######## block 1 ########
<file path="config.mk">
export PLATFORM = sky130hd
export DESIGN_NAME = truth_table_scanner_flat
export DESIGN_NICKNAME = d
export VERILOG_FILES = /design/src/rtl/truth_table_scanner_if.sv /design/src/rtl/truth_table_scanner.sv /design/src/flat_wrapper.sv
export SDC_FILE = /design/constraint.sdc
export NUM_CORES = 1
export LEC_CHECK = 0
export CORE_ASPECT_RATIO = 1.5
export CORE_MARGIN = 3
export CORE_UTILIZATION = 30
export CTS_BUF_LIST = sky130_fd_sc_hd__clkbuf_16
export DETAILED_ROUTE_END_ITERATION = 16
export GPL_ROUTABILITY_DRIVEN = 1
export PLACE_DENSITY = 0.53
export SLEW_MARGIN = 20
export SYNTH_ARGS = -nofsm -noshare
export SYNTH_HDL_FRONTEND = slang
export SYNTH_SLANG_ARGS = --single-unit
export TNS_END_PERCENT = 5
</file>
<file path="constraint.sdc">
create_clock -name clk -period 1.63 [get_ports clk]
set_input_delay 0.326 -clock clk [delete_from_list [all_inputs] [get_ports clk]]
set_output_delay 0.326 -clock clk [all_outputs]
set_load 0.05 [all_outputs]
</file>
<file path="src/rtl/truth_table_scanner_if.sv">
// Bus between the truth-table scanner and the function-under-test / result consumer.
interface truth_table_scanner_if #(
    parameter int unsigned N_IN = 5
);
    localparam int unsigned TBL_W  = 1 << N_IN;
    localparam int unsigned ONES_W = N_IN + 1;

    logic              start;
    logic              fn_in;
    logic [N_IN-1:0]   vec;
    logic              busy;
    logic              done;
    logic [TBL_W-1:0]  tbl;
    logic [ONES_W-1:0] ones;

    // Environment side: requests scans, returns fn_in, reads results.
    modport master (
        output start,
        output fn_in,
        input  vec,
        input  busy,
        input  done,
        input  tbl,
        input  ones
    );

    // Scanner side.
    modport slave (
        input  start,
        input  fn_in,
        output vec,
        output busy,
        output done,
        output tbl,
        output ones
    );
endinterface

</file>
<file path="src/rtl/truth_table_scanner.sv">
// Walks every input combination through an external combinational function,
// holding each vector SETTLE+1 cycles, and records the full truth table
// (bus.tbl, bit k = output for vector k) plus the minterm count.
module truth_table_scanner #(
    parameter int unsigned N_IN   = 5,
    parameter int unsigned SETTLE = 1
) (
    input  logic                  clk,
    input  logic                  rst_n,
    truth_table_scanner_if.slave  bus
);
    localparam int unsigned VEC_W  = N_IN;
    localparam int unsigned TBL_W  = 1 << N_IN;
    localparam int unsigned ONES_W = N_IN + 1;
    localparam int unsigned HOLD_W = 4;

    localparam logic [VEC_W-1:0]  VEC_LAST   = {VEC_W{1'b1}};
    localparam logic [HOLD_W-1:0] HOLD_CLOSE = HOLD_W'(SETTLE);

    typedef enum logic {
        ST_IDLE = 1'b0,
        ST_SCAN = 1'b1
    } state_e;

    state_e              state_q, state_d;
    logic [VEC_W-1:0]    vec_q,   vec_d;
    logic [HOLD_W-1:0]   hold_q,  hold_d;
    logic [TBL_W-1:0]    tbl_q,   tbl_d;
    logic [ONES_W-1:0]   ones_q,  ones_d;
    logic                busy_q,  busy_d;
    logic                done_q,  done_d;

    // State and output registers; reset aborts any scan in progress.
    always_ff @(posedge clk or negedge rst_n) begin
        if (!rst_n) begin
            state_q <= ST_IDLE;
            vec_q   <= '0;
            hold_q  <= '0;
            tbl_q   <= '0;
            ones_q  <= '0;
            busy_q  <= 1'b0;
            done_q  <= 1'b0;
        end else begin
            state_q <= state_d;
            vec_q   <= vec_d;
            hold_q  <= hold_d;
            tbl_q   <= tbl_d;
            ones_q  <= ones_d;
            busy_q  <= busy_d;
            done_q  <= done_d;
        end
    end

    // Next state: sample fn_in only at the closing edge of each hold window.
    always_comb begin
        state_d = state_q;
        vec_d   = vec_q;
        hold_d  = hold_q;
        tbl_d   = tbl_q;
        ones_d  = ones_q;
        busy_d  = busy_q;
        done_d  = 1'b0;

        unique case (state_q)
            ST_IDLE: begin
                vec_d  = '0;
                busy_d = 1'b0;
                if (bus.start) begin
                    state_d = ST_SCAN;
                    busy_d  = 1'b1;
                    hold_d  = '0;
                    tbl_d   = '0;
                    ones_d  = '0;
                end
            end

            ST_SCAN: begin
                if (hold_q == HOLD_CLOSE) begin
                    tbl_d[vec_q] = bus.fn_in;
                    ones_d       = ones_q + ONES_W'(bus.fn_in);
                    hold_d       = '0;
                    if (vec_q == VEC_LAST) begin
                        // Last vector sampled: finish without letting vec wrap.
                        state_d = ST_IDLE;
                        busy_d  = 1'b0;
                        done_d  = 1'b1;
                        vec_d   = '0;
                    end else begin
                        vec_d = vec_q + VEC_W'(1);
                    end
                end else begin
                    hold_d = hold_q + HOLD_W'(1);
                end
            end

            default: begin
                state_d = ST_IDLE;
            end
        endcase
    end

    assign bus.vec  = vec_q;
    assign bus.busy = busy_q;
    assign bus.done = done_q;
    assign bus.tbl  = tbl_q;
    assign bus.ones = ones_q;

endmodule

</file>
<file path="src/flat_wrapper.sv">
// flat-port wrapper written by rule: the top's interface ports become plain ports
module truth_table_scanner_flat 
#(
    parameter int unsigned N_IN   = 5,
    parameter int unsigned SETTLE = 1
)
  (clk, rst_n, bus_start, bus_fn_in, bus_vec, bus_busy, bus_done, bus_tbl, bus_ones);
  truth_table_scanner_if #(.N_IN(N_IN)) bus_i ();
  input  logic clk;
  input  logic rst_n;
  input wire logic [$bits(bus_i.start)-1:0] bus_start;
  input wire logic [$bits(bus_i.fn_in)-1:0] bus_fn_in;
  output wire logic [$bits(bus_i.vec)-1:0] bus_vec;
  output wire logic [$bits(bus_i.busy)-1:0] bus_busy;
  output wire logic [$bits(bus_i.done)-1:0] bus_done;
  output wire logic [$bits(bus_i.tbl)-1:0] bus_tbl;
  output wire logic [$bits(bus_i.ones)-1:0] bus_ones;
  assign bus_i.start = bus_start;
  assign bus_i.fn_in = bus_fn_in;
  assign bus_vec = bus_i.vec;
  assign bus_busy = bus_i.busy;
  assign bus_done = bus_i.done;
  assign bus_tbl = bus_i.tbl;
  assign bus_ones = bus_i.ones;
  truth_table_scanner #(.N_IN(N_IN), .SETTLE(SETTLE)) u_core (.clk(clk), .rst_n(rst_n), .bus(bus_i));
endmodule
</file>
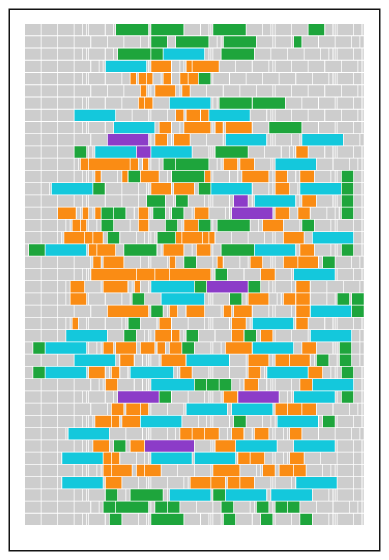
Figure 1: block 1, placed cells, one color a class.
Fill, decap, tap and diode cells in gray.
Key: green = remaining buffers and delay cells [cells 90, share of their area 25%]; cyan = registers [cells 50, share of their area 34%]; orange = remaining logic cells [cells 157, share of their area 37%]; purple = clock drivers and dummy loads [cells 8, share of their area 4.6%]

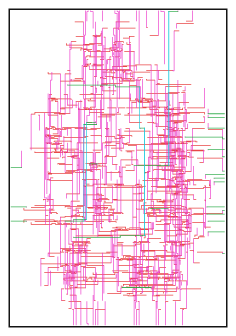
Figure 2: block 1, wiring by layer.
Key: green = M3 [wire length 215 µm]; cyan = M4 [wire length 188 µm]; magenta = M2 [wire length 3770 µm]; red = M1 [wire length 2770 µm]

==> results.sh <==
# flow metrics
export IMPL_dieArea_um2=9830
export IMPL_yosys_cell_count_top_type="dfrtp_1"
export IMPL_yosys_stat_area_um2=2600
export IMPL_diodes=0
export IMPL_synth_flops=50
export IMPL_wl_met3_um=215
export IMPL_syn_area_um2=2600
export IMPL_overflow=0
export IMPL_post_cts_buffers=1
export IMPL_worst_ep_arrival_time_ns=1.81
export IMPL_final_setup_tns_ns=-0.00948
export IMPL_n_all_buffers=90
export IMPL_setup_viol=2
export IMPL_busiest_layer="met2"
export IMPL_pin_count=49
export IMPL_cts_made_buffers=5
export IMPL_comb_area_um2=1340
export IMPL_maxCapViolCount=0
export IMPL_mux_area_share_pct=1.64
export IMPL_r2r_end="u_core.bus.vec[3]"
export IMPL_portBuffers=48
export IMPL_end_kind="register"
export IMPL_final_setup_worst_slack_ns=-0.00563
export IMPL_hold_viol_final=0
export IMPL_period_minus_slack_ns=1.64
export IMPL_dominant_cells="logic gates"
export IMPL_hold_class="input port to asynchronous set/reset pin"
export IMPL_ys_cells=226
export IMPL_p_sw_share_pct=40.8
export IMPL_seq_power_share_pct=29.9
export IMPL_nonClkBufAreaFrac_pct=24.0
export IMPL_ys_sh_xor_pct=0.674
export IMPL_failed_checks="setup timing"
export IMPL_power_density_nw_per_um2=1480
export IMPL_finClkSkew_ns=0.00615
export IMPL_grt_max_degree=39
export IMPL_rsz0062_at_grt="true"
export IMPL_met2_length_um=3770
export IMPL_synth_simple_area_share_pct=14.4
export IMPL_antenna_found_initial=0
export IMPL_avgSynthCellArea_um2=11.5
export IMPL_status="complete, but fails checks"
export IMPL_crit_end="u_core.bus.vec[3]"
export IMPL_start_kind="register"
export IMPL_hold_buffers=1
export IMPL_viasPerCell=5.33
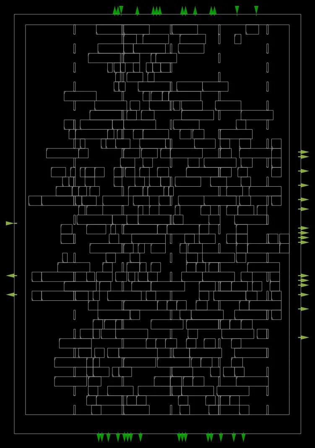
Figure 3: block 1, cell outlines without signal wires.
Well Taps: 107
FP Rows: 41
Finished Core Util: 45.8%
# fillers: 801
final cell count without fillers: 412

## critical path: stages (launching register included)
cell	delay, ns
dfrtp_2	0.39
ha_4	0.13
and3_4	0.19
ha_4	0.12
or4bb_4	0.50
nand3b_1	0.11
mux2i_1	0.07
## power by group through the flow
stage | Sequential, mW | Clock, mW | Combinational [mW]
after global routing | 1.74 | 1.32 | 2.91
after CTS | 1.70 | 1.27 | 2.70
after detailed placement | 1.72 | 0 | 2.66
final | 1.70 | 1.24 | 2.75
after floorplan | 2.32 | 0 | 0.939
after global placement | 1.71 | 0 | 2.63

######## block 2 ########
**src/rtl/lfsr_stream.sv**
```systemverilog
// LFSR pseudo-random word source: Fibonacci or Galois feedback, BITS_PER_CYCLE steps per advance,
// runtime seed load, all-zero lockup recovery, period marker and a valid/ready output stream.
module lfsr_stream #(
   parameter int                        LFSR_WIDTH      = 16,
   parameter logic [LFSR_WIDTH-1:0]     LFSR_POLYNOMIAL = 16'h002D,
   parameter logic [LFSR_WIDTH-1:0]     LFSR_SEED       = 16'hACE1,
   parameter int                        LFSR_MODE       = 0,
   parameter int                        BITS_PER_CYCLE  = 1
) (
   input  logic                      clk,
   input  logic                      reset_n,
   input  logic                      ld,
   input  logic [LFSR_WIDTH-1:0]     seed_in,
   input  logic                      en,
   output logic [BITS_PER_CYCLE-1:0] dout,
   output logic                      dout_valid,
   input  logic                      dout_ready,
   output logic [LFSR_WIDTH-1:0]     state,
   output logic                      lockup,
   output logic                      period
);

   localparam int W = LFSR_WIDTH;
   localparam int B = BITS_PER_CYCLE;

   logic [W-1:0] r_state;
   logic [W-1:0] r_seed;
   logic [B-1:0] r_dout;
   logic         r_valid;
   logic         r_lockup;
   logic         r_period;

   logic [W-1:0] w_next;
   logic [B-1:0] w_dout;
   logic         w_zero;
   logic         w_adv;

   function automatic logic [W-1:0] f_step(input logic [W-1:0] s);
      logic [W-1:0] v_n;
      if (LFSR_MODE == 0) begin
         v_n = {s[W-2:0], ^(s & LFSR_POLYNOMIAL)};
      end else begin
         v_n = {s[W-2:0], 1'b0} ^ (s[W-1] ? LFSR_POLYNOMIAL : '0);
      end
      return v_n;
   endfunction

   // Unrolled advance: the first bit shifted out lands in the MSB of the word.
   always_comb begin
      w_next = r_state;
      w_dout = '0;
      for (int i = 0; i < B; i++) begin
         w_dout[B-1-i] = w_next[W-1];
         w_next        = f_step(w_next);
      end
   end

   assign w_zero = (r_state == '0);
   assign w_adv  = en && !ld && !w_zero && (!r_valid || dout_ready);

   always_ff @(posedge clk or negedge reset_n) begin
      if (!reset_n) begin
         r_state  <= LFSR_SEED;
         r_seed   <= LFSR_SEED;
         r_dout   <= '0;
         r_valid  <= 1'b0;
         r_lockup <= 1'b0;
         r_period <= 1'b0;
      end else begin
         r_lockup <= 1'b0;
         r_period <= 1'b0;
         if (ld) begin
            // A zero seed would lock the register, so it is replaced and flagged.
            if (seed_in != '0) begin
               r_state <= seed_in;
               r_seed  <= seed_in;
            end else begin
               r_state  <= LFSR_SEED;
               r_seed   <= LFSR_SEED;
               r_lockup <= 1'b1;
            end
            r_valid <= 1'b0;
         end else if (w_zero) begin
            r_state  <= LFSR_SEED;
            r_lockup <= 1'b1;
            if (r_valid && dout_ready) r_valid <= 1'b0;
         end else if (w_adv) begin
            r_state  <= w_next;
            r_dout   <= w_dout;
            r_valid  <= 1'b1;
            r_period <= (w_next == r_seed);
         end else if (r_valid && dout_ready) begin
            r_valid <= 1'b0;
         end
      end
   end

   assign state      = r_state;
   assign dout       = r_dout;
   assign dout_valid = r_valid;
   assign lockup     = r_lockup;
   assign period     = r_period;

endmodule

```
**config.mk**
```make
export PLATFORM = sky130hd
export DESIGN_NAME = lfsr_stream
export DESIGN_NICKNAME = d
export VERILOG_FILES = /design/src/rtl/lfsr_stream.sv
export SDC_FILE = /design/constraint.sdc
export NUM_CORES = 1
export LEC_CHECK = 0
export CAP_MARGIN = 30
export CORE_MARGIN = 2
export CORE_UTILIZATION = 44
export DETAILED_ROUTE_END_ITERATION = 10
export PLACE_DENSITY = 0.85
export SLEW_MARGIN = 0
export SYNTH_ARGS = -nofsm -noshare
export SYNTH_HDL_FRONTEND = slang
export SYNTH_SLANG_ARGS = --single-unit
export TNS_END_PERCENT = 1
```
**constraint.sdc**
```tcl
create_clock -name clk -period 1.9 [get_ports clk]
set_clock_uncertainty 0.2 [all_clocks]
set_input_delay 0.19 -clock clk [delete_from_list [all_inputs] [get_ports clk]]
set_output_delay 0.19 -clock clk [all_outputs]
set_load 0.005 [all_outputs]
```
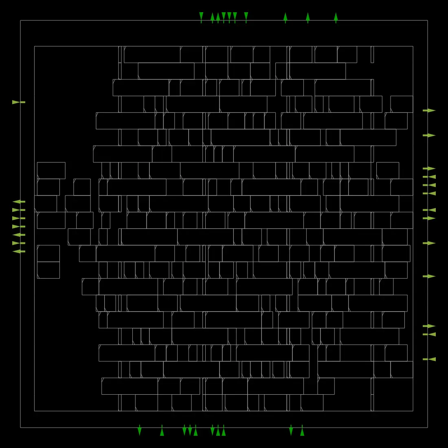
Figure 4: block 2, cell outlines without signal wires.
# fillers: 289
CORE AREA: 3720 µm²

==> results.sh <==
# flow metrics
export IMPL_ys_seq_share_pct=53.1
export IMPL_logic_family="AND-OR/OR-AND gates"
export IMPL_met2_length_um=2430
export IMPL_grt_util_met3_pct=6.42
export IMPL_r2r_start="state[4]"
export IMPL_final_util_pct=67.4
export IMPL_place_ws_ns=-0.370
export IMPL_clockPowerShare_pct=28.1
export IMPL_portBuffers=40
export IMPL_net_switching_power_mw=0.575
export IMPL_clock_latency_ns=0.29
export IMPL_antenna_found_initial=0
export IMPL_dieArea_um2=4460
export IMPL_fp_util_pct=46.7
export IMPL_edf_count=0
export IMPL_hold_class="input port to register"
export IMPL_post_cts_buffers=0
export IMPL_ys_cells=168
export IMPL_clock_path_buffers=2
export IMPL_die_height_um=66.8
export IMPL_grtUsageTotal_pct=23.7
export IMPL_status="completed"
export IMPL_drt_iter0_drc=105
export IMPL_p_seq_mw=0.958
export IMPL_synthArstFlopShare_pct=100
export IMPL_crit_end="dout"
export IMPL_fin_nets=257
export IMPL_finalPower_mw=2.01
export IMPL_viasPerCell=5.41
export IMPL_cts_made_buffers=5
export IMPL_cts_root_buf="clkbuf_8"
export IMPL_wl_met1_um=1920
export IMPL_irDropWorstVdd_mv=0.392
export IMPL_fmaxAchievable_mhz=528
export IMPL_firstDrtPassIters=4
export IMPL_slew_headroom_pct=68.0
export IMPL_clk_pin_slew_worst_paths_ns=0.07
export IMPL_rsz0062_at_grt="true"
export IMPL_holdWs_ns=0.0765
export IMPL_postSynthCellCount=168
export IMPL_pwr_share_comb_pct=24.2
export IMPL_max_slew_worst_pin_slew_ns=0.475
export IMPL_grt_max_degree=37
export IMPL_rows=22
export IMPL_grt_pass1_vias=1603
export IMPL_period_minus_slack_ns=1.90
export IMPL_p_comb_mw=0.486
export IMPL_adder_share_pct=0.721
export IMPL_hold_viol_final=0
export IMPL_lay_top_count="clkdlybuf4s50_1"
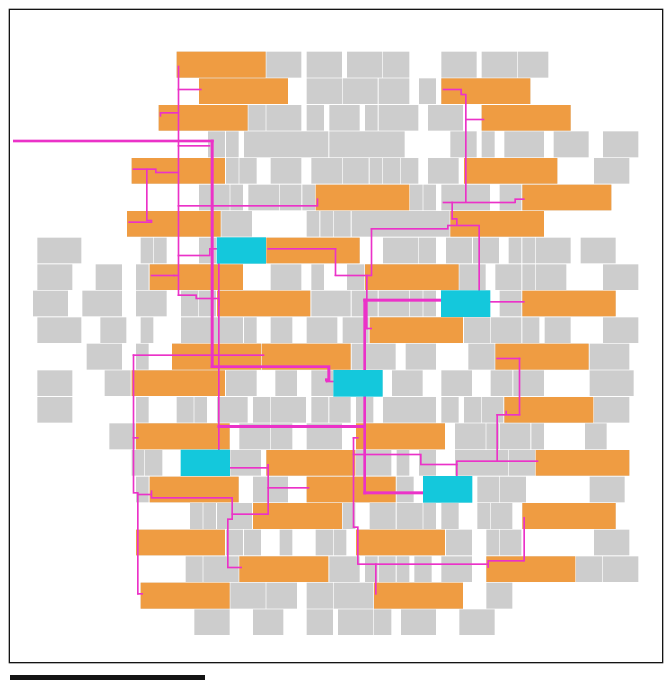
Figure 5: block 2, clock distribution.
Scale bar: 20 µm.
Key: cyan = clock-net drivers [count 5]; orange = flip-flops [count 36]; magenta = clock wires [length 441 µm]
There are 6 routed clock nets.

==> final cells by class <==
class	count	area [µm²]	area share, %
flip-flops and latches	36	921	36.7
well taps	48	60.1	2.40
clock buffers	6	82.6	3.30
clock inverters	2	10.0	0.399
multi-input cells	116	792	31.6
repair buffers	65	599	23.9
inverters	11	41.3	1.65
==> flip-flops by register name (all words and copies together), names as in the netlist <==
signal and cells:
dout 1, dout_valid 1, lockup 1, period 1, r_seed 16, state 16
==> critical path: stages (launching register included) <==
cell and delay (ns):
dfrtp_1 0.46, nor4_1 0.45, a41o_4 0.35, nor2_2 0.06, mux2_2 0.26

######## block 3 ########
File: src/rtl/fport_channel_unpacker_if.sv
// Byte-stream input and channel/status outputs of the F.Port channel unpacker.
// Handshake: byte_valid is a one-cycle strobe qualifying byte_data; the unpacker has no
// backpressure (ready is implicitly always 1), and channel_changed likewise qualifies index/value.
interface fport_channel_unpacker_if;
  logic        byte_valid;
  logic [7:0]  byte_data;
  logic        channel_changed;
  logic [3:0]  channel_index;
  logic [10:0] channel_value;
  logic        failsafe;
  logic        frame_lost;
  logic [7:0]  rssi;
  logic        frame_ok;
  logic        crc_error;
  logic        link_ok;
  logic [2:0]  parser_state;

  modport master (
    output byte_valid, byte_data,
    input  channel_changed, channel_index, channel_value, failsafe, frame_lost,
           rssi, frame_ok, crc_error, link_ok, parser_state
  );

  modport slave (
    input  byte_valid, byte_data,
    output channel_changed, channel_index, channel_value, failsafe, frame_lost,
           rssi, frame_ok, crc_error, link_ok, parser_state
  );
endinterface

File: src/rtl/fport_channel_unpacker.sv
// F.Port control-frame parser: de-stuffs, checks the additive CRC, and reports each
// changed 11-bit channel once per accepted frame via a 16-cycle emitter walk.
module fport_channel_unpacker #(
  parameter int CLOCK_FREQUENCY     = 12_000_000,
  parameter int BYTE_TIMEOUT_CLOCKS = CLOCK_FREQUENCY / 1000,
  parameter int LINK_TIMEOUT_CLOCKS = CLOCK_FREQUENCY / 10
) (
  input  logic                     clock,
  input  logic                     reset_n,
  fport_channel_unpacker_if.slave  bus
);

  localparam int BW = $clog2(BYTE_TIMEOUT_CLOCKS + 1);
  localparam int LW = $clog2(LINK_TIMEOUT_CLOCKS + 1);

  typedef enum logic [2:0] {
    S_HUNT, S_LEN, S_TYPE, S_DATA, S_FLAGS, S_RSSI, S_CHECK
  } state_e;

  state_e        state_q, state_d;
  logic          esc_q, esc_d;
  logic [7:0]    acc_q, acc_d;
  logic [4:0]    data_idx_q, data_idx_d;
  logic [175:0]  payload_q, payload_d;
  logic [1:0]    flags_q, flags_d;
  logic [7:0]    rssi_rx_q, rssi_rx_d;
  logic [BW-1:0] idle_q, idle_d;

  logic          frame_ok_q, frame_ok_d;
  logic          crc_error_q, crc_error_d;
  logic          failsafe_q, failsafe_d;
  logic          frame_lost_q, frame_lost_d;
  logic [7:0]    rssi_q, rssi_d;
  logic          link_ok_q, link_ok_d;
  logic [LW-1:0] link_cnt_q, link_cnt_d;

  logic [175:0]  emit_q, emit_d;
  logic          walk_q, walk_d;
  logic [3:0]    ch_q, ch_d;
  logic          changed_q, changed_d;
  logic [3:0]    idx_q, idx_d;
  logic [10:0]   val_q, val_d;
  logic [10:0]   shadow_q [16];
  logic [10:0]   shadow_d [16];
  logic [15:0]   sv_q, sv_d;

  logic          good, bad;
  logic [7:0]    b;
  logic [7:0]    data_base;
  logic [7:0]    emit_base;
  logic [10:0]   ch_val;

  // End-around-carry add; the folded result never exceeds 0xFF.
  function automatic logic [7:0] fold_add(input logic [7:0] acc, input logic [7:0] v);
    logic [8:0] s;
    s = {1'b0, acc} + {1'b0, v};
    return s[7:0] + {7'd0, s[8]};
  endfunction

  assign b         = bus.byte_data ^ (esc_q ? 8'h20 : 8'h00);
  assign data_base = {data_idx_q, 3'b000};
  assign emit_base = 8'(ch_q) * 8'd11;
  assign ch_val    = emit_q[emit_base +: 11];

  always_comb begin
    state_d    = state_q;
    esc_d      = esc_q;
    acc_d      = acc_q;
    data_idx_d = data_idx_q;
    payload_d  = payload_q;
    flags_d    = flags_q;
    rssi_rx_d  = rssi_rx_q;
    idle_d     = idle_q;
    good       = 1'b0;
    bad        = 1'b0;

    if (bus.byte_valid) begin
      idle_d = '0;
      if (state_q == S_HUNT) begin
        if (bus.byte_data == 8'h7E) begin
          state_d = S_LEN;
          acc_d   = '0;
          esc_d   = 1'b0;
        end
      end else if (bus.byte_data == 8'h7E && !esc_q) begin
        state_d = S_LEN;
        acc_d   = '0;
        esc_d   = 1'b0;
      end else if (bus.byte_data == 8'h7D && !esc_q) begin
        esc_d = 1'b1;
      end else begin
        esc_d = 1'b0;
        acc_d = fold_add(acc_q, b);
        unique case (state_q)
          S_LEN:   state_d = (b == 8'h19) ? S_TYPE : S_HUNT;
          S_TYPE: begin
            state_d    = (b == 8'h00) ? S_DATA : S_HUNT;
            data_idx_d = '0;
          end
          S_DATA: begin
            payload_d[data_base +: 8] = b;
            data_idx_d = data_idx_q + 5'd1;
            if (data_idx_q == 5'd21) state_d = S_FLAGS;
          end
          S_FLAGS: begin
            flags_d = b[3:2];
            state_d = S_RSSI;
          end
          S_RSSI: begin
            rssi_rx_d = b;
            state_d   = S_CHECK;
          end
          S_CHECK: begin
            good    = (fold_add(acc_q, b) == 8'hFF);
            bad     = !good;
            state_d = S_HUNT;
          end
          default: state_d = S_HUNT;
        endcase
      end
    end else begin
      if (idle_q != BW'(BYTE_TIMEOUT_CLOCKS)) idle_d = idle_q + 1'b1;
      if (state_q != S_HUNT && idle_q == BW'(BYTE_TIMEOUT_CLOCKS)) begin
        state_d = S_HUNT;
        esc_d   = 1'b0;
      end
    end
  end

  always_comb begin
    frame_ok_d   = good;
    crc_error_d  = bad;
    failsafe_d   = failsafe_q;
    frame_lost_d = frame_lost_q;
    rssi_d       = rssi_q;
    link_ok_d    = link_ok_q;
    link_cnt_d   = link_cnt_q;
    emit_d       = emit_q;
    walk_d       = walk_q;
    ch_d         = ch_q;
    changed_d    = 1'b0;
    idx_d        = idx_q;
    val_d        = val_q;
    shadow_d     = shadow_q;
    sv_d         = sv_q;

    if (good) begin
      failsafe_d   = flags_q[1];
      frame_lost_d = flags_q[0];
      rssi_d       = rssi_rx_q;
      link_ok_d    = 1'b1;
      link_cnt_d   = '0;
    end else if (link_ok_q) begin
      if (link_cnt_q == LW'(LINK_TIMEOUT_CLOCKS - 1)) link_ok_d = 1'b0;
      else link_cnt_d = link_cnt_q + 1'b1;
    end

    // A new frame reloads the emit register and restarts the walk from channel 0.
    if (good) begin
      emit_d = payload_q;
      walk_d = 1'b1;
      ch_d   = '0;
    end else if (walk_q) begin
      if (!sv_q[ch_q] || ch_val != shadow_q[ch_q]) begin
        changed_d      = 1'b1;
        idx_d          = ch_q;
        val_d          = ch_val;
        shadow_d[ch_q] = ch_val;
        sv_d[ch_q]     = 1'b1;
      end
      ch_d = ch_q + 4'd1;
      if (ch_q == 4'd15) walk_d = 1'b0;
    end
  end

  always_ff @(posedge clock) begin
    if (!reset_n) begin
      state_q      <= S_HUNT;
      esc_q        <= 1'b0;
      acc_q        <= '0;
      data_idx_q   <= '0;
      payload_q    <= '0;
      flags_q      <= '0;
      rssi_rx_q    <= '0;
      idle_q       <= '0;
      frame_ok_q   <= 1'b0;
      crc_error_q  <= 1'b0;
      failsafe_q   <= 1'b0;
      frame_lost_q <= 1'b0;
      rssi_q       <= '0;
      link_ok_q    <= 1'b0;
      link_cnt_q   <= '0;
      emit_q       <= '0;
      walk_q       <= 1'b0;
      ch_q         <= '0;
      changed_q    <= 1'b0;
      idx_q        <= '0;
      val_q        <= '0;
      sv_q         <= '0;
      for (int i = 0; i < 16; i++) shadow_q[i] <= '0;
    end else begin
      state_q      <= state_d;
      esc_q        <= esc_d;
      acc_q        <= acc_d;
      data_idx_q   <= data_idx_d;
      payload_q    <= payload_d;
      flags_q      <= flags_d;
      rssi_rx_q    <= rssi_rx_d;
      idle_q       <= idle_d;
      frame_ok_q   <= frame_ok_d;
      crc_error_q  <= crc_error_d;
      failsafe_q   <= failsafe_d;
      frame_lost_q <= frame_lost_d;
      rssi_q       <= rssi_d;
      link_ok_q    <= link_ok_d;
      link_cnt_q   <= link_cnt_d;
      emit_q       <= emit_d;
      walk_q       <= walk_d;
      ch_q         <= ch_d;
      changed_q    <= changed_d;
      idx_q        <= idx_d;
      val_q        <= val_d;
      sv_q         <= sv_d;
      for (int i = 0; i < 16; i++) shadow_q[i] <= shadow_d[i];
    end
  end

  assign bus.channel_changed = changed_q;
  assign bus.channel_index   = idx_q;
  assign bus.channel_value   = val_q;
  assign bus.failsafe        = failsafe_q;
  assign bus.frame_lost      = frame_lost_q;
  assign bus.rssi            = rssi_q;
  assign bus.frame_ok        = frame_ok_q;
  assign bus.crc_error       = crc_error_q;
  assign bus.link_ok         = link_ok_q;
  assign bus.parser_state    = state_q;

endmodule

File: src/flat_wrapper.sv
// flat-port wrapper written by rule: the top's interface ports become plain ports
module fport_channel_unpacker_flat 
#(
  parameter int CLOCK_FREQUENCY     = 12_000_000,
  parameter int BYTE_TIMEOUT_CLOCKS = CLOCK_FREQUENCY / 1000,
  parameter int LINK_TIMEOUT_CLOCKS = CLOCK_FREQUENCY / 10
)
  (clock, reset_n, bus_byte_valid, bus_byte_data, bus_channel_changed, bus_channel_index, bus_channel_value, bus_failsafe, bus_frame_lost, bus_rssi, bus_frame_ok, bus_crc_error, bus_link_ok, bus_parser_state);
  fport_channel_unpacker_if bus_i ();
  input  logic clock;
  input  logic reset_n;
  input wire logic [$bits(bus_i.byte_valid)-1:0] bus_byte_valid;
  input wire logic [$bits(bus_i.byte_data)-1:0] bus_byte_data;
  output wire logic [$bits(bus_i.channel_changed)-1:0] bus_channel_changed;
  output wire logic [$bits(bus_i.channel_index)-1:0] bus_channel_index;
  output wire logic [$bits(bus_i.channel_value)-1:0] bus_channel_value;
  output wire logic [$bits(bus_i.failsafe)-1:0] bus_failsafe;
  output wire logic [$bits(bus_i.frame_lost)-1:0] bus_frame_lost;
  output wire logic [$bits(bus_i.rssi)-1:0] bus_rssi;
  output wire logic [$bits(bus_i.frame_ok)-1:0] bus_frame_ok;
  output wire logic [$bits(bus_i.crc_error)-1:0] bus_crc_error;
  output wire logic [$bits(bus_i.link_ok)-1:0] bus_link_ok;
  output wire logic [$bits(bus_i.parser_state)-1:0] bus_parser_state;
  assign bus_i.byte_valid = bus_byte_valid;
  assign bus_i.byte_data = bus_byte_data;
  assign bus_channel_changed = bus_i.channel_changed;
  assign bus_channel_index = bus_i.channel_index;
  assign bus_channel_value = bus_i.channel_value;
  assign bus_failsafe = bus_i.failsafe;
  assign bus_frame_lost = bus_i.frame_lost;
  assign bus_rssi = bus_i.rssi;
  assign bus_frame_ok = bus_i.frame_ok;
  assign bus_crc_error = bus_i.crc_error;
  assign bus_link_ok = bus_i.link_ok;
  assign bus_parser_state = bus_i.parser_state;
  fport_channel_unpacker #(.CLOCK_FREQUENCY(CLOCK_FREQUENCY), .BYTE_TIMEOUT_CLOCKS(BYTE_TIMEOUT_CLOCKS), .LINK_TIMEOUT_CLOCKS(LINK_TIMEOUT_CLOCKS)) u_core (.clock(clock), .reset_n(reset_n), .bus(bus_i));
endmodule
File: config.mk
export PLATFORM = sky130hd
export DESIGN_NAME = fport_channel_unpacker_flat
export DESIGN_NICKNAME = d
export VERILOG_FILES = /design/src/rtl/fport_channel_unpacker_if.sv /design/src/rtl/fport_channel_unpacker.sv /design/src/flat_wrapper.sv
export SDC_FILE = /design/constraint.sdc
export NUM_CORES = 1
export LEC_CHECK = 0
export ABC_CLOCK_PERIOD_IN_PS = 6000
export CAP_MARGIN = 15
export CORE_UTILIZATION = 38
export DETAILED_ROUTE_END_ITERATION = 10
export MAX_ROUTING_LAYER = met4
export PLACE_DENSITY = 0.59
export SYNTH_ARGS = -nofsm -noshare
export SYNTH_HDL_FRONTEND = slang
export SYNTH_SLANG_ARGS = --single-unit
export TNS_END_PERCENT = 100
File: constraint.sdc
create_clock -name clock -period 6 [get_ports clock]
set_input_delay 1.5 -clock clock [delete_from_list [all_inputs] [get_ports clock]]
set_output_delay 1.5 -clock clock [all_outputs]
set_load 0.02 [all_outputs]
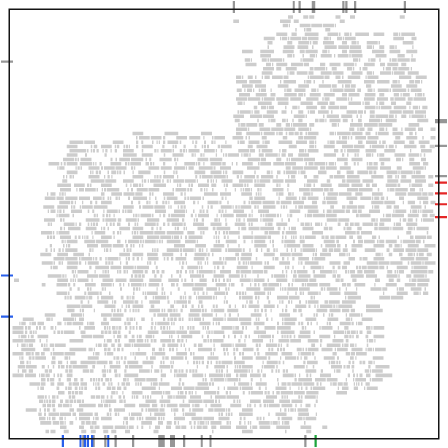
Figure 6: block 3, pin placement.
Pins as bars across the die edge, other pins in gray.
Key: red = bus_channel_index [pins 4, direction output, edge east]; green = bus_link_ok [pins 1, direction output, edge south]; blue = bus_byte_data [pins 8, direction input, edge 6 south, 2 west]
All pins by edge: 23 south, 9 north, 8 east, 3 west.

==> results.sh <==
# flow metrics
export IMPL_status="completed"
export IMPL_p_clk_mw=4.53
export IMPL_clockPowerShare_pct=50.7
export IMPL_place_ws_ns=0.00714
export IMPL_area_growth_pct=15.4
export IMPL_hold_class="register to register"
export IMPL_worstRegToRegCells=9
export IMPL_period_used_pct=89.9
export IMPL_p_seq_mw=4.25
export IMPL_grt_max_degree=156
export IMPL_yosys_cell_count_top_type="nand2_1"
export IMPL_post_cts_resized=0
export IMPL_yosys_warnings=0
export IMPL_hpwlAfterDp_um=48600
export IMPL_synth_cell_types=69
export IMPL_final_setup_tns_ns=0
export IMPL_crit_type="input port to register"
export IMPL_ys_seq_share_pct=47.1
export IMPL_period_minus_slack_ns=5.39
export IMPL_via_count=21400
export IMPL_layout_cells_most_common_list="nand2_1, dfxtp_1, a21oi_1, mux2i_1, nor2_1"
export IMPL_antenna_found_initial=1
export IMPL_grtUsageTotal_pct=21.7
export IMPL_final_util_pct=44.6
export IMPL_post_cts_buffers=0
export IMPL_lay_top_count="nand2_1"
export IMPL_worstHoldStart="u_core.payload_q[148]"
export IMPL_portBuffers=42
export IMPL_finClkSkew_ns=0.0235
export IMPL_edf_count=0
export IMPL_placed_cell_area_um2=28900
export IMPL_syn_nets=3047
export IMPL_seq_power_share_pct=47.6
export IMPL_rrSetupSlack_ns=1.49
export IMPL_htreeDepth=3
export IMPL_logic_family="simple AND/OR/NAND/NOR gates"
export IMPL_largest_registers="u_core.emit_q x176, u_core.payload_q x176, u_core.shadow_q x176"
export IMPL_crit_end="u_core.emit_q[75]"
export IMPL_diodes=0
export IMPL_fin_nets=3020
export IMPL_start_kind="input port"
export IMPL_slowest_delay_ns=0.79
export IMPL_common_cells="nand2_1, dfxtp_1, a21oi_1"
export IMPL_cts_made_buffers=72
export IMPL_setup_viol=0
export IMPL_p_sw_share_pct=21.8
export IMPL_ff_type="dfxtp_1"
export IMPL_firstDrtPassIters=6
export IMPL_rsz0062_at_grt="false"
export IMPL_viasPerCell=5.38
export IMPL_synthArstFlopShare_pct=0
export IMPL_slew_violations=0
export IMPL_clock_path_buffers=3
export IMPL_avgSynthCellArea_um2=9.03
export IMPL_warnings=39
export IMPL_top_power_group="clock"
export IMPL_rows=97
export IMPL_net_switching_power_mw=1.95
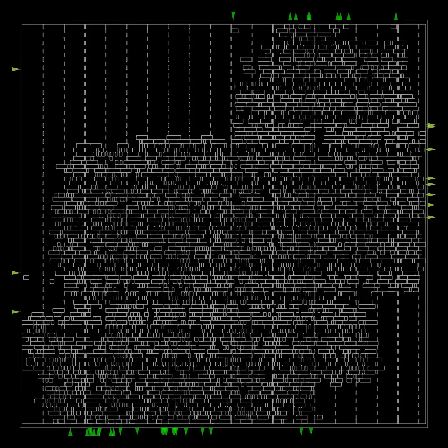
Figure 7: block 3, cell outlines without signal wires.
# fillers: 6830
Well Taps: 940
layout sequential cell count: 640

routing by layer:
metal  share of wire (%)  up-vias  global-route usage, %
li1                    -    10300                      -
met1                  46    10400                   28.9
met2                  46      563                   34.0
met3                 5.3      119                   3.35
met4                 2.6        0                   6.44
met5                   0        -                      -
layout make-up:
type	count	area [µm²]
fill	6830	39000
multi-input combinational	2118	13400
sequential	640	12800
clock buffer	106	2100
inverter	20	82.6
timing repair buffer	133	1510
clock inverter	18	339
tap	940	1180

######## block 4 ########
Figure 8. Wiring by layer (block 4).
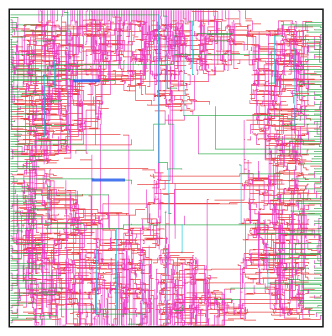
--- src/rtl/dmio_arbiter.sv ---
// Two-requester arbiter for a single-port DMIO bus; DMIO_ARB_ROUND_ROBIN_EN selects round-robin ties (default: req0 fixed priority).
// Latency: request sampled in IDLE -> DMIO access next cycle -> ack the cycle after; one access every 3 cycles at most.
// Backpressure: requesters hold req until their ack; a losing requester simply waits, nothing is queued or dropped.
module dmio_arbiter #(
    parameter int ADDR_W = 13,
    parameter int DATA_W = 64
) (
    input  logic              clk,
    input  logic              rst,
    input  logic              req0,
    input  logic              req1,
    input  logic              we0,
    input  logic              we1,
    input  logic [ADDR_W-1:0] addr0,
    input  logic [ADDR_W-1:0] addr1,
    input  logic [DATA_W-1:0] wdata0,
    input  logic [DATA_W-1:0] wdata1,
    output logic              ack0,
    output logic              ack1,
    output logic [DATA_W-1:0] rdata0,
    output logic [DATA_W-1:0] rdata1,
    output logic [ADDR_W-1:0] direccion,
    output logic [DATA_W-1:0] dataWrite,
    output logic              memWr,
    input  logic [DATA_W-1:0] dataRead,
    output logic              busy
);

    typedef enum logic [1:0] {
        IDLE   = 2'd0,
        ACCESS = 2'd1,
        DONE   = 2'd2
    } stateT;

    stateT state;
    stateT nextState;

    logic grantNow;   // an access is granted on this edge
    logic pick;       // 0 selects requester 0, 1 selects requester 1
    logic winner;     // requester owning the transaction in flight
    logic latWe;

    assign grantNow = (state == IDLE) && (req0 || req1);

`ifdef DMIO_ARB_ROUND_ROBIN_EN
    logic lastGrant;

    // On a tie the requester that was not served last wins.
    always_comb begin
        pick = ~req0;
        if (req0 && req1) begin
            pick = ~lastGrant;
        end
    end

    always_ff @(posedge clk) begin
        if (rst) begin
            lastGrant <= 1'b1;
        end else if (grantNow) begin
            lastGrant <= pick;
        end
    end
`else
    // req0 wins whenever it is present.
    assign pick = ~req0;
`endif

    always_ff @(posedge clk) begin
        if (rst) begin
            state <= IDLE;
        end else begin
            state <= nextState;
        end
    end

    always_comb begin
        nextState = state;
        busy      = 1'b1;
        memWr     = 1'b0;
        ack0      = 1'b0;
        ack1      = 1'b0;
        case (state)
            IDLE: begin
                busy = 1'b0;
                if (req0 || req1) begin
                    nextState = ACCESS;
                end
            end
            ACCESS: begin
                memWr     = latWe;
                nextState = DONE;
            end
            DONE: begin
                ack0      = ~winner;
                ack1      = winner;
                nextState = IDLE;
            end
            default: begin
                nextState = IDLE;
            end
        endcase
    end

    // direccion/dataWrite double as the latched request, so they naturally
    // hold their last driven value once the access cycle is over.
    always_ff @(posedge clk) begin
        if (rst) begin
            winner    <= 1'b0;
            latWe     <= 1'b0;
            direccion <= '0;
            dataWrite <= '0;
            rdata0    <= '0;
            rdata1    <= '0;
        end else begin
            if (grantNow) begin
                winner    <= pick;
                latWe     <= pick ? we1 : we0;
                direccion <= pick ? addr1 : addr0;
                dataWrite <= pick ? wdata1 : wdata0;
            end
            if ((state == ACCESS) && !latWe) begin
                if (winner) begin
                    rdata1 <= dataRead;
                end else begin
                    rdata0 <= dataRead;
                end
            end
        end
    end

endmodule

--- config.mk ---
export PLATFORM = sky130hd
export DESIGN_NAME = dmio_arbiter
export DESIGN_NICKNAME = d
export VERILOG_FILES = /design/src/rtl/dmio_arbiter.sv
export SDC_FILE = /design/constraint.sdc
export NUM_CORES = 1
export LEC_CHECK = 0
export CAP_MARGIN = 10
export CORE_AREA = 2 2 169 171
export CTS_CLUSTER_SIZE = 14
export DETAILED_ROUTE_END_ITERATION = 16
export DIE_AREA = 0 0 171 173
export PLACE_DENSITY = 0.66
export REMOVE_ABC_BUFFERS = 1
export SYNTH_ARGS = -nofsm -noshare
export SYNTH_HDL_FRONTEND = slang
export SYNTH_SLANG_ARGS = --single-unit
--- constraint.sdc ---
create_clock -name clk -period 2.5 [get_ports clk]
set_input_delay 0.25 -clock clk [delete_from_list [all_inputs] [get_ports clk]]
set_output_delay 0.25 -clock clk [all_outputs]
set_load 0.02 [all_outputs]
==> results.sh <==
# flow metrics
export IMPL_seq_power_share_pct=40.0
export IMPL_drt_wl_total_um=31000
export IMPL_via_count=8261
export IMPL_topCellsByArea="dfxtp_1, a21oi_1, nand2_1"
export IMPL_status="completed"
export IMPL_dpl_cell_count=1674
export IMPL_crit_end="ack0"
export IMPL_warnings=25
export IMPL_hold_viol_final=0
export IMPL_crit_slowest_cell="clkdlybuf4s50_1"
export IMPL_common_cells="nand2_1, dfxtp_1, a21oi_1"
export IMPL_r2r_end="rdata0[56]"
export IMPL_r2r_start="state[0]"
export IMPL_clockPowerShare_pct=39.3
export IMPL_power_leakage_nw=4.90
export IMPL_end_kind="output port"
export IMPL_post_cts_buffers=0
export IMPL_core_um2=27600
export IMPL_cp_num_cells=2
export IMPL_comb_cells=632
export IMPL_ff_count=209
export IMPL_power_density_nw_per_um2=679
export IMPL_rsz0062_at_grt="false"
export IMPL_crit_required_ns=2.25
export IMPL_ys_seq_share_pct=51.8
export IMPL_comb_area_um2=3560
export IMPL_period_minus_slack_ns=2.21
export IMPL_antenna_found_initial=6
export IMPL_grt_max_degree=80
export IMPL_clk_pin_slew_worst_paths_ns=0.06
export IMPL_min_path_cells=2
export IMPL_slowest_delay_ns=0.66
export IMPL_wl_met3_um=3080
export IMPL_area_share_sequential_pct=30.8
export IMPL_ys_cells=929
export IMPL_drt_iter0_drc=467
export IMPL_finalPower_mw=9.24
export IMPL_pwr_share_comb_pct=20.7
export IMPL_synth_cell_types=21
export IMPL_worstRegToRegCells=4
export IMPL_pin_count=433
export IMPL_worst_ep_arrival_time_ns=1.96
export IMPL_yosysTopAreaCell="dfxtp_1"
export IMPL_clk_share_pct=5.94
export IMPL_irDropWorstVdd_mv=0.434
export IMPL_drc=0
export IMPL_grt_util_met3_pct=6.98
export IMPL_lay_top_count="clkdlybuf4s50_1"
export IMPL_synth_flops=209
export IMPL_intPower_mw=6.74
export IMPL_layout_cells_most_common_list="clkdlybuf4s50_1, nand2_1, dfxtp_1, a21oi_1, mux2i_1"
export IMPL_routedWlPerCell_um=18.0
export IMPL_grt_pass1_vias=8065
export IMPL_rows=61
export IMPL_clock_buffers=34
export IMPL_avgSynthCellArea_um2=8.70
export IMPL_p_sw_share_pct=27.1
export IMPL_nonClkBufAreaFrac_pct=33.5
export IMPL_overflow=0
export IMPL_yosys_warnings=0
export IMPL_area_growth_pct=68.3
export IMPL_die_height_um=173
export IMPL_dominant_cells="non-clock buffers"
export IMPL_gr_usage_met2_pct=33.9
export IMPL_worstHoldStart="rst"
export IMPL_critPathMaxFanout=9
export IMPL_fp_util_pct=29.3
export IMPL_fmaxAchievable_mhz=453
export IMPL_rrSetupSlack_ns=0.69
export IMPL_maxCapViolCount=0
About Figure 8:
Key: blue = M5 [wire length 29.4 µm]; green = M3 [wire length 3080 µm]; red = M1 [wire length 12300 µm]; magenta = M2 [wire length 14900 µm]; cyan = M4 [wire length 759 µm]

-- power groups by stage --
stage	logic (mW)	registers [mW]	clock network [mW]
global route	2.05	3.72	3.85
finish	1.91	3.70	3.63
global placement	1.91	3.76	0
floorplan	0.516	4.02	0
detailed placement	1.92	3.76	0
CTS	1.94	3.70	3.75
-- cells by family after synthesis --
kind of cell | after synthesis | share of synthesized area [%]
flops | 209 | 51.8
buf+inv | 88 | 4.72
simple gates | 268 | 13.1
compound gates | 286 | 20.8
mux | 78 | 9.66

######## block 5 ########
<file path="config.mk">
export PLATFORM = sky130hd
export DESIGN_NAME = key_matrix_scan
export DESIGN_NICKNAME = d
export VERILOG_FILES = /design/src/rtl/key_matrix_scan.sv
export SDC_FILE = /design/constraint.sdc
export NUM_CORES = 1
export LEC_CHECK = 0
export ABC_AREA = 1
export CORE_MARGIN = 1
export CORE_UTILIZATION = 30
export CTS_BUF_LIST = sky130_fd_sc_hd__clkbuf_8
export DETAILED_ROUTE_END_ITERATION = 16
export PLACE_DENSITY = 0.57
export SYNTH_ARGS = -nofsm -noshare
export SYNTH_HDL_FRONTEND = slang
export SYNTH_SLANG_ARGS = --single-unit
</file>
<file path="constraint.sdc">
create_clock -name clk -period 3.9 [get_ports clk]
set_input_delay 0.78 -clock clk [delete_from_list [all_inputs] [get_ports clk]]
set_output_delay 0.78 -clock clk [all_outputs]
set_load 0.005 [all_outputs]
</file>
<file path="src/rtl/key_matrix_scan.sv">
// 4x4 active-low keypad scanner: column rotation, debounce on press and
// release, and a single key_valid strobe per debounced press.
module key_matrix_scan #(
  parameter int unsigned SCAN_DIV = 50_000,
  parameter int unsigned DB_TICKS = 20
) (
  input  logic       clk,
  input  logic       rst_n,
  input  logic [3:0] row_in,
  output logic [3:0] col_out,
  output logic       key_valid,
  output logic [3:0] key_code,
  output logic       key_down
);

  localparam int unsigned DIV_W = $clog2(SCAN_DIV);
  localparam int unsigned CNT_W = $clog2(DB_TICKS + 1);

  typedef enum logic [1:0] {SCAN, DEBOUNCE, PRESSED} state_t;

  state_t           state, state_n;
  logic [3:0]       rs_meta, rs;
  logic [DIV_W-1:0] div_cnt;
  logic             tick;
  logic [1:0]       col_idx, col_idx_n;
  logic [1:0]       cand_row, cand_row_n;
  logic [1:0]       cand_col, cand_col_n;
  logic [3:0]       cand_pat, cand_pat_n;
  logic [CNT_W-1:0] db_cnt, db_cnt_n;
  logic [CNT_W-1:0] rel_cnt, rel_cnt_n;
  logic             key_valid_n, key_down_n;
  logic [3:0]       key_code_n;
  logic [3:0]       row_low;
  logic             single_low;
  logic [1:0]       row_enc;

  always_ff @(posedge clk or negedge rst_n) begin
    if (!rst_n) begin
      rs_meta <= '1;
      rs      <= '1;
      div_cnt <= '0;
    end else begin
      rs_meta <= row_in;
      rs      <= rs_meta;
      div_cnt <= tick ? '0 : div_cnt + 1'b1;
    end
  end

  assign tick    = (div_cnt == DIV_W'(SCAN_DIV - 1));
  assign col_out = ~(4'b0001 << col_idx);

  // Exactly one row low means a single unambiguous key on the driven column.
  always_comb begin
    row_low    = ~rs;
    single_low = (row_low != '0) && ((row_low & (row_low - 4'd1)) == '0);
    row_enc    = '0;
    for (int unsigned i = 0; i < 4; i++)
      if (row_low[i]) row_enc = 2'(i);
  end

  always_ff @(posedge clk or negedge rst_n) begin
    if (!rst_n) begin
      state     <= SCAN;
      col_idx   <= '0;
      cand_row  <= '0;
      cand_col  <= '0;
      cand_pat  <= '1;
      db_cnt    <= '0;
      rel_cnt   <= '0;
      key_valid <= 1'b0;
      key_code  <= '0;
      key_down  <= 1'b0;
    end else begin
      state     <= state_n;
      col_idx   <= col_idx_n;
      cand_row  <= cand_row_n;
      cand_col  <= cand_col_n;
      cand_pat  <= cand_pat_n;
      db_cnt    <= db_cnt_n;
      rel_cnt   <= rel_cnt_n;
      key_valid <= key_valid_n;
      key_code  <= key_code_n;
      key_down  <= key_down_n;
    end
  end

  always_comb begin
    state_n     = state;
    col_idx_n   = col_idx;
    cand_row_n  = cand_row;
    cand_col_n  = cand_col;
    cand_pat_n  = cand_pat;
    db_cnt_n    = db_cnt;
    rel_cnt_n   = rel_cnt;
    key_valid_n = 1'b0;
    key_code_n  = key_code;
    key_down_n  = key_down;
    if (tick) begin
      unique case (state)
        SCAN: begin
          if (single_low) begin
            cand_row_n = row_enc;
            cand_col_n = col_idx;
            cand_pat_n = rs;
            db_cnt_n   = CNT_W'(1);
            if (DB_TICKS == 1) begin
              db_cnt_n    = '0;
              key_valid_n = 1'b1;
              key_code_n  = {row_enc, col_idx};
              key_down_n  = 1'b1;
              state_n     = PRESSED;
            end else begin
              state_n = DEBOUNCE;
            end
          end else begin
            col_idx_n = col_idx + 2'd1;
          end
        end
        DEBOUNCE: begin
          if (rs == cand_pat) begin
            if (db_cnt + 1'b1 == CNT_W'(DB_TICKS)) begin
              db_cnt_n    = '0;
              key_valid_n = 1'b1;
              key_code_n  = {cand_row, cand_col};
              key_down_n  = 1'b1;
              state_n     = PRESSED;
            end else begin
              db_cnt_n = db_cnt + 1'b1;
            end
          end else begin
            db_cnt_n  = '0;
            col_idx_n = col_idx + 2'd1;
            state_n   = SCAN;
          end
        end
        PRESSED: begin
          if (rs == 4'hF) begin
            if (rel_cnt + 1'b1 == CNT_W'(DB_TICKS)) begin
              rel_cnt_n  = '0;
              key_down_n = 1'b0;
              col_idx_n  = col_idx + 2'd1;
              state_n    = SCAN;
            end else begin
              rel_cnt_n = rel_cnt + 1'b1;
            end
          end else begin
            rel_cnt_n = '0;
          end
        end
        default: state_n = SCAN;
      endcase
    end
  end

endmodule

</file>
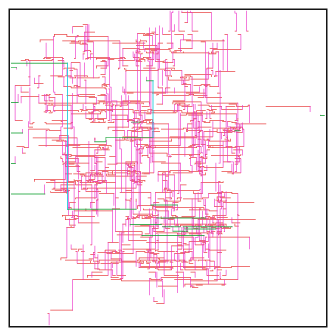
Figure 9: block 5, wiring by layer.
Key: red = M1 [wire length 2540 µm]; cyan = M4 [wire length 63.2 µm]; green = M3 [wire length 172 µm]; magenta = M2 [wire length 2450 µm]

==> results.sh <==
# flow metrics
export IMPL_hold_buffers=0
export IMPL_holdPathEnd="rs[0]"
export IMPL_period_minus_slack_ns=2.37
export IMPL_clock_buffers=5
export IMPL_hpwlAfterDp_um=3880
export IMPL_rsz0062_at_grt="false"
export IMPL_hold_class="register to register"
export IMPL_clk_pin_slew_worst_paths_ns=0.10
export IMPL_warnings=29
export IMPL_seq_area_um2=1320
export IMPL_dpl_cell_count=464
export IMPL_power_leakage_nw=1.49
export IMPL_synth_cell_types=36
export IMPL_grtUsageTotal_pct=11.8
export IMPL_n_all_buffers=16
export IMPL_crit_top_cell="inv_1"
export IMPL_pwr_share_comb_pct=3.1
export IMPL_p_sw_share_pct=23.7
export IMPL_common_cells="nand2_1, inv_1, dfrtp_1"
export IMPL_largest_register="div_cnt"
export IMPL_yosys_stat_area_um2=2800
export IMPL_edf_count=0
export IMPL_core_um2=8890
export IMPL_cts_made_buffers=5
export IMPL_cp_top_family="buffers and inverters"
export IMPL_drive_gt1_share_pct=15.4
export IMPL_synthArstFlopShare_pct=100
export IMPL_largest_reg_flops=16
export IMPL_status="completed"
export IMPL_grt_pass1_wl_um=9290
export IMPL_crit_required_ns=3.12
export IMPL_comb_area_um2=1240
export IMPL_crit_type="register to output port"
export IMPL_p_comb_mw=0.0282
export IMPL_grt_max_degree=40
export IMPL_final_setup_tns_ns=0
export IMPL_area_growth_pct=12.2
[kinds of logic (layout without fill, tap and decap cells)]
| logic type | Yosys count | in the layout |
|---|---|---|
| compound gates | 31 | 31 |
| xor+xnor | 10 | 10 |
| fa+ha+maj | 7 | 7 |
| buf+inv | 56 | 76 |
| flops | 52 | 52 |
| simple gates | 188 | 188 |
[metal layers]
| layer | up-vias | track usage, % | wire length, µm |
|---|---|---|---|
| li1 | 1120 | - | - |
| met1 | 1028 | 15.4 | 2540 |
| met2 | 32 | 19.6 | 2450 |
| met3 | 4 | 2.41 | 171 |
| met4 | 0 | 4.13 | 63 |
| met5 | - | 0 | 0 |

######## block 6 ########
Figure 10. Wiring by layer (block 6).
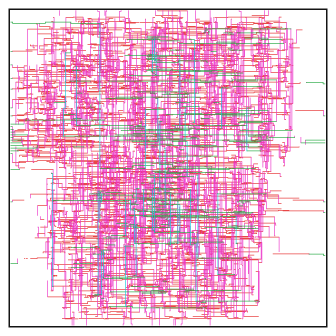
Figure 11. Cell outlines without signal wires (block 6).
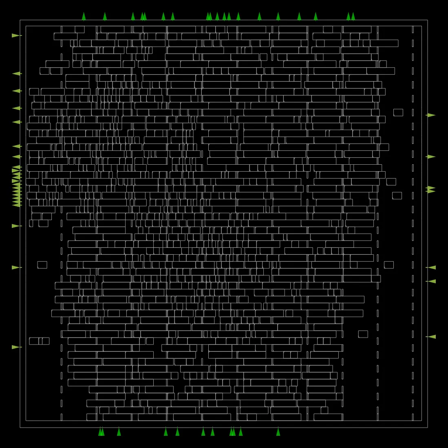
Figure 12. Placed cells, one color a class (block 6).
Fill, decap, tap and diode cells in gray.
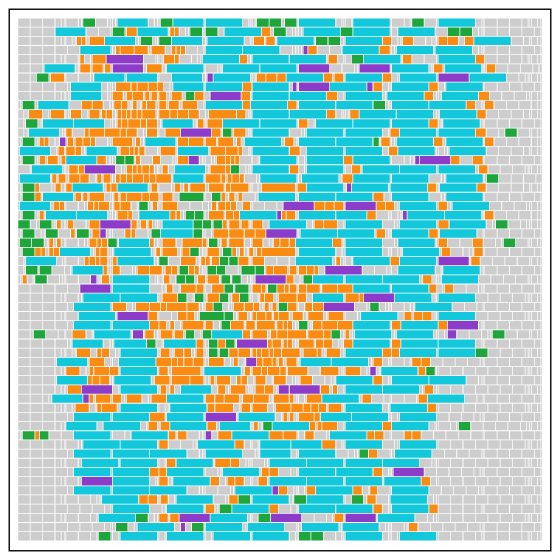
--- src/rtl/softmax_seq.sv ---
// Softmax sequencer: buffers N Q8.8 scores and tracks their max, then runs exp(x - max)
// through an exp LUT while accumulating the sum, and finally streams exponentials with the sum.
module softmax_seq #(
  parameter int unsigned N     = 8,
  parameter int unsigned IN_W  = 16,
  parameter int unsigned OUT_W = 16,
  parameter int unsigned SUM_W = OUT_W + $clog2(N)
) (
  input  logic             clk,
  input  logic             rst,
  input  logic             in_valid,
  output logic             in_ready,
  input  logic [IN_W-1:0]  in_data,
  output logic             out_valid,
  input  logic             out_ready,
  output logic [OUT_W-1:0] out_data,
  output logic             out_last,
  output logic [SUM_W-1:0] sum_out,
  output logic             busy
);

  localparam int unsigned IdxW = $clog2(N);
  localparam logic [IdxW-1:0] LastIdx = IdxW'(N - 1);

  typedef enum logic [1:0] {StLoad, StExp, StOut} state_e;

  state_e                  state_q, state_d;
  logic [IdxW-1:0]         idx_q, idx_d;
  logic signed [IN_W-1:0]  max_q, max_d;
  logic [SUM_W-1:0]        acc_q, acc_d;
  logic [SUM_W-1:0]        sum_q, sum_d;
  logic [IN_W-1:0]         score_q [N];
  logic [OUT_W-1:0]        exp_q [N];
  logic                    score_we, exp_we;
  logic signed [IN_W:0]    diff_wide;
  logic signed [IN_W-1:0]  diff;
  logic [OUT_W-1:0]        lut_val;

  // exp_lut: floor to integer, clamp to [-8,0], Q0.16 result.
  function automatic logic [OUT_W-1:0] exp_lut(input logic signed [IN_W-1:0] x);
    logic signed [IN_W-9:0] ip;
    logic [3:0]             k;
    ip = x[IN_W-1:8];
    if (ip > 0) begin
      k = 4'd0;
    end else if (ip < -8) begin
      k = 4'd8;
    end else begin
      k = 4'(-ip);
    end
    case (k)
      4'd0:    exp_lut = OUT_W'(32'd65535);
      4'd1:    exp_lut = OUT_W'(32'd24109);
      4'd2:    exp_lut = OUT_W'(32'd8869);
      4'd3:    exp_lut = OUT_W'(32'd3265);
      4'd4:    exp_lut = OUT_W'(32'd1202);
      4'd5:    exp_lut = OUT_W'(32'd442);
      4'd6:    exp_lut = OUT_W'(32'd163);
      4'd7:    exp_lut = OUT_W'(32'd60);
      default: exp_lut = OUT_W'(32'd22);
    endcase
  endfunction

  // The difference is never positive, so overflow of the wide result only happens downward.
  always_comb begin
    diff_wide = {score_q[idx_q][IN_W-1], score_q[idx_q]} - {max_q[IN_W-1], max_q};
    if (diff_wide[IN_W] != diff_wide[IN_W-1]) begin
      diff = {1'b1, {(IN_W-1){1'b0}}};
    end else begin
      diff = diff_wide[IN_W-1:0];
    end
    lut_val = exp_lut(diff);
  end

  always_comb begin
    state_d  = state_q;
    idx_d    = idx_q;
    max_d    = max_q;
    acc_d    = acc_q;
    sum_d    = sum_q;
    score_we = 1'b0;
    exp_we   = 1'b0;
    unique case (state_q)
      StLoad: begin
        if (in_valid) begin
          score_we = 1'b1;
          if (idx_q == '0 || $signed(in_data) > max_q) begin
            max_d = in_data;
          end
          if (idx_q == LastIdx) begin
            idx_d   = '0;
            acc_d   = '0;
            state_d = StExp;
          end else begin
            idx_d = idx_q + 1'b1;
          end
        end
      end
      StExp: begin
        exp_we = 1'b1;
        acc_d  = acc_q + SUM_W'(lut_val);
        if (idx_q == LastIdx) begin
          sum_d   = acc_q + SUM_W'(lut_val);
          idx_d   = '0;
          state_d = StOut;
        end else begin
          idx_d = idx_q + 1'b1;
        end
      end
      StOut: begin
        if (out_ready) begin
          if (idx_q == LastIdx) begin
            idx_d   = '0;
            state_d = StLoad;
          end else begin
            idx_d = idx_q + 1'b1;
          end
        end
      end
      default: state_d = StLoad;
    endcase
  end

  always_ff @(posedge clk or posedge rst) begin
    if (rst) begin
      state_q <= StLoad;
      idx_q   <= '0;
      max_q   <= '0;
      acc_q   <= '0;
      sum_q   <= '0;
    end else begin
      state_q <= state_d;
      idx_q   <= idx_d;
      max_q   <= max_d;
      acc_q   <= acc_d;
      sum_q   <= sum_d;
    end
  end

  always_ff @(posedge clk) begin
    if (score_we) score_q[idx_q] <= in_data;
    if (exp_we)   exp_q[idx_q]   <= lut_val;
  end

  always_comb begin
    in_ready  = (state_q == StLoad);
    out_valid = (state_q == StOut);
    busy      = (state_q != StLoad);
    out_last  = (state_q == StOut) && (idx_q == LastIdx);
    out_data  = (state_q == StOut) ? exp_q[idx_q] : '0;
    sum_out   = sum_q;
  end

endmodule

--- config.mk ---
export PLATFORM = sky130hd
export DESIGN_NAME = softmax_seq
export DESIGN_NICKNAME = d
export VERILOG_FILES = /design/src/rtl/softmax_seq.sv
export SDC_FILE = /design/constraint.sdc
export NUM_CORES = 1
export LEC_CHECK = 0
export CORE_MARGIN = 2
export CORE_UTILIZATION = 55
export DETAILED_ROUTE_END_ITERATION = 7
export PLACE_DENSITY = 0.79
export SETUP_SLACK_MARGIN = 0.2
export SLEW_MARGIN = 15
export SYNTH_ARGS = -nofsm -noshare
export SYNTH_HDL_FRONTEND = slang
export SYNTH_SLANG_ARGS = --single-unit
--- constraint.sdc ---
create_clock -name clk -period 9.07 [get_ports clk]
set_input_delay 2.2675 -clock clk [delete_from_list [all_inputs] [get_ports clk]]
set_output_delay 2.2675 -clock clk [all_outputs]
set_load 0.03 [all_outputs]
==> results.sh <==
# flow metrics
export IMPL_max_slew_worst_pin_slew_ns=1.06
export IMPL_ys_seq_share_pct=66.6
export IMPL_fmaxAchievable_mhz=117
export IMPL_pin_count=59
export IMPL_synth_cell_types=66
export IMPL_routedWlPerCell_um=23.5
export IMPL_cts_made_buffers=29
export IMPL_worstRegToRegCells=38
export IMPL_antenna_found_initial=0
export IMPL_clock_latency_ns=0.55
export IMPL_crit_required_ns=9.54
export IMPL_synth_simple_area_share_pct=7.11
export IMPL_comb_area_share_pct=27.7
export IMPL_r2r_end="sum_out[18]"
export IMPL_drive_gt1_share_pct=17.5
export IMPL_yosys_warnings=0
export IMPL_grtUsageTotal_pct=25.4
export IMPL_crit_end="sum_out[18]"
export IMPL_comb_cells=569
export IMPL_period_minus_slack_ns=8.57
export IMPL_mux_area_share_pct=2.49
export IMPL_ff_type="edfxtp_1"
export IMPL_clock_path_buffers=3
export IMPL_design_area_um2=15800
export IMPL_cts_tree="built"
export IMPL_aoi_share_pct=14.6
export IMPL_synth_flops=307
export IMPL_die_height_um=160
export IMPL_status="completed"
export IMPL_edf_count=248
export IMPL_postSynthCellCount=957
export IMPL_avgSynthCellArea_um2=14.0
export IMPL_end_kind="register"
export IMPL_viasPerCell=6.39
export IMPL_cp_num_buf_inv=5
export IMPL_crit_type="register to register"
export IMPL_htreeDepth=1
export IMPL_adder_share_pct=5.56
export IMPL_seq_area_um2=8930
export IMPL_post_cts_resized=7
export IMPL_gp_congestion=0.921
export IMPL_synth_top_cell_area_share_pct=55.5
export IMPL_largest_reg_flops=128
export IMPL_slew_violations=0
export IMPL_n_all_buffers=117
export IMPL_clk_pin_slew_worst_paths_ns=0.06
export IMPL_stdcell_count=1407
About Figure 10:
Key: red = M1 [wire length 13300 µm]; magenta = M2 [wire length 15800 µm]; green = M3 [wire length 2940 µm]; cyan = M4 [wire length 1000 µm]

About Figure 11:
Finished Core Util: 65.6%
Seq/total area: 56.5%
CORE AREA: 24100 µm²
# fillers: 1724

About Figure 12:
Key: green = remaining buffers and delay cells [cells 117, share of their area 6.8%]; orange = remaining logic cells [cells 607, share of their area 29%]; cyan = registers [cells 307, share of their area 58%]; purple = clock drivers and dummy loads [cells 52, share of their area 5.8%]

how the worst min path moves through the flow:
stage                       end  slack (ns)  depth (start not counted)
finish               sum_out[4]        0.48                          2
global route        sum_out[10]        0.50                          2
CTS                  sum_out[7]        0.48                          2
detailed placement  sum_out[10]        0.46                          2
global placement     sum_out[4]        0.46                          2
floorplan             acc_q[11]        0.46                          2
metal layers:
metal / wire length, µm / track usage [%] / part of all wire, %
met1: 13300 / 35.1 / 40
met2: 15800 / 40.9 / 48
met3: 2940 / 4.10 / 8.9
met4: 1000 / 9.66 / 3.0
met5: 0 / 0 / 0

######## block 7 ########
[config.mk]
export PLATFORM = sky130hd
export DESIGN_NAME = l_mac_accumulator
export DESIGN_NICKNAME = d
export VERILOG_FILES = /design/src/rtl/g729_basic_pkg.sv /design/src/rtl/l_mac_accumulator_l_mult.sv /design/src/rtl/l_mac_accumulator.sv
export SDC_FILE = /design/constraint.sdc
export NUM_CORES = 1
export LEC_CHECK = 0
export CAP_MARGIN = 10
export CORE_ASPECT_RATIO = 1.4
export CORE_MARGIN = 4
export CORE_UTILIZATION = 50
export DETAILED_ROUTE_END_ITERATION = 16
export GPL_ROUTABILITY_DRIVEN = 0
export PLACE_DENSITY = 0.69
export SYNTH_ARGS = -nofsm -noshare
export SYNTH_HDL_FRONTEND = slang
export SYNTH_SLANG_ARGS = --single-unit
[constraint.sdc]
create_clock -name clock -period 10.5 [get_ports clock]
set_input_delay 2.1 -clock clock [delete_from_list [all_inputs] [get_ports clock]]
set_output_delay 2.1 -clock clock [all_outputs]
set_load 0.03 [all_outputs]
[src/rtl/g729_basic_pkg.sv]
// Shared G.729 basic-op definitions: Q15/Q31 limits, MAC FSM states, saturating 32-bit add.
package g729_basic_pkg;

  localparam int unsigned DATA_W = 16;
  localparam int unsigned ACC_W  = 32;

  localparam logic [ACC_W-1:0]  MAX_32 = 32'h7FFF_FFFF;
  localparam logic [ACC_W-1:0]  MIN_32 = 32'h8000_0000;
  localparam logic [DATA_W-1:0] MAX_16 = 16'h7FFF;
  localparam logic [DATA_W-1:0] MIN_16 = ~MAX_16;

  typedef enum logic [1:0] {
    ST_IDLE  = 2'd0,
    ST_ACCUM = 2'd1,
    ST_DRAIN = 2'd2,
    ST_DONE  = 2'd3
  } mac_state_e;

  typedef struct packed {
    logic             ovf;
    logic [ACC_W-1:0] sum;
  } sat32_res_t;

  // L_add: 33-bit sign-extended sum; top two bits disagree exactly when the
  // operand signs match and the 32-bit sum sign differs.
  function automatic sat32_res_t sat32_add(input logic [ACC_W-1:0] a,
                                           input logic [ACC_W-1:0] b);
    logic [ACC_W:0] s;
    sat32_res_t     r;
    s     = {a[ACC_W-1], a} + {b[ACC_W-1], b};
    r.ovf = s[ACC_W] ^ s[ACC_W-1];
    r.sum = r.ovf ? (s[ACC_W] ? MIN_32 : MAX_32) : s[ACC_W-1:0];
    return r;
  endfunction

endpackage

[src/rtl/l_mac_accumulator_l_mult.sv]
// L_mult basic op: saturating Q15 x Q15 -> Q31 product, purely combinational.
module l_mac_accumulator_l_mult
  import g729_basic_pkg::*;
(
  input  logic [DATA_W-1:0] x,
  input  logic [DATA_W-1:0] y,
  output logic [ACC_W-1:0]  product_c,
  output logic              ovf_c
);

  logic signed [ACC_W-1:0] raw_c;

  // Signed product doubled; -1.0 * -1.0 is the only case that cannot be represented.
  always_comb begin
    raw_c     = ACC_W'($signed(x)) * ACC_W'($signed(y));
    product_c = raw_c << 1;
    ovf_c     = 1'b0;
    if ((x == MIN_16) && (y == MIN_16)) begin
      product_c = MAX_32;
      ovf_c     = 1'b1;
    end
  end

endmodule

[src/rtl/l_mac_accumulator.sv]
// L_mac chain engine: acc = L_add(acc, L_mult(x, y)) over a job of len pairs.
// Optional rounded-high-half output enabled by defining L_MAC_ROUND_EN.
module l_mac_accumulator
  import g729_basic_pkg::*;
#(
  parameter int unsigned LEN_W = 7
) (
  input  logic              clock,
  input  logic              reset,
  input  logic              start,
  input  logic [LEN_W-1:0]  len,
  input  logic [ACC_W-1:0]  acc_init,
  input  logic              in_valid,
  output logic              in_ready,
  input  logic [DATA_W-1:0] x,
  input  logic [DATA_W-1:0] y,
  output logic              busy,
  output logic              done,
  output logic [ACC_W-1:0]  result,
  output logic              overflow
`ifdef L_MAC_ROUND_EN
  ,
  output logic [DATA_W-1:0] result_hi
`endif
);

  mac_state_e       state_q, state_d;
  logic [LEN_W-1:0] cnt_q, cnt_d;
  logic [ACC_W-1:0] acc_q, acc_d;
  logic [ACC_W-1:0] prod_q, prod_d;
  logic             s1_valid_q, s1_valid_d;
  logic             s1_ovf_q, s1_ovf_d;
  logic             s2_valid_q, s2_valid_d;
  logic             in_ready_q, in_ready_d;
  logic             busy_q, busy_d;
  logic             done_q, done_d;
  logic             ovf_q, ovf_d;
  logic [ACC_W-1:0] result_q, result_d;

  logic [ACC_W-1:0] l_mult_c;
  logic             mult_ovf_c;
  logic             accept_c;
  sat32_res_t       add_c;

`ifdef L_MAC_ROUND_EN
  logic [DATA_W-1:0] result_hi_q, result_hi_d;
  logic [ACC_W-1:0]  fin_c;
  sat32_res_t        round_c;
`endif

  l_mac_accumulator_l_mult u_l_mult (
    .x         (x),
    .y         (y),
    .product_c (l_mult_c),
    .ovf_c     (mult_ovf_c)
  );

  // Stage 1: capture the product of each accepted pair; valid bit gates stage 2.
  always_comb begin
    accept_c   = (state_q == ST_ACCUM) && in_ready_q && in_valid;
    prod_d     = prod_q;
    s1_ovf_d   = s1_ovf_q;
    s1_valid_d = accept_c;
    s2_valid_d = s1_valid_q;
    if (accept_c) begin
      prod_d   = l_mult_c;
      s1_ovf_d = mult_ovf_c;
    end
    add_c = sat32_add(acc_q, prod_q);
  end

`ifdef L_MAC_ROUND_EN
  // Rounding source is acc_init for an empty job, otherwise the drained accumulator.
  always_comb begin
    fin_c   = (state_q == ST_IDLE) ? acc_init : acc_q;
    round_c = sat32_add(fin_c, 32'h0000_8000);
  end
`endif

  // Next-state, stage-2 accumulate and output decode.
  always_comb begin
    state_d  = state_q;
    cnt_d    = cnt_q;
    acc_d    = acc_q;
    ovf_d    = ovf_q;
    busy_d   = busy_q;
    done_d   = 1'b0;
    result_d = result_q;
`ifdef L_MAC_ROUND_EN
    result_hi_d = result_hi_q;
`endif

    if (s1_valid_q) begin
      acc_d = add_c.sum;
      ovf_d = ovf_q | s1_ovf_q | add_c.ovf;
    end

    case (state_q)
      ST_IDLE: begin
        if (start) begin
          acc_d = acc_init;
          ovf_d = 1'b0;
          if (len == '0) begin
            state_d  = ST_DONE;
            done_d   = 1'b1;
            busy_d   = 1'b0;
            result_d = acc_init;
`ifdef L_MAC_ROUND_EN
            result_hi_d = round_c.sum[ACC_W-1:DATA_W];
            ovf_d       = round_c.ovf;
`endif
          end else begin
            state_d = ST_ACCUM;
            cnt_d   = len;
            busy_d  = 1'b1;
          end
        end
      end
      ST_ACCUM: begin
        if (accept_c) begin
          cnt_d = cnt_q - LEN_W'(1);
          if (cnt_q == LEN_W'(1)) begin
            state_d = ST_DRAIN;
          end
        end
      end
      ST_DRAIN: begin
        if (!s1_valid_q && !s2_valid_q) begin
          state_d  = ST_DONE;
          done_d   = 1'b1;
          busy_d   = 1'b0;
          result_d = acc_q;
`ifdef L_MAC_ROUND_EN
          result_hi_d = round_c.sum[ACC_W-1:DATA_W];
          ovf_d       = ovf_d | round_c.ovf;
`endif
        end
      end
      ST_DONE: begin
        state_d = ST_IDLE;
      end
      default: begin
        state_d = ST_IDLE;
      end
    endcase

    in_ready_d = (state_d == ST_ACCUM) && (cnt_d != '0);
  end

  // State, pipeline and output registers; reset abandons any job in flight.
  always_ff @(posedge clock) begin
    if (reset) begin
      state_q    <= ST_IDLE;
      cnt_q      <= '0;
      acc_q      <= '0;
      prod_q     <= '0;
      s1_valid_q <= 1'b0;
      s1_ovf_q   <= 1'b0;
      s2_valid_q <= 1'b0;
      in_ready_q <= 1'b0;
      busy_q     <= 1'b0;
      done_q     <= 1'b0;
      ovf_q      <= 1'b0;
      result_q   <= '0;
`ifdef L_MAC_ROUND_EN
      result_hi_q <= '0;
`endif
    end else begin
      state_q    <= state_d;
      cnt_q      <= cnt_d;
      acc_q      <= acc_d;
      prod_q     <= prod_d;
      s1_valid_q <= s1_valid_d;
      s1_ovf_q   <= s1_ovf_d;
      s2_valid_q <= s2_valid_d;
      in_ready_q <= in_ready_d;
      busy_q     <= busy_d;
      done_q     <= done_d;
      ovf_q      <= ovf_d;
      result_q   <= result_d;
`ifdef L_MAC_ROUND_EN
      result_hi_q <= result_hi_d;
`endif
    end
  end

  assign in_ready = in_ready_q;
  assign busy     = busy_q;
  assign done     = done_q;
  assign result   = result_q;
  assign overflow = ovf_q;
`ifdef L_MAC_ROUND_EN
  assign result_hi = result_hi_q;
`endif

endmodule
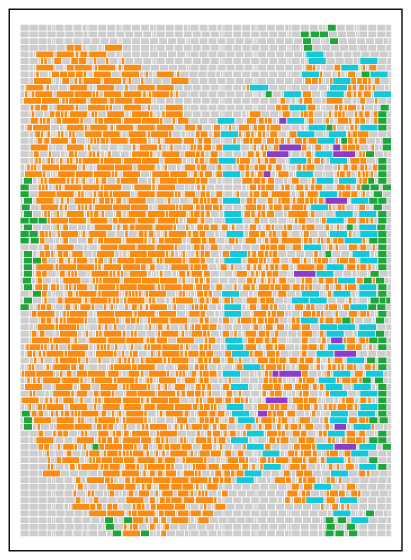
Figure 13: block 7, placed cells, one color a class.
Fill, decap, tap and diode cells in gray.
Key: cyan = registers [cells 111, share of their area 13%]; purple = clock drivers and dummy loads [cells 16, share of their area 1.7%]; green = remaining buffers and delay cells [cells 118, share of their area 6.7%]; orange = remaining logic cells [cells 1662, share of their area 79%]

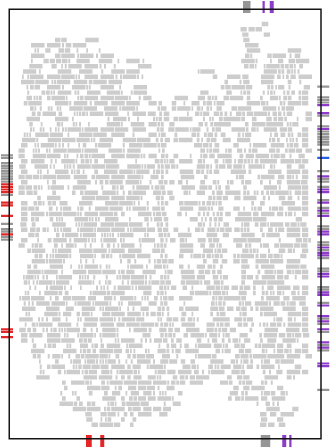
Figure 14: block 7, pin placement.
Pins as bars across the die edge, other pins in gray.
Key: red = y [pins 16, direction input, edge 11 west, 5 south]; blue = overflow [pins 1, direction output, edge east]; purple = result [pins 32, direction output, edge 26 east, 3 north, 3 south]

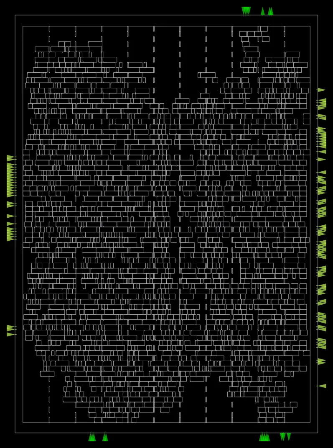
Figure 15: block 7, cell outlines without signal wires.
# fillers: 2939
layout sequential cell count: 111
Well Taps: 395

==> results.sh <==
# flow metrics
export IMPL_logic_family="adder cells"
export IMPL_place_ws_ns=1.30
export IMPL_die_height_um=221
export IMPL_drive_gt1_share_pct=2.31
export IMPL_ant_nets=0
export IMPL_ys_sh_xor_pct=3.30
export IMPL_hold_buffers=0
export IMPL_grtUsageTotal_pct=22.0
export IMPL_comb_area_share_pct=70.1
export IMPL_slew_violations=0
export IMPL_yosys_stat_area_um2=16200
export IMPL_htreeDepth=3
export IMPL_yosysTopAreaCell="fa_1"
export IMPL_syn_nets=2303
export IMPL_period_used_pct=84.7
export IMPL_setup_viol=0
export IMPL_wl_met3_um=1750
export IMPL_ys_seq_share_pct=13.7
export IMPL_irDropWorstVdd_mv=0.261
export IMPL_rows=77
export IMPL_status="completed"
export IMPL_crit_type="input port to register"
export IMPL_n_all_buffers=118
==> power by group <==
| part | leakage (nW) | total, mW | internal, mW | switching (mW) |
|---|---|---|---|---|
| clock network | 0.145 | 0.339 | 0.178 | 0.161 |
| logic | 7.47 | 4.94 | 2.15 | 2.80 |
| registers | 0.904 | 0.462 | 0.443 | 0.0186 |
==> worst paths after layout <==
path / endpoint / slack (ns) / startpoint
hold / removal: busy / 0.47 / busy
hold reg to reg: busy / 0.47 / busy
setup reg to reg: acc_q[30] / 6.80 / acc_q[0]
setup / recovery: prod_q[31] / 1.60 / y[1]

######## block 8 ########
Figure 16. Clock distribution (block 8).
Scale bar: 20 µm.
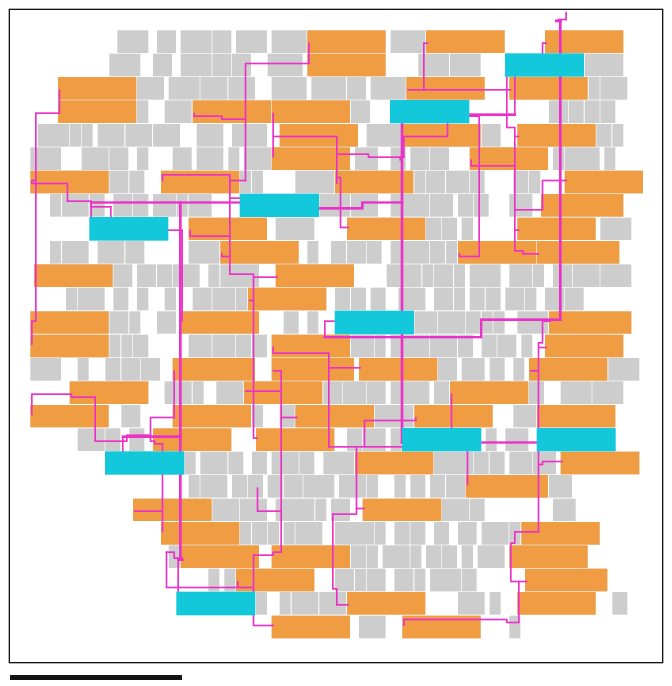
Figure 17. Pin placement (block 8).
Pins as bars across the die edge, other pins in gray.
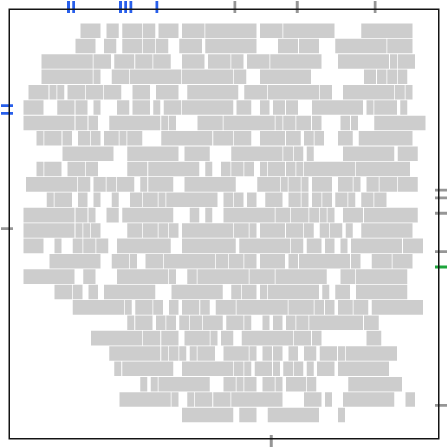
==> src/rtl/ps2_host_tx.sv <==
// PS/2 host-to-device transmitter: requests the bus, shifts one command byte out
// on device clock edges, checks the device ACK, and reports done/error pulses.
module ps2_host_tx #(
  parameter int INHIBIT_CYCLES = 5000,
  parameter int TIMEOUT_CYCLES = 750000,
  parameter int FILTER_LEN     = 8
) (
  input  logic       clock,
  input  logic       resetn,
  input  logic [7:0] tx_data,
  input  logic       tx_valid,
  output logic       tx_ready,
  input  logic       kb_clock_in,
  input  logic       kb_data_in,
  output logic       kb_clock_oe,
  output logic       kb_data_oe,
  output logic       busy,
  output logic       tx_done,
  output logic       tx_error
);

  localparam int INH_W = $clog2(INHIBIT_CYCLES + 1);
  localparam int TMO_W = $clog2(TIMEOUT_CYCLES + 1);
  localparam int FLT_W = $clog2(FILTER_LEN + 1);

  typedef enum logic [2:0] {IDLE, INHIBIT, REQ, SEND, ACK, WAIT_IDLE} state_t;

  state_t             state;
  logic               clk_meta, clk_sync, dat_meta, dat_sync;
  logic               fclk, fclk_q;
  logic [FLT_W-1:0]   flt_cnt;
  logic [INH_W-1:0]   inh_cnt;
  logic [TMO_W-1:0]   tmo_cnt;
  logic [3:0]         bit_cnt;
  logic [8:0]         frame;
  logic               fall;
  logic               timeout;

  // Idle PS/2 lines are pulled high, so synchronizers and filter start at 1.
  always_ff @(posedge clock or negedge resetn) begin
    if (!resetn) begin
      clk_meta <= 1'b1;
      clk_sync <= 1'b1;
      dat_meta <= 1'b1;
      dat_sync <= 1'b1;
    end else begin
      clk_meta <= kb_clock_in;
      clk_sync <= clk_meta;
      dat_meta <= kb_data_in;
      dat_sync <= dat_meta;
    end
  end

  // Filtered clock only follows after FILTER_LEN consecutive differing samples.
  always_ff @(posedge clock or negedge resetn) begin
    if (!resetn) begin
      fclk    <= 1'b1;
      fclk_q  <= 1'b1;
      flt_cnt <= '0;
    end else begin
      fclk_q <= fclk;
      if (clk_sync == fclk) begin
        flt_cnt <= '0;
      end else if (flt_cnt == FLT_W'(FILTER_LEN - 1)) begin
        fclk    <= clk_sync;
        flt_cnt <= '0;
      end else begin
        flt_cnt <= flt_cnt + 1'b1;
      end
    end
  end

  assign fall    = fclk_q & ~fclk;
  assign timeout = (state == SEND || state == ACK || state == WAIT_IDLE) &&
                   (tmo_cnt == TMO_W'(TIMEOUT_CYCLES - 1));

  always_ff @(posedge clock or negedge resetn) begin
    if (!resetn) begin
      state       <= IDLE;
      kb_clock_oe <= 1'b0;
      kb_data_oe  <= 1'b0;
      busy        <= 1'b0;
      tx_ready    <= 1'b1;
      tx_done     <= 1'b0;
      tx_error    <= 1'b0;
      inh_cnt     <= '0;
      tmo_cnt     <= '0;
      bit_cnt     <= '0;
      frame       <= '0;
    end else begin
      tx_done  <= 1'b0;
      tx_error <= 1'b0;
      // Timeout wins over any edge seen in the same cycle.
      if (timeout) begin
        state       <= IDLE;
        kb_clock_oe <= 1'b0;
        kb_data_oe  <= 1'b0;
        busy        <= 1'b0;
        tx_ready    <= 1'b1;
        tx_error    <= 1'b1;
      end else begin
        if (state == SEND || state == ACK || state == WAIT_IDLE)
          tmo_cnt <= tmo_cnt + 1'b1;
        case (state)
          IDLE: begin
            if (tx_valid) begin
              frame       <= {~^tx_data, tx_data};
              inh_cnt     <= '0;
              tmo_cnt     <= '0;
              bit_cnt     <= '0;
              kb_clock_oe <= 1'b1;
              busy        <= 1'b1;
              tx_ready    <= 1'b0;
              state       <= INHIBIT;
            end
          end
          INHIBIT: begin
            if (inh_cnt == INH_W'(INHIBIT_CYCLES - 1)) begin
              kb_data_oe <= 1'b1;
              state      <= REQ;
            end else begin
              inh_cnt <= inh_cnt + 1'b1;
            end
          end
          REQ: begin
            kb_clock_oe <= 1'b0;
            tmo_cnt     <= '0;
            state       <= SEND;
          end
          SEND: begin
            // Edges 1..9 shift out data then parity; edge 10 releases data for the stop bit.
            if (fall) begin
              if (bit_cnt == 4'd9) begin
                kb_data_oe <= 1'b0;
                state      <= ACK;
              end else begin
                kb_data_oe <= ~frame[0];
                frame      <= {1'b0, frame[8:1]};
                bit_cnt    <= bit_cnt + 1'b1;
              end
            end
          end
          ACK: begin
            if (fall) begin
              if (!dat_sync) begin
                state <= WAIT_IDLE;
              end else begin
                state    <= IDLE;
                busy     <= 1'b0;
                tx_ready <= 1'b1;
                tx_error <= 1'b1;
              end
            end
          end
          WAIT_IDLE: begin
            if (fclk && dat_sync) begin
              state    <= IDLE;
              busy     <= 1'b0;
              tx_ready <= 1'b1;
              tx_done  <= 1'b1;
            end
          end
          default: begin
            state       <= IDLE;
            kb_clock_oe <= 1'b0;
            kb_data_oe  <= 1'b0;
            busy        <= 1'b0;
            tx_ready    <= 1'b1;
          end
        endcase
      end
    end
  end

endmodule

==> config.mk <==
export PLATFORM = sky130hd
export DESIGN_NAME = ps2_host_tx
export DESIGN_NICKNAME = d
export VERILOG_FILES = /design/src/rtl/ps2_host_tx.sv
export SDC_FILE = /design/constraint.sdc
export NUM_CORES = 1
export LEC_CHECK = 0
export CORE_MARGIN = 2
export CORE_UTILIZATION = 64
export CTS_BUF_LIST = sky130_fd_sc_hd__clkbuf_16
export CTS_CLUSTER_DIAMETER = 200
export DETAILED_ROUTE_END_ITERATION = 10
export PLACE_DENSITY = 0.91
export SLEW_MARGIN = 10
export SYNTH_ARGS = -nofsm -noshare
export SYNTH_HDL_FRONTEND = slang
export SYNTH_SLANG_ARGS = --single-unit
==> constraint.sdc <==
create_clock -name clock -period 3.5 [get_ports clock]
set_input_delay 0.35 -clock clock [delete_from_list [all_inputs] [get_ports clock]]
set_output_delay 0.35 -clock clock [all_outputs]
set_load 0.03 [all_outputs]
==> results.sh <==
# flow metrics
export IMPL_largest_register="tmo_cnt"
export IMPL_cts_made_buffers=9
export IMPL_drc=0
export IMPL_crit_type="register to register"
export IMPL_syn_nets=344
export IMPL_status="completed"
export IMPL_slowest_delay_ns=0.73
export IMPL_crit_slowest_cell="a211oi_2"
export IMPL_met2_length_um=3200
export IMPL_period_minus_slack_ns=2.53
export IMPL_fp_dieW_um=75.7
export IMPL_ant_nets=0
export IMPL_rsz0062_at_grt="false"
export IMPL_topCellsByArea="dfrtp_1, dfstp_2, xnor2_1"
export IMPL_firstDrtPassIters=5
export IMPL_period_used_pct=72.3
export IMPL_cts_sinks=65
export IMPL_lay_top_count="dfrtp_1"
export IMPL_p_clk_mw=0.767
export IMPL_adder_share_pct=1.90
export IMPL_pwr_share_comb_pct=6.8
export IMPL_cp_num_cells=5
export IMPL_ys_cells=326
export IMPL_irDropWorstVdd_mv=0.296
export IMPL_finClkSkew_ns=0.00722
export IMPL_warnings=27
export IMPL_yosys_cell_count_top_type="dfrtp_1"
export IMPL_max_slew_worst_pin_slew_ns=0.943
export IMPL_dieArea_um2=5740
export IMPL_place_ws_ns=1.09
export IMPL_mux_area_share_pct=0.949
export IMPL_cp_num_buf_inv=0
About Figure 16:
Key: magenta = clock wires [length 805 µm]; cyan = clock-net drivers [count 9]; orange = flip-flops [count 65]
There are 10 routed clock nets. Position of the flops: widely spread.

About Figure 17:
Key: blue = tx_data [pins 8, direction input, edge 6 north, 2 west]; green = tx_valid [pins 1, direction input, edge east]
All pins by edge: 9 north, 6 east, 3 west, 1 south.

==> cell families (layout without fill, tap and decap cells) <==
logic type                 after synthesis  count (layout)
and+or+nand+nor                        148             148
adders and majority gates                5               5
muxes                                    3               3
DFF                                     65              65
xor gates and xnor gates                32              32
buffers and inverters                   18              40
AOI/OAI and AO/OA                       55              55
==> layout make-up <==
type | count | area (µm²)
Inverter | 6 | 22.5
Tap cell | 70 | 87.6
Timing Repair Buffer | 19 | 183
Clock inverter | 6 | 27.5
Sequential cell | 65 | 1640
Multi-Input combinational cell | 243 | 1580
Clock buffer | 9 | 225
Fill cell | 333 | 1280

######## block 9 ########
## config.mk

```make
export PLATFORM = sky130hd
export DESIGN_NAME = serial_adder_ctrl
export DESIGN_NICKNAME = d
export VERILOG_FILES = /design/src/rtl/serial_adder_ctrl.sv
export SDC_FILE = /design/constraint.sdc
export NUM_CORES = 1
export LEC_CHECK = 0
export ABC_CLOCK_PERIOD_IN_PS = 1300
export CORE_UTILIZATION = 45
export DETAILED_ROUTE_END_ITERATION = 6
export PLACE_DENSITY_LB_ADDON = 0.3
export SYNTH_ARGS = -nofsm -noshare
export SYNTH_HDL_FRONTEND = slang
export SYNTH_SLANG_ARGS = --single-unit
export TNS_END_PERCENT = 50
```

## constraint.sdc

```tcl
create_clock -name clk -period 1.3 [get_ports clk]
set_clock_uncertainty 0.05 [all_clocks]
set_input_delay 0.13 -clock clk [delete_from_list [all_inputs] [get_ports clk]]
set_output_delay 0.13 -clock clk [all_outputs]
set_load 0.01 [all_outputs]
```

## src/rtl/serial_adder_ctrl.sv

```systemverilog
// rtl/serial_adder_ctrl.sv - bit-serial add/subtract engine built around one full adder slice
//
// Ports:
//   clk, rst_n        : rising-edge clock, synchronous active-low reset
//   start, sub        : request (taken when ready) and operation select (0 add, 1 subtract)
//   op_a, op_b        : WIDTH-bit operands, sampled with an accepted start
//   ready, busy, done : idle flag, run/done flag, one-cycle result-valid pulse
//   sum, cout, ovf    : result, final carry (subtract: 1 = no borrow), signed overflow

module serial_adder_ctrl #(
  parameter int WIDTH = 8
) (
  input  logic             clk,
  input  logic             rst_n,
  input  logic             start,
  input  logic             sub,
  input  logic [WIDTH-1:0] op_a,
  input  logic [WIDTH-1:0] op_b,
  output logic             ready,
  output logic             busy,
  output logic             done,
  output logic [WIDTH-1:0] sum,
  output logic             cout,
  output logic             ovf
);

  // Counter must reach WIDTH-1 without wrapping.
  localparam int CNT_W = $clog2(WIDTH + 1);

  typedef enum logic [1:0] {
    S_IDLE,
    S_RUN,
    S_DONE
  } state_e;

  state_e             state_q;
  logic [WIDTH-1:0]   a_sr_q;
  logic [WIDTH-1:0]   b_sr_q;
  logic [WIDTH-1:0]   res_q;
  logic               carry_q;
  logic [CNT_W-1:0]   cnt_q;
  logic               ready_q;
  logic               busy_q;
  logic               done_q;
  logic [WIDTH-1:0]   sum_q;
  logic               cout_q;
  logic               ovf_q;

  logic               slice_sum_d;
  logic               slice_carry_d;

  full_adder u_slice (
    .a    (a_sr_q[0]),
    .b    (b_sr_q[0]),
    .cin  (carry_q),
    .sum  (slice_sum_d),
    .carry(slice_carry_d)
  );

  always_ff @(posedge clk) begin
    if (!rst_n) begin
      state_q <= S_IDLE;
      a_sr_q  <= '0;
      b_sr_q  <= '0;
      res_q   <= '0;
      carry_q <= 1'b0;
      cnt_q   <= '0;
      ready_q <= 1'b1;
      busy_q  <= 1'b0;
      done_q  <= 1'b0;
      sum_q   <= '0;
      cout_q  <= 1'b0;
      ovf_q   <= 1'b0;
    end else begin
      case (state_q)
        S_IDLE: begin
          if (start) begin
            // Subtraction is A + ~B + 1: invert B and seed the carry with 1.
            a_sr_q  <= op_a;
            b_sr_q  <= sub ? ~op_b : op_b;
            carry_q <= sub;
            cnt_q   <= '0;
            res_q   <= '0;
            ready_q <= 1'b0;
            busy_q  <= 1'b1;
            state_q <= S_RUN;
          end
        end

        S_RUN: begin
          a_sr_q  <= {1'b0, a_sr_q[WIDTH-1:1]};
          b_sr_q  <= {1'b0, b_sr_q[WIDTH-1:1]};
          res_q   <= {slice_sum_d, res_q[WIDTH-1:1]};
          carry_q <= slice_carry_d;
          cnt_q   <= cnt_q + 1'b1;
          if (cnt_q == CNT_W'(WIDTH - 1)) begin
            // On the MSB step carry_q is the carry into the MSB, so the
            // overflow compare needs no separate holding register.
            sum_q   <= {slice_sum_d, res_q[WIDTH-1:1]};
            cout_q  <= slice_carry_d;
            ovf_q   <= carry_q ^ slice_carry_d;
            done_q  <= 1'b1;
            state_q <= S_DONE;
          end
        end

        S_DONE: begin
          done_q  <= 1'b0;
          busy_q  <= 1'b0;
          ready_q <= 1'b1;
          state_q <= S_IDLE;
        end

        default: begin
          done_q  <= 1'b0;
          busy_q  <= 1'b0;
          ready_q <= 1'b1;
          state_q <= S_IDLE;
        end
      endcase
    end
  end

  assign ready = ready_q;
  assign busy  = busy_q;
  assign done  = done_q;
  assign sum   = sum_q;
  assign cout  = cout_q;
  assign ovf   = ovf_q;

endmodule

// One-bit full adder cell.
module full_adder (
  input  logic a,
  input  logic b,
  input  logic cin,
  output logic sum,
  output logic carry
);

  assign sum   = a ^ b ^ cin;
  assign carry = (a & b) | (a & cin) | (b & cin);

endmodule

```

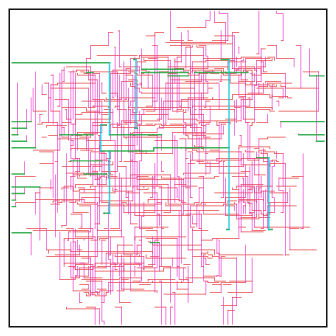
Figure 18: block 9, wiring by layer.
Key: green = M3 [wire length 172 µm]; red = M1 [wire length 1880 µm]; cyan = M4 [wire length 97.9 µm]; magenta = M2 [wire length 2140 µm]

==> results.sh <==
# flow metrics
export IMPL_synth_top_cell_area_share_pct=47.1
export IMPL_comb_cells=128
export IMPL_setup_viol=0
export IMPL_min_path_cells=2
export IMPL_layout_cells_most_common_list="dfxtp_1, buf_4, nor2_1, clkdlybuf4s50_1, a22oi_1"
export IMPL_portBuffers=32
export IMPL_hold_class="register to register"
export IMPL_ff_count=43
export IMPL_status="completed"
export IMPL_avgSynthCellArea_um2=9.61
export IMPL_routedWlPerCell_um=14.9
export IMPL_yosysTopAreaCell="dfxtp_1"
export IMPL_busiest_layer="met2"
export IMPL_p_comb_mw=0.400
export IMPL_slowest_delay_ns=0.42
export IMPL_grt_util_met3_pct=4.17
export IMPL_synth_cell_types=37
export IMPL_ff_type="dfxtp_1"
export IMPL_crit_type="register to register"
export IMPL_crit_required_ns=1.45
export IMPL_ys_sh_xor_pct=4.32
export IMPL_overflow=0
export IMPL_period_used_pct=99.1
export IMPL_power_leakage_nw=0.965
export IMPL_n_tap_cell=48
export IMPL_via_count=1650
export IMPL_drt_wl_total_um=4290
export IMPL_cp_num_cells=3
export IMPL_fp_dieW_um=65.7
export IMPL_comb_area_um2=876
export IMPL_lay_top_count="dfxtp_1"
export IMPL_edf_count=0
export IMPL_dieArea_um2=4320
==> per-stage QoR <==
stage	power (mW)	setup TNS, ns	setup slack [ns]
final	2.67	0	0.0121
after floorplan	1.67	0	0.0394
after global placement	1.81	-1.94	-0.113
after CTS	2.67	-0.0846	-0.0408
after detailed placement	1.83	-3.24	-0.157
after global routing	2.78	-0.111	-0.0376
==> repair_timing <==
item,CTS,global route
setup buffers,1,1
gates resized,16,11
setup endpoints to repair,35,18
pin swaps,2,1
endpoints found under the hold margin,0,0
cloned,0,0

######## block 10 ########
Figure 19. Placed cells, one color a class (block 10).
Fill, decap, tap and diode cells in gray.
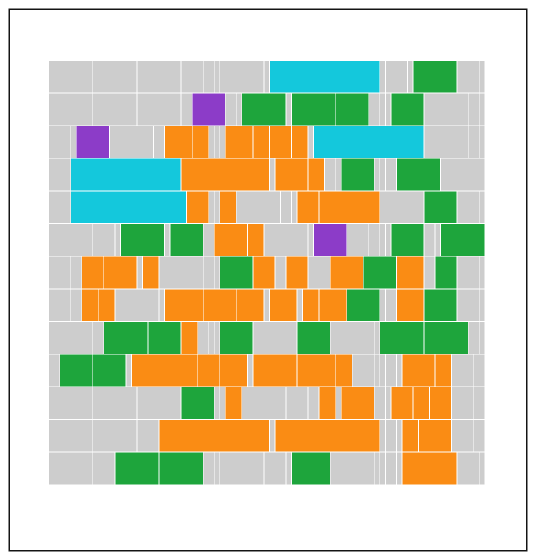
==> src/rtl/jk_cnt_pkg.sv <==
// Shared types and helpers for the JK-flop based up/down counter.
package jk_cnt_pkg;

    // One JK control pair per flop.
    typedef struct packed {
        logic j;
        logic k;
    } jk_pair_t;

    // {J,K} encodings for a single flop.
    localparam logic [1:0] JK_HOLD   = 2'b00;
    localparam logic [1:0] JK_RESET  = 2'b01;
    localparam logic [1:0] JK_SET    = 2'b10;
    localparam logic [1:0] JK_TOGGLE = 2'b11;

    // Drive J or K only on bits that must change; never both, so toggle is unused here.
    function automatic jk_pair_t jk_from_next(input logic q_bit, input logic n_bit);
        jk_pair_t p;
        p.j = n_bit & ~q_bit;
        p.k = ~n_bit & q_bit;
        return p;
    endfunction

endpackage

==> src/rtl/sync_updown_jk_cnt_jk_ff.sv <==
// Single-bit JK flip-flop, async active-low reset clears q.
module jk_ff
    import jk_cnt_pkg::*;
(
    input  logic clk,
    input  logic reset,
    input  logic j,
    input  logic k,
    output logic q
);

    // JK state update; reset forces 0.
    always_ff @(posedge clk or negedge reset) begin
        if (!reset) begin
            q <= 1'b0;
        end else begin
            case ({j, k})
                JK_HOLD:   q <= q;
                JK_RESET:  q <= 1'b0;
                JK_SET:    q <= 1'b1;
                JK_TOGGLE: q <= ~q;
                default:   q <= q;
            endcase
        end
    end

endmodule

==> src/rtl/sync_updown_jk_cnt.sv <==
// Synchronous up/down modulo-MODULUS counter made of per-bit JK flops.
// Optional macro JK_CNT_SATURATE_EN: saturate at the ends instead of wrapping.
module sync_updown_jk_cnt
    import jk_cnt_pkg::*;
#(
    parameter int unsigned WIDTH   = 4,
    parameter int unsigned MODULUS = 16
) (
    input  logic             clk,
    input  logic             reset,
    input  logic             en,
    input  logic             up_dn,
    input  logic             load,
    input  logic [WIDTH-1:0] load_val,
    output logic [WIDTH-1:0] q,
    output logic             tc
);

    localparam longint unsigned SPAN = 64'd1 << WIDTH;

    generate
        if (WIDTH < 1 || WIDTH > 16 || MODULUS < 2 || 64'(MODULUS) > SPAN) begin : g_bad_param
            $error("sync_updown_jk_cnt: illegal WIDTH/MODULUS combination");
        end
    endgenerate

    localparam logic [WIDTH-1:0] MAX_VAL = WIDTH'(MODULUS - 1);
    localparam logic [WIDTH-1:0] ONE     = WIDTH'(1);
    localparam logic [WIDTH-1:0] ZERO    = '0;

    logic [WIDTH-1:0] n;
    logic             at_max;
    logic             at_min;

    assign at_max = (q == MAX_VAL);
    assign at_min = (q == ZERO);

    // Next count: load (clamped) over count over hold; wrap compare kept explicit.
    always_comb begin
        n = q;
        if (load) begin
            n = (load_val > MAX_VAL) ? MAX_VAL : load_val;
        end else if (en) begin
            if (up_dn) begin
`ifdef JK_CNT_SATURATE_EN
                n = at_max ? MAX_VAL : q + ONE;
`else
                n = at_max ? ZERO : q + ONE;
`endif
            end else begin
`ifdef JK_CNT_SATURATE_EN
                n = at_min ? ZERO : q - ONE;
`else
                n = at_min ? MAX_VAL : q - ONE;
`endif
            end
        end
    end

    // Terminal count: flags the cycle before a wrap edge; forced low while in reset.
    always_comb begin
        tc = reset & en & ~load & ((up_dn & at_max) | (~up_dn & at_min));
    end

    generate
        for (genvar i = 0; i < WIDTH; i++) begin : g_bit
            jk_pair_t jk;
            assign jk = jk_from_next(q[i], n[i]);

            jk_ff u_jk_ff (
                .clk   (clk),
                .reset (reset),
                .j     (jk.j),
                .k     (jk.k),
                .q     (q[i])
            );
        end
    endgenerate

endmodule

==> config.mk <==
export PLATFORM = sky130hd
export DESIGN_NAME = sync_updown_jk_cnt
export DESIGN_NICKNAME = d
export VERILOG_FILES = /design/src/rtl/jk_cnt_pkg.sv /design/src/rtl/sync_updown_jk_cnt_jk_ff.sv /design/src/rtl/sync_updown_jk_cnt.sv
export SDC_FILE = /design/constraint.sdc
export NUM_CORES = 1
export LEC_CHECK = 0
export ABC_CLOCK_PERIOD_IN_PS = 2190
export CAP_MARGIN = 20
export CORE_AREA = 3 3 40 42
export DETAILED_ROUTE_END_ITERATION = 7
export DIE_AREA = 0 0 43 45
export PLACE_DENSITY = 0.63
export SYNTH_ARGS = -nofsm -noshare
export SYNTH_HDL_FRONTEND = slang
export SYNTH_HIERARCHICAL = 1
export SYNTH_SLANG_ARGS = --single-unit
==> constraint.sdc <==
create_clock -name clk -period 2.19 [get_ports clk]
set_clock_uncertainty 0.2 [all_clocks]
set_input_delay 0.438 -clock clk [delete_from_list [all_inputs] [get_ports clk]]
set_output_delay 0.438 -clock clk [all_outputs]
set_load 0.005 [all_outputs]
==> results.sh <==
# flow metrics
export IMPL_ys_cells=59
export IMPL_wl_met3_um=82
export IMPL_syn_nets=70
export IMPL_gr_usage_met2_pct=26.6
export IMPL_largest_registers="g_bit.u_jk_ff/q x4"
export IMPL_cts_sinks=4
export IMPL_ant_nets=0
export IMPL_clk_share_pct=3.03
export IMPL_grt_pass1_wl_um=2280
export IMPL_ys_seq_share_pct=21.3
export IMPL_post_cts_resized=6
export IMPL_largest_register="g_bit.u_jk_ff/q"
export IMPL_antenna_found_initial=0
export IMPL_yosysTopAreaCell="dfrtp_1"
export IMPL_drt_iter0_drc=14
export IMPL_slew_violations=0
export IMPL_status="completed"
export IMPL_hpwlAfterDp_um=1100
export IMPL_fillCellCount=129
export IMPL_seq_area_um2=101
## Picture notes: Figure 19
Key: cyan = registers [cells 4, share of their area 14%]; orange = remaining logic cells [cells 51, share of their area 49%]; purple = clock-net drivers [cells 3, share of their area 3.1%]; green = remaining buffers and delay cells [cells 29, share of their area 34%]

## critical path: stages (launching register included)
cell and delay [ns]:
dfrtp_2 0.42, inv_2 0.08, ha_4 0.15, nand2b_4 0.05
o31ai_1 0.18, and3_1 0.18, clkbuf_2 0.10
## power by group
part | internal (mW) | total (mW) | switching (mW)
clock network | 0.0611 | 0.0896 | 0.0285
registers | 0.115 | 0.155 | 0.0403
logic | 0.363 | 0.656 | 0.293
total | 0.539 | 0.901 | 0.362
## cells by family after synthesis
kind of cell	share of synthesized area, %
flops	21.3
simple gates	34.0
compound gates	29.0
buf+inv	8.51
fa+ha+maj	5.32
xor+xnor	1.86

######## block 11 ########
Figure 20. Cell outlines without signal wires (block 11).
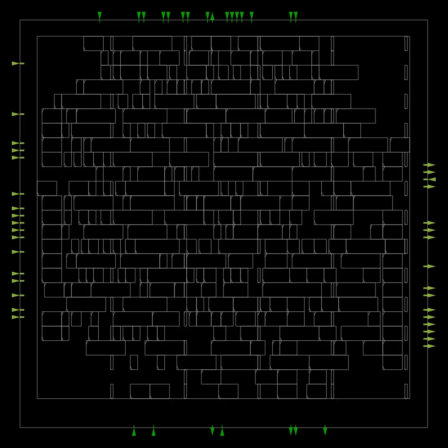
--- src/rtl/adder_ctrl_pkg.sv ---
// Shared definitions for the nibble-serial adder controller:
// FSM state encodings and the slice width of the shared adder.
package adder_ctrl_pkg;

  localparam int NIBBLE_W = 4;

  typedef enum logic [1:0] {
    ST_IDLE = 2'b00,
    ST_ADD  = 2'b01,
    ST_DONE = 2'b10
  } state_e;

endpackage

--- src/rtl/fourBitFullAdder.sv ---
// Purely combinational 4-bit ripple-carry adder; the controller
// reuses this one instance for every nibble of a wide addition.
module fourBitFullAdder (
  input  logic [3:0] a,
  input  logic [3:0] b,
  input  logic       cin,
  output logic [3:0] sum,
  output logic       cout
);

  logic [4:0] c;

  assign c[0] = cin;

  for (genvar gi = 0; gi < 4; gi++) begin : g_bit
    assign sum[gi]  = a[gi] ^ b[gi] ^ c[gi];
    assign c[gi+1]  = (a[gi] & b[gi]) | (c[gi] & (a[gi] ^ b[gi]));
  end

  assign cout = c[4];

endmodule

--- src/rtl/nibble_serial_adder_ctrl.sv ---
// Wide unsigned adder built by stepping one shared 4-bit adder across
// the operands, LSB nibble first, one nibble per clock.
module nibble_serial_adder_ctrl
  import adder_ctrl_pkg::*;
#(
  parameter int NIBBLES = 4
) (
  input  logic                        clk,
  input  logic                        reset,
  input  logic                        start,
  input  logic [NIBBLE_W*NIBBLES-1:0] a,
  input  logic [NIBBLE_W*NIBBLES-1:0] b,
  input  logic                        cin,
  output logic                        busy,
  output logic                        done,
  output logic [NIBBLE_W*NIBBLES-1:0] sum,
  output logic                        cout,
  output logic                        zero
);

  localparam int W     = NIBBLE_W * NIBBLES;
  localparam int IDX_W = (NIBBLES > 1) ? $clog2(NIBBLES) : 1;
  localparam logic [IDX_W-1:0] IDX_LAST = IDX_W'(NIBBLES - 1);

  state_e           state_q, state_d;
  logic [W-1:0]     op_a_q, op_a_d;
  logic [W-1:0]     op_b_q, op_b_d;
  logic [W-1:0]     sum_q, sum_d;
  logic             carry_q, carry_d;
  logic             cout_q, cout_d;
  logic [IDX_W-1:0] idx_q, idx_d;

  logic [NIBBLE_W-1:0] a_nib [NIBBLES];
  logic [NIBBLE_W-1:0] b_nib [NIBBLES];
  logic [NIBBLE_W-1:0] add_a, add_b, add_sum;
  logic                add_cout;

  // Nibble select mux: slice the frozen operands, then pick slice idx.
  for (genvar gi = 0; gi < NIBBLES; gi++) begin : g_nib
    assign a_nib[gi] = op_a_q[gi*NIBBLE_W +: NIBBLE_W];
    assign b_nib[gi] = op_b_q[gi*NIBBLE_W +: NIBBLE_W];
  end

  assign add_a = a_nib[idx_q];
  assign add_b = b_nib[idx_q];

  fourBitFullAdder u_adder (
    .a    (add_a),
    .b    (add_b),
    .cin  (carry_q),
    .sum  (add_sum),
    .cout (add_cout)
  );

  always_comb begin
    state_d = state_q;
    op_a_d  = op_a_q;
    op_b_d  = op_b_q;
    sum_d   = sum_q;
    carry_d = carry_q;
    cout_d  = cout_q;
    idx_d   = idx_q;
    case (state_q)
      ST_IDLE: begin
        if (start) begin
          op_a_d  = a;
          op_b_d  = b;
          carry_d = cin;
          sum_d   = '0;
          idx_d   = '0;
          state_d = ST_ADD;
        end
      end
      ST_ADD: begin
        sum_d[NIBBLE_W*idx_q +: NIBBLE_W] = add_sum;
        carry_d = add_cout;
        // idx is held on the final step so it never wraps mid-operation.
        if (idx_q == IDX_LAST) begin
          cout_d  = add_cout;
          state_d = ST_DONE;
        end else begin
          idx_d = idx_q + IDX_W'(1);
        end
      end
      ST_DONE: state_d = ST_IDLE;
      default: state_d = ST_IDLE;
    endcase
  end

  always_ff @(posedge clk) begin
    if (reset) begin
      state_q <= ST_IDLE;
      op_a_q  <= '0;
      op_b_q  <= '0;
      sum_q   <= '0;
      carry_q <= 1'b0;
      cout_q  <= 1'b0;
      idx_q   <= '0;
    end else begin
      state_q <= state_d;
      op_a_q  <= op_a_d;
      op_b_q  <= op_b_d;
      sum_q   <= sum_d;
      carry_q <= carry_d;
      cout_q  <= cout_d;
      idx_q   <= idx_d;
    end
  end

  assign busy = (state_q == ST_ADD);
  assign done = (state_q == ST_DONE);
  assign sum  = sum_q;
  assign cout = cout_q;
  assign zero = (sum_q == '0);

endmodule
--- config.mk ---
export PLATFORM = sky130hd
export DESIGN_NAME = nibble_serial_adder_ctrl
export DESIGN_NICKNAME = d
export VERILOG_FILES = /design/src/rtl/adder_ctrl_pkg.sv /design/src/rtl/fourBitFullAdder.sv /design/src/rtl/nibble_serial_adder_ctrl.sv
export SDC_FILE = /design/constraint.sdc
export NUM_CORES = 1
export LEC_CHECK = 0
export CORE_MARGIN = 3
export CORE_UTILIZATION = 50
export CTS_CLUSTER_DIAMETER = 80
export CTS_CLUSTER_SIZE = 20
export DETAILED_ROUTE_END_ITERATION = 12
export PLACE_DENSITY = 0.79
export RECOVER_POWER = 100
export SYNTH_ARGS = -nofsm -noshare
export SYNTH_HDL_FRONTEND = slang
export SYNTH_HIERARCHICAL = 1
export SYNTH_SLANG_ARGS = --single-unit
--- constraint.sdc ---
create_clock -name clk -period 4.6 [get_ports clk]
set_clock_uncertainty 0.2 [all_clocks]
set_input_delay 0.92 -clock clk [delete_from_list [all_inputs] [get_ports clk]]
set_output_delay 0.92 -clock clk [all_outputs]
set_load 0.05 [all_outputs]
==> results.sh <==
# flow metrics
export IMPL_fin_nets=360
export IMPL_post_cts_resized=0
export IMPL_gp_congestion=0.760
export IMPL_end_kind="register"
export IMPL_nNonClkInverters=14
export IMPL_clock_latency_ns=0.31
export IMPL_period_minus_slack_ns=3.69
export IMPL_irDropWorstVdd_mv=0.145
export IMPL_cts_tree="built"
export IMPL_synth_cell_types=31
export IMPL_worst_ep_arrival_time_ns=3.74
export IMPL_status="completed"
export IMPL_r2r_end="sum[7]"
export IMPL_synth_flops=54
export IMPL_htreeDepth=2
export IMPL_grt_pass1_vias=1866
export IMPL_cp_num_buf_inv=4
export IMPL_firstDrtPassIters=4
export IMPL_top_power_group="registers"
export IMPL_worstSetupStartpoint="idx_q[0]"
export IMPL_die_height_um=76.5
export IMPL_clk_pin_slew_worst_paths_ns=0.09
export IMPL_hold_buffers=0
export IMPL_adder_share_pct=6.24
export IMPL_postSynthCellCount=266
export IMPL_ys_sh_xor_pct=0
export IMPL_power_leakage_nw=1.20
export IMPL_power_density_nw_per_um2=311
export IMPL_n_tap_cell=67
export IMPL_p_clk_mw=0.309
export IMPL_slew_violations=0
export IMPL_n_all_buffers=57
export IMPL_ff_count=54
export IMPL_warnings=31
export IMPL_fmaxAchievable_mhz=271
export IMPL_grtUsageTotal_pct=18.4
export IMPL_area_share_sequential_pct=34.8
export IMPL_slew_headroom_pct=25.5
export IMPL_ant_nets=0
export IMPL_grt_pass1_wl_um=8810
export IMPL_grt_max_degree=35
export IMPL_drt_wl_total_um=5230
export IMPL_yosysTopAreaCell="dfxtp_1"
export IMPL_drt_iter0_drc=86
export IMPL_start_kind="register"
export IMPL_edf_count=0
export IMPL_comb_cells=182
export IMPL_portBuffers=55
export IMPL_diodes=0
export IMPL_holdPathEnd="op_b_q[12]"
export IMPL_hold_viol_final=0
export IMPL_comb_area_um2=1220
export IMPL_drc=0
export IMPL_p_comb_mw=0.152
export IMPL_rrSetupSlack_ns=0.91
export IMPL_cts_sinks=54
export IMPL_crit_end="sum[7]"
export IMPL_cts_root_buf="clkbuf_8"
export IMPL_clk_share_pct=3.42
export IMPL_ys_cells=266
export IMPL_antenna_found_initial=0
export IMPL_yosys_stat_area_um2=2480
export IMPL_fillCellCount=413
export IMPL_overflow=0
export IMPL_hpwlAfterDp_um=3820
export IMPL_seq_area_um2=1080
export IMPL_finalPower_mw=0.968
export IMPL_viasPerCell=5.22
export IMPL_critPathMaxFanout=17
Notes on Figure 20 above:
final cell count without fillers: 382
Finished Core Util: 65.4%

## state kept, by name, summed over array words and instances (netlist names)
register	count
op_b_q	16
idx_q	2
cout	1
sum	16
state_q	2
carry_q	1
op_a_q	16
## per-stage QoR
stage	setup slack, ns	instances	cell area [µm²]
after global routing	0.642	382	3110
after detailed placement	0.945	374	3010
after global placement	1.03	374	3010
after CTS	0.883	382	3110
final	0.911	382	3110
after floorplan	1.35	266	2480
## per-layer routing
metal	track usage, %	routed length (µm)
met2	31.5	2600
met3	4.26	201
met5	0	0
met1	23.2	2360
met4	4.89	63

######## block 12 ########
Figure 21. Clock distribution (block 12).
Scale bar: 20 µm.
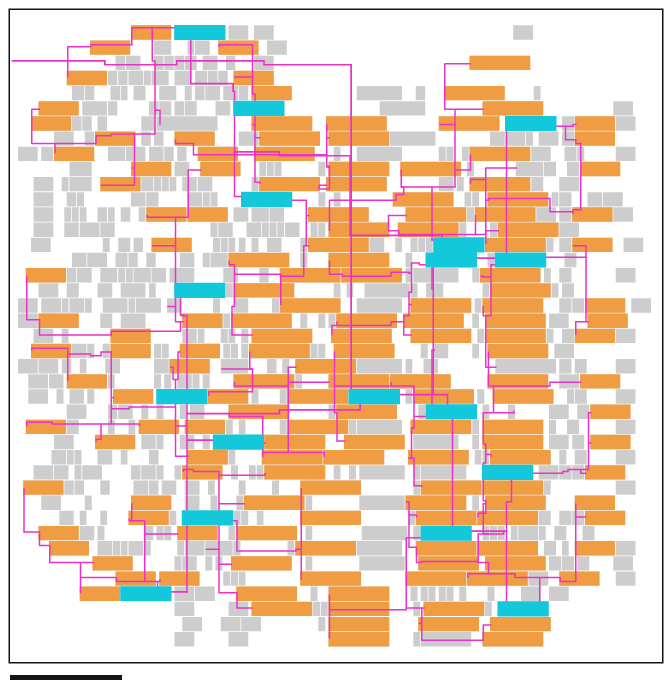
Figure 22. Cell outlines without signal wires (block 12).
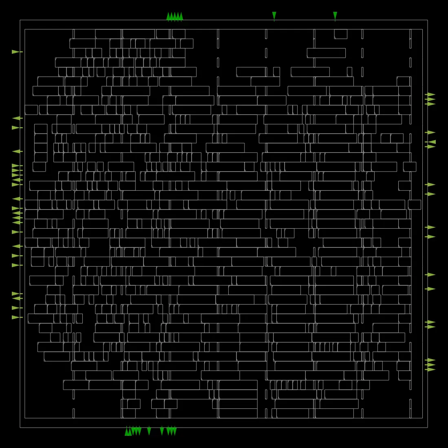
**config.mk**
```make
export PLATFORM = sky130hd
export DESIGN_NAME = spi_decoder
export DESIGN_NICKNAME = d
export VERILOG_FILES = /design/src/rtl/spi_cmd_pkg.sv /design/src/rtl/spi_sample_regs.sv /design/src/rtl/spi_decoder.sv
export SDC_FILE = /design/constraint.sdc
export NUM_CORES = 1
export LEC_CHECK = 0
export CORE_UTILIZATION = 50
export DETAILED_ROUTE_END_ITERATION = 8
export PLACE_DENSITY_LB_ADDON = 0.25
export SETUP_SLACK_MARGIN = 0.02
export SYNTH_ARGS = -nofsm -noshare
export SYNTH_HDL_FRONTEND = slang
export SYNTH_SLANG_ARGS = --single-unit
```
**constraint.sdc**
```tcl
create_clock -name clk -period 3.1 [get_ports clk]
set_input_delay 0.31 -clock clk [delete_from_list [all_inputs] [get_ports clk]]
set_output_delay 0.31 -clock clk [all_outputs]
set_load 0.02 [all_outputs]
```
**src/rtl/spi_cmd_pkg.sv**
```systemverilog
// Shared command codes, FSM encoding and sample width for the SPI sensor encoder/decoder pair.
// Only codes below NUM_REGS are legal read commands.
package spi_cmd_pkg;

  localparam int CMD_WIDTH = 3;
  localparam int SAMPLE_W  = 16;
  localparam int NUM_REGS  = 6;

  typedef enum logic [CMD_WIDTH-1:0] {
    CMD_ROLL_ANG  = 3'd0,
    CMD_ROLL_LIN  = 3'd1,
    CMD_PITCH_ANG = 3'd2,
    CMD_PITCH_LIN = 3'd3,
    CMD_YAW_ANG   = 3'd4,
    CMD_YAW_LIN   = 3'd5
  } cmd_e;

  typedef enum logic [1:0] {
    IDLE    = 2'd0,
    WAIT_LO = 2'd1,
    WAIT_HI = 2'd2,
    DONE    = 2'd3
  } state_e;

  typedef logic [SAMPLE_W-1:0] sample_t;

endpackage

```
**src/rtl/spi_sample_regs.sv**
```systemverilog
// Six-entry sample holding file: one write port, registered read port (1-cycle latency).
// No backpressure; a same-cycle write and read of one entry returns the pre-write value.
module spi_sample_regs
  import spi_cmd_pkg::*;
#(
  parameter int CMD_W = CMD_WIDTH
) (
  input  logic                clk,
  input  logic                rst_n,
  input  logic                wr_en,
  input  logic [CMD_W-1:0]    wr_sel,
  input  logic [SAMPLE_W-1:0] wr_data,
  input  logic [CMD_W-1:0]    rd_sel,
  output logic [SAMPLE_W-1:0] rd_data
);

  sample_t regs [NUM_REGS];

  always_ff @(posedge clk) begin
    if (!rst_n) begin
      for (int i = 0; i < NUM_REGS; i++) regs[i] <= '0;
      rd_data <= '0;
    end else begin
      if (wr_en && (int'(wr_sel) < NUM_REGS)) regs[wr_sel] <= wr_data;
      // Selectors past the last entry read as zero.
      rd_data <= (int'(rd_sel) < NUM_REGS) ? regs[rd_sel] : '0;
    end
  end

endmodule

```
**src/rtl/spi_decoder.sv**
```systemverilog
// Collects a two-byte (low then high) sensor response per read command; data_valid follows the
// high byte by one cycle. No backpressure: stray bytes and commands while not expected are dropped.
module spi_decoder
  import spi_cmd_pkg::*;
#(
  parameter int TIMEOUT_CYCLES = 1024,
  parameter int CMD_W          = CMD_WIDTH
) (
  input  logic                clk,
  input  logic                rst_n,
  input  logic                cmd_start,
  input  logic [CMD_W-1:0]    command,
  input  logic                rx_dv,
  input  logic [7:0]          rx_byte,
  input  logic [CMD_W-1:0]    rd_sel,
  output logic [SAMPLE_W-1:0] data_out,
  output logic [CMD_W-1:0]    data_cmd,
  output logic                data_valid,
  output logic                busy,
  output logic                error,
  output logic [SAMPLE_W-1:0] rd_data
);

  localparam int TW = (TIMEOUT_CYCLES > 2) ? $clog2(TIMEOUT_CYCLES) : 1;

  state_e           state;
  logic [TW-1:0]    timer;
  logic [CMD_W-1:0] cmd_q;
  logic [7:0]       lo_q;
  logic             cmd_ok;
  logic             timer_last;

  assign cmd_ok     = int'(command) < NUM_REGS;
  assign timer_last = timer == TW'(TIMEOUT_CYCLES - 1);

  always_ff @(posedge clk) begin
    if (!rst_n) begin
      state      <= IDLE;
      timer      <= '0;
      cmd_q      <= '0;
      lo_q       <= '0;
      data_out   <= '0;
      data_cmd   <= '0;
      data_valid <= 1'b0;
      busy       <= 1'b0;
      error      <= 1'b0;
    end else begin
      data_valid <= 1'b0;
      error      <= 1'b0;
      case (state)
        IDLE: begin
          if (cmd_start) begin
            if (cmd_ok) begin
              cmd_q <= command;
              timer <= '0;
              busy  <= 1'b1;
              state <= WAIT_LO;
            end else begin
              error <= 1'b1;
            end
          end
        end
        WAIT_LO: begin
          // A byte arriving on the last timer count still counts.
          if (rx_dv) begin
            lo_q  <= rx_byte;
            timer <= '0;
            state <= WAIT_HI;
          end else if (timer_last) begin
            error <= 1'b1;
            busy  <= 1'b0;
            state <= IDLE;
          end else begin
            timer <= timer + TW'(1);
          end
        end
        WAIT_HI: begin
          if (rx_dv) begin
            data_out   <= {rx_byte, lo_q};
            data_cmd   <= cmd_q;
            data_valid <= 1'b1;
            busy       <= 1'b0;
            state      <= DONE;
          end else if (timer_last) begin
            error <= 1'b1;
            busy  <= 1'b0;
            state <= IDLE;
          end else begin
            timer <= timer + TW'(1);
          end
        end
        DONE: begin
          timer <= '0;
          state <= IDLE;
        end
        default: state <= IDLE;
      endcase
    end
  end

  // The holding register is written during the DONE cycle from the already-registered sample.
  spi_sample_regs #(.CMD_W(CMD_W)) u_regs (
    .clk     (clk),
    .rst_n   (rst_n),
    .wr_en   (state == DONE),
    .wr_sel  (data_cmd),
    .wr_data (data_out),
    .rd_sel  (rd_sel),
    .rd_data (rd_data)
  );

endmodule

```
==> results.sh <==
# flow metrics
export IMPL_final_setup_tns_ns=0
export IMPL_drive_gt1_share_pct=9.77
export IMPL_max_slew_worst_pin_slew_ns=0.785
export IMPL_via_count=4413
export IMPL_pwr_share_comb_pct=7.1
export IMPL_placed_cell_area_um2=7280
export IMPL_p_seq_mw=2.32
export IMPL_lay_top_count="edfxtp_1"
export IMPL_pin_count=56
export IMPL_adder_share_pct=1.14
export IMPL_drt_iter0_drc=320
export IMPL_worstRegToRegCells=6
export IMPL_portBuffers=55
export IMPL_p_clk_mw=2.10
export IMPL_grt_pass1_wl_um=20600
export IMPL_n_all_buffers=68
export IMPL_status="completed"
export IMPL_seq_area_um2=4100
export IMPL_net_switching_power_mw=1.03
export IMPL_warnings=30
export IMPL_drc=0
export IMPL_holdPathEnd="lo_q[5]"
export IMPL_crit_end="u_regs.regs[3][1]"
export IMPL_clk_share_pct=7.69
export IMPL_crit_slowest_cell="nand2_1"
export IMPL_synth_simple_area_share_pct=15.2
export IMPL_aoi_share_pct=8.64
export IMPL_yosys_cell_count_top_type="edfxtp_1"
export IMPL_intPower_mw=3.73
export IMPL_post_cts_buffers=0
export IMPL_slew_headroom_pct=47.5
export IMPL_rsz0062_at_grt="false"
export IMPL_synthArstFlopShare_pct=0
export IMPL_hold_class="register to register"
export IMPL_fillCellCount=1079
export IMPL_antenna_found_initial=0
export IMPL_crit_top_cell="nand2_1"
export IMPL_irDropWorstVdd_mv=0.460
## Picture notes: Figure 21
Key: cyan = clock-net drivers [count 17]; magenta = clock wires [length 1810 µm]; orange = flip-flops [count 157]
Position of the flops: widely spread. There are 18 routed clock nets.

## Picture notes: Figure 22
final cell count without fillers: 817
Well Taps: 172
Seq/total area: 52.0%

[routing by layer]
metal / GRT usage [%] / share of wire [%]
met5: 0 / 0
met4: 8.95 / 1.4
met3: 5.10 / 5.3
met2: 34.4 / 49
met1: 26.3 / 44
[state kept, by name, indices dropped and copies added, names as in the netlist]
signal and flops:
u_regs.regs 96, cmd_q 3, error 1, lo_q 8, timer 10, data_valid 1
data_out 16, u_regs.rd_data 16, data_cmd 3, state 2, busy 1
[kinds of logic after synthesis]
family	count (synthesis)
AND/OR/NAND/NOR	228
adder cells (fa/ha/maj)	6
buffers and inverters	71
flip-flops	157
multiplexers	33
AND-OR/OR-AND	83


==> gallery <==
Cell outlines without signal wires.
Plate I
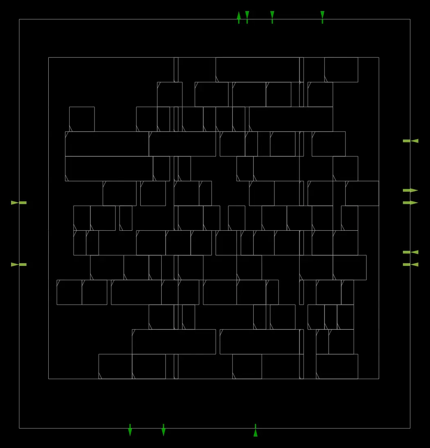
Plate II
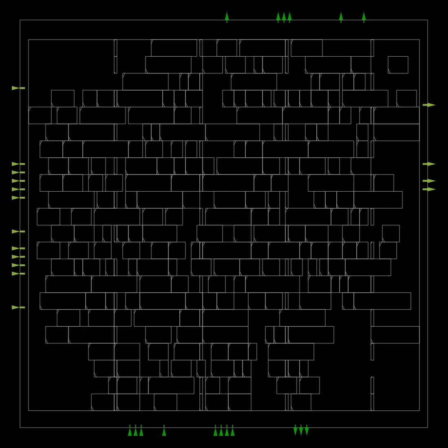
Plate III
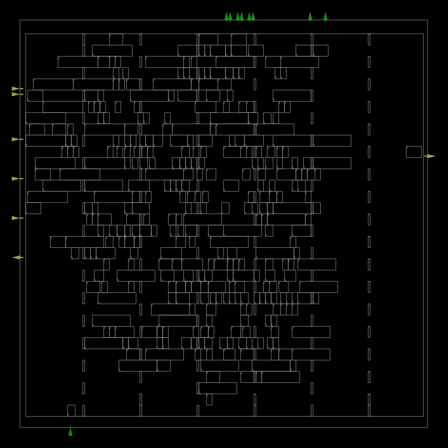
Plate IV
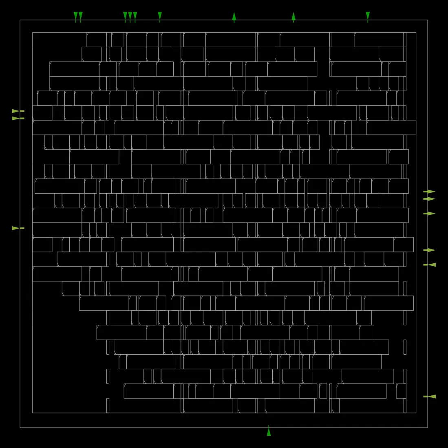
Plate V
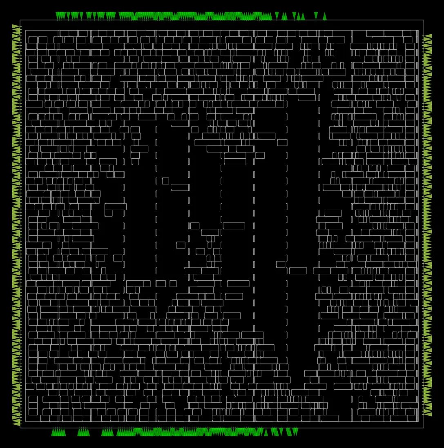
block 10 -> Plate I
block 9 -> Plate II
block 8 -> Plate IV
block 4 -> Plate V
block 5 -> Plate III
Of these, lowest utilization: Plate III


==> notes/layouts.md <==
Pictures saved along the way, in no particular order.

Placed cells, one color a class.
Fill, decap, tap and diode cells in gray.
shot_01.png
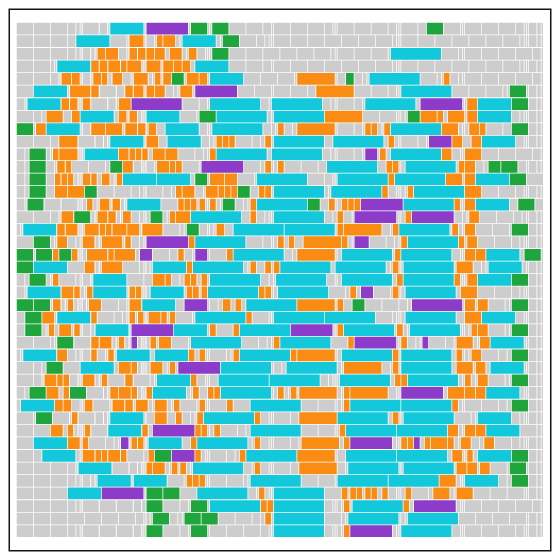
shot_02.png
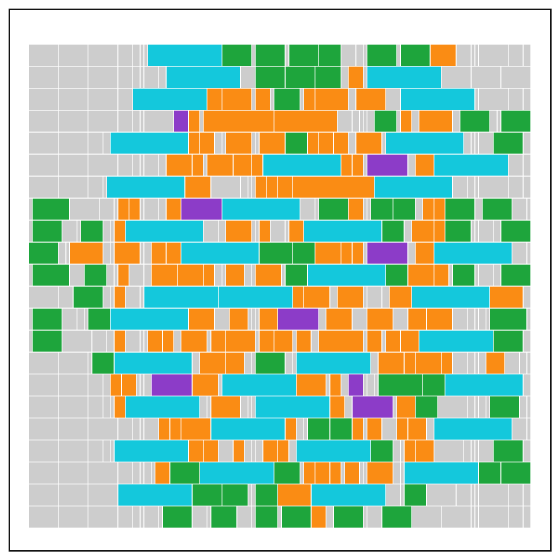
shot_03.png
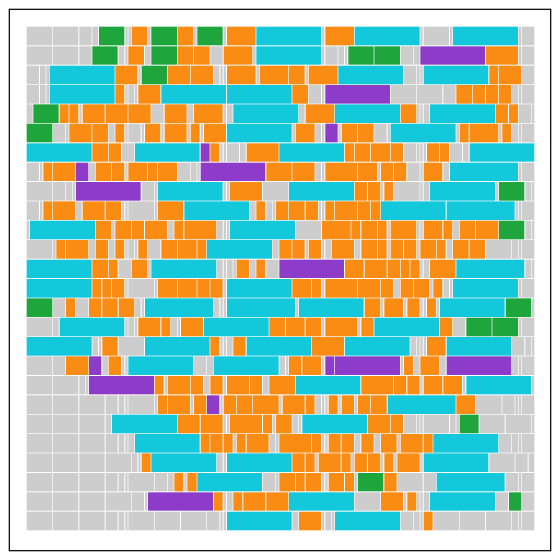
shot_04.png
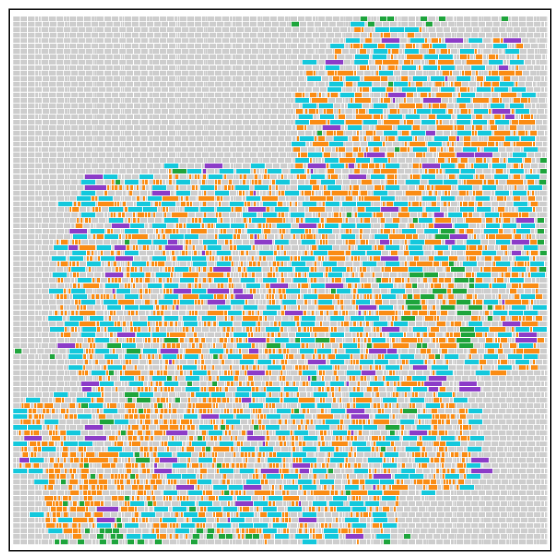
shot_05.png
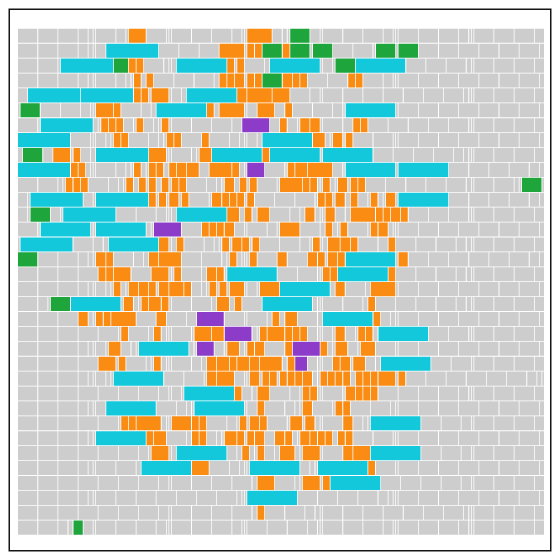
shot_06.png
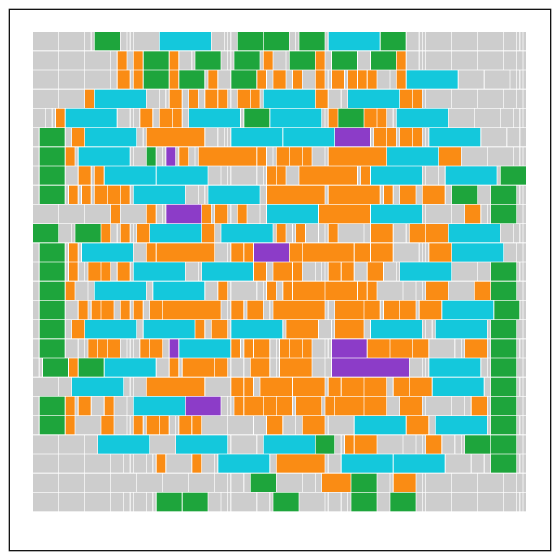
shot_05.png -> block 5
shot_02.png -> block 2
shot_06.png -> block 11
shot_01.png -> block 12
shot_03.png -> block 8
shot_04.png -> block 3
Of these, most cells: shot_04.png
Of these, most sequential cells: shot_04.png

Key to shot_04.png:
Key: cyan = registers [cells 640, share of their area 42%]; green = remaining buffers and delay cells [cells 133, share of their area 5.0%]; purple = clock drivers and dummy loads [cells 124, share of their area 8.1%]; orange = remaining logic cells [cells 2138, share of their area 44%]

Power and IR drop assume default switching activity.
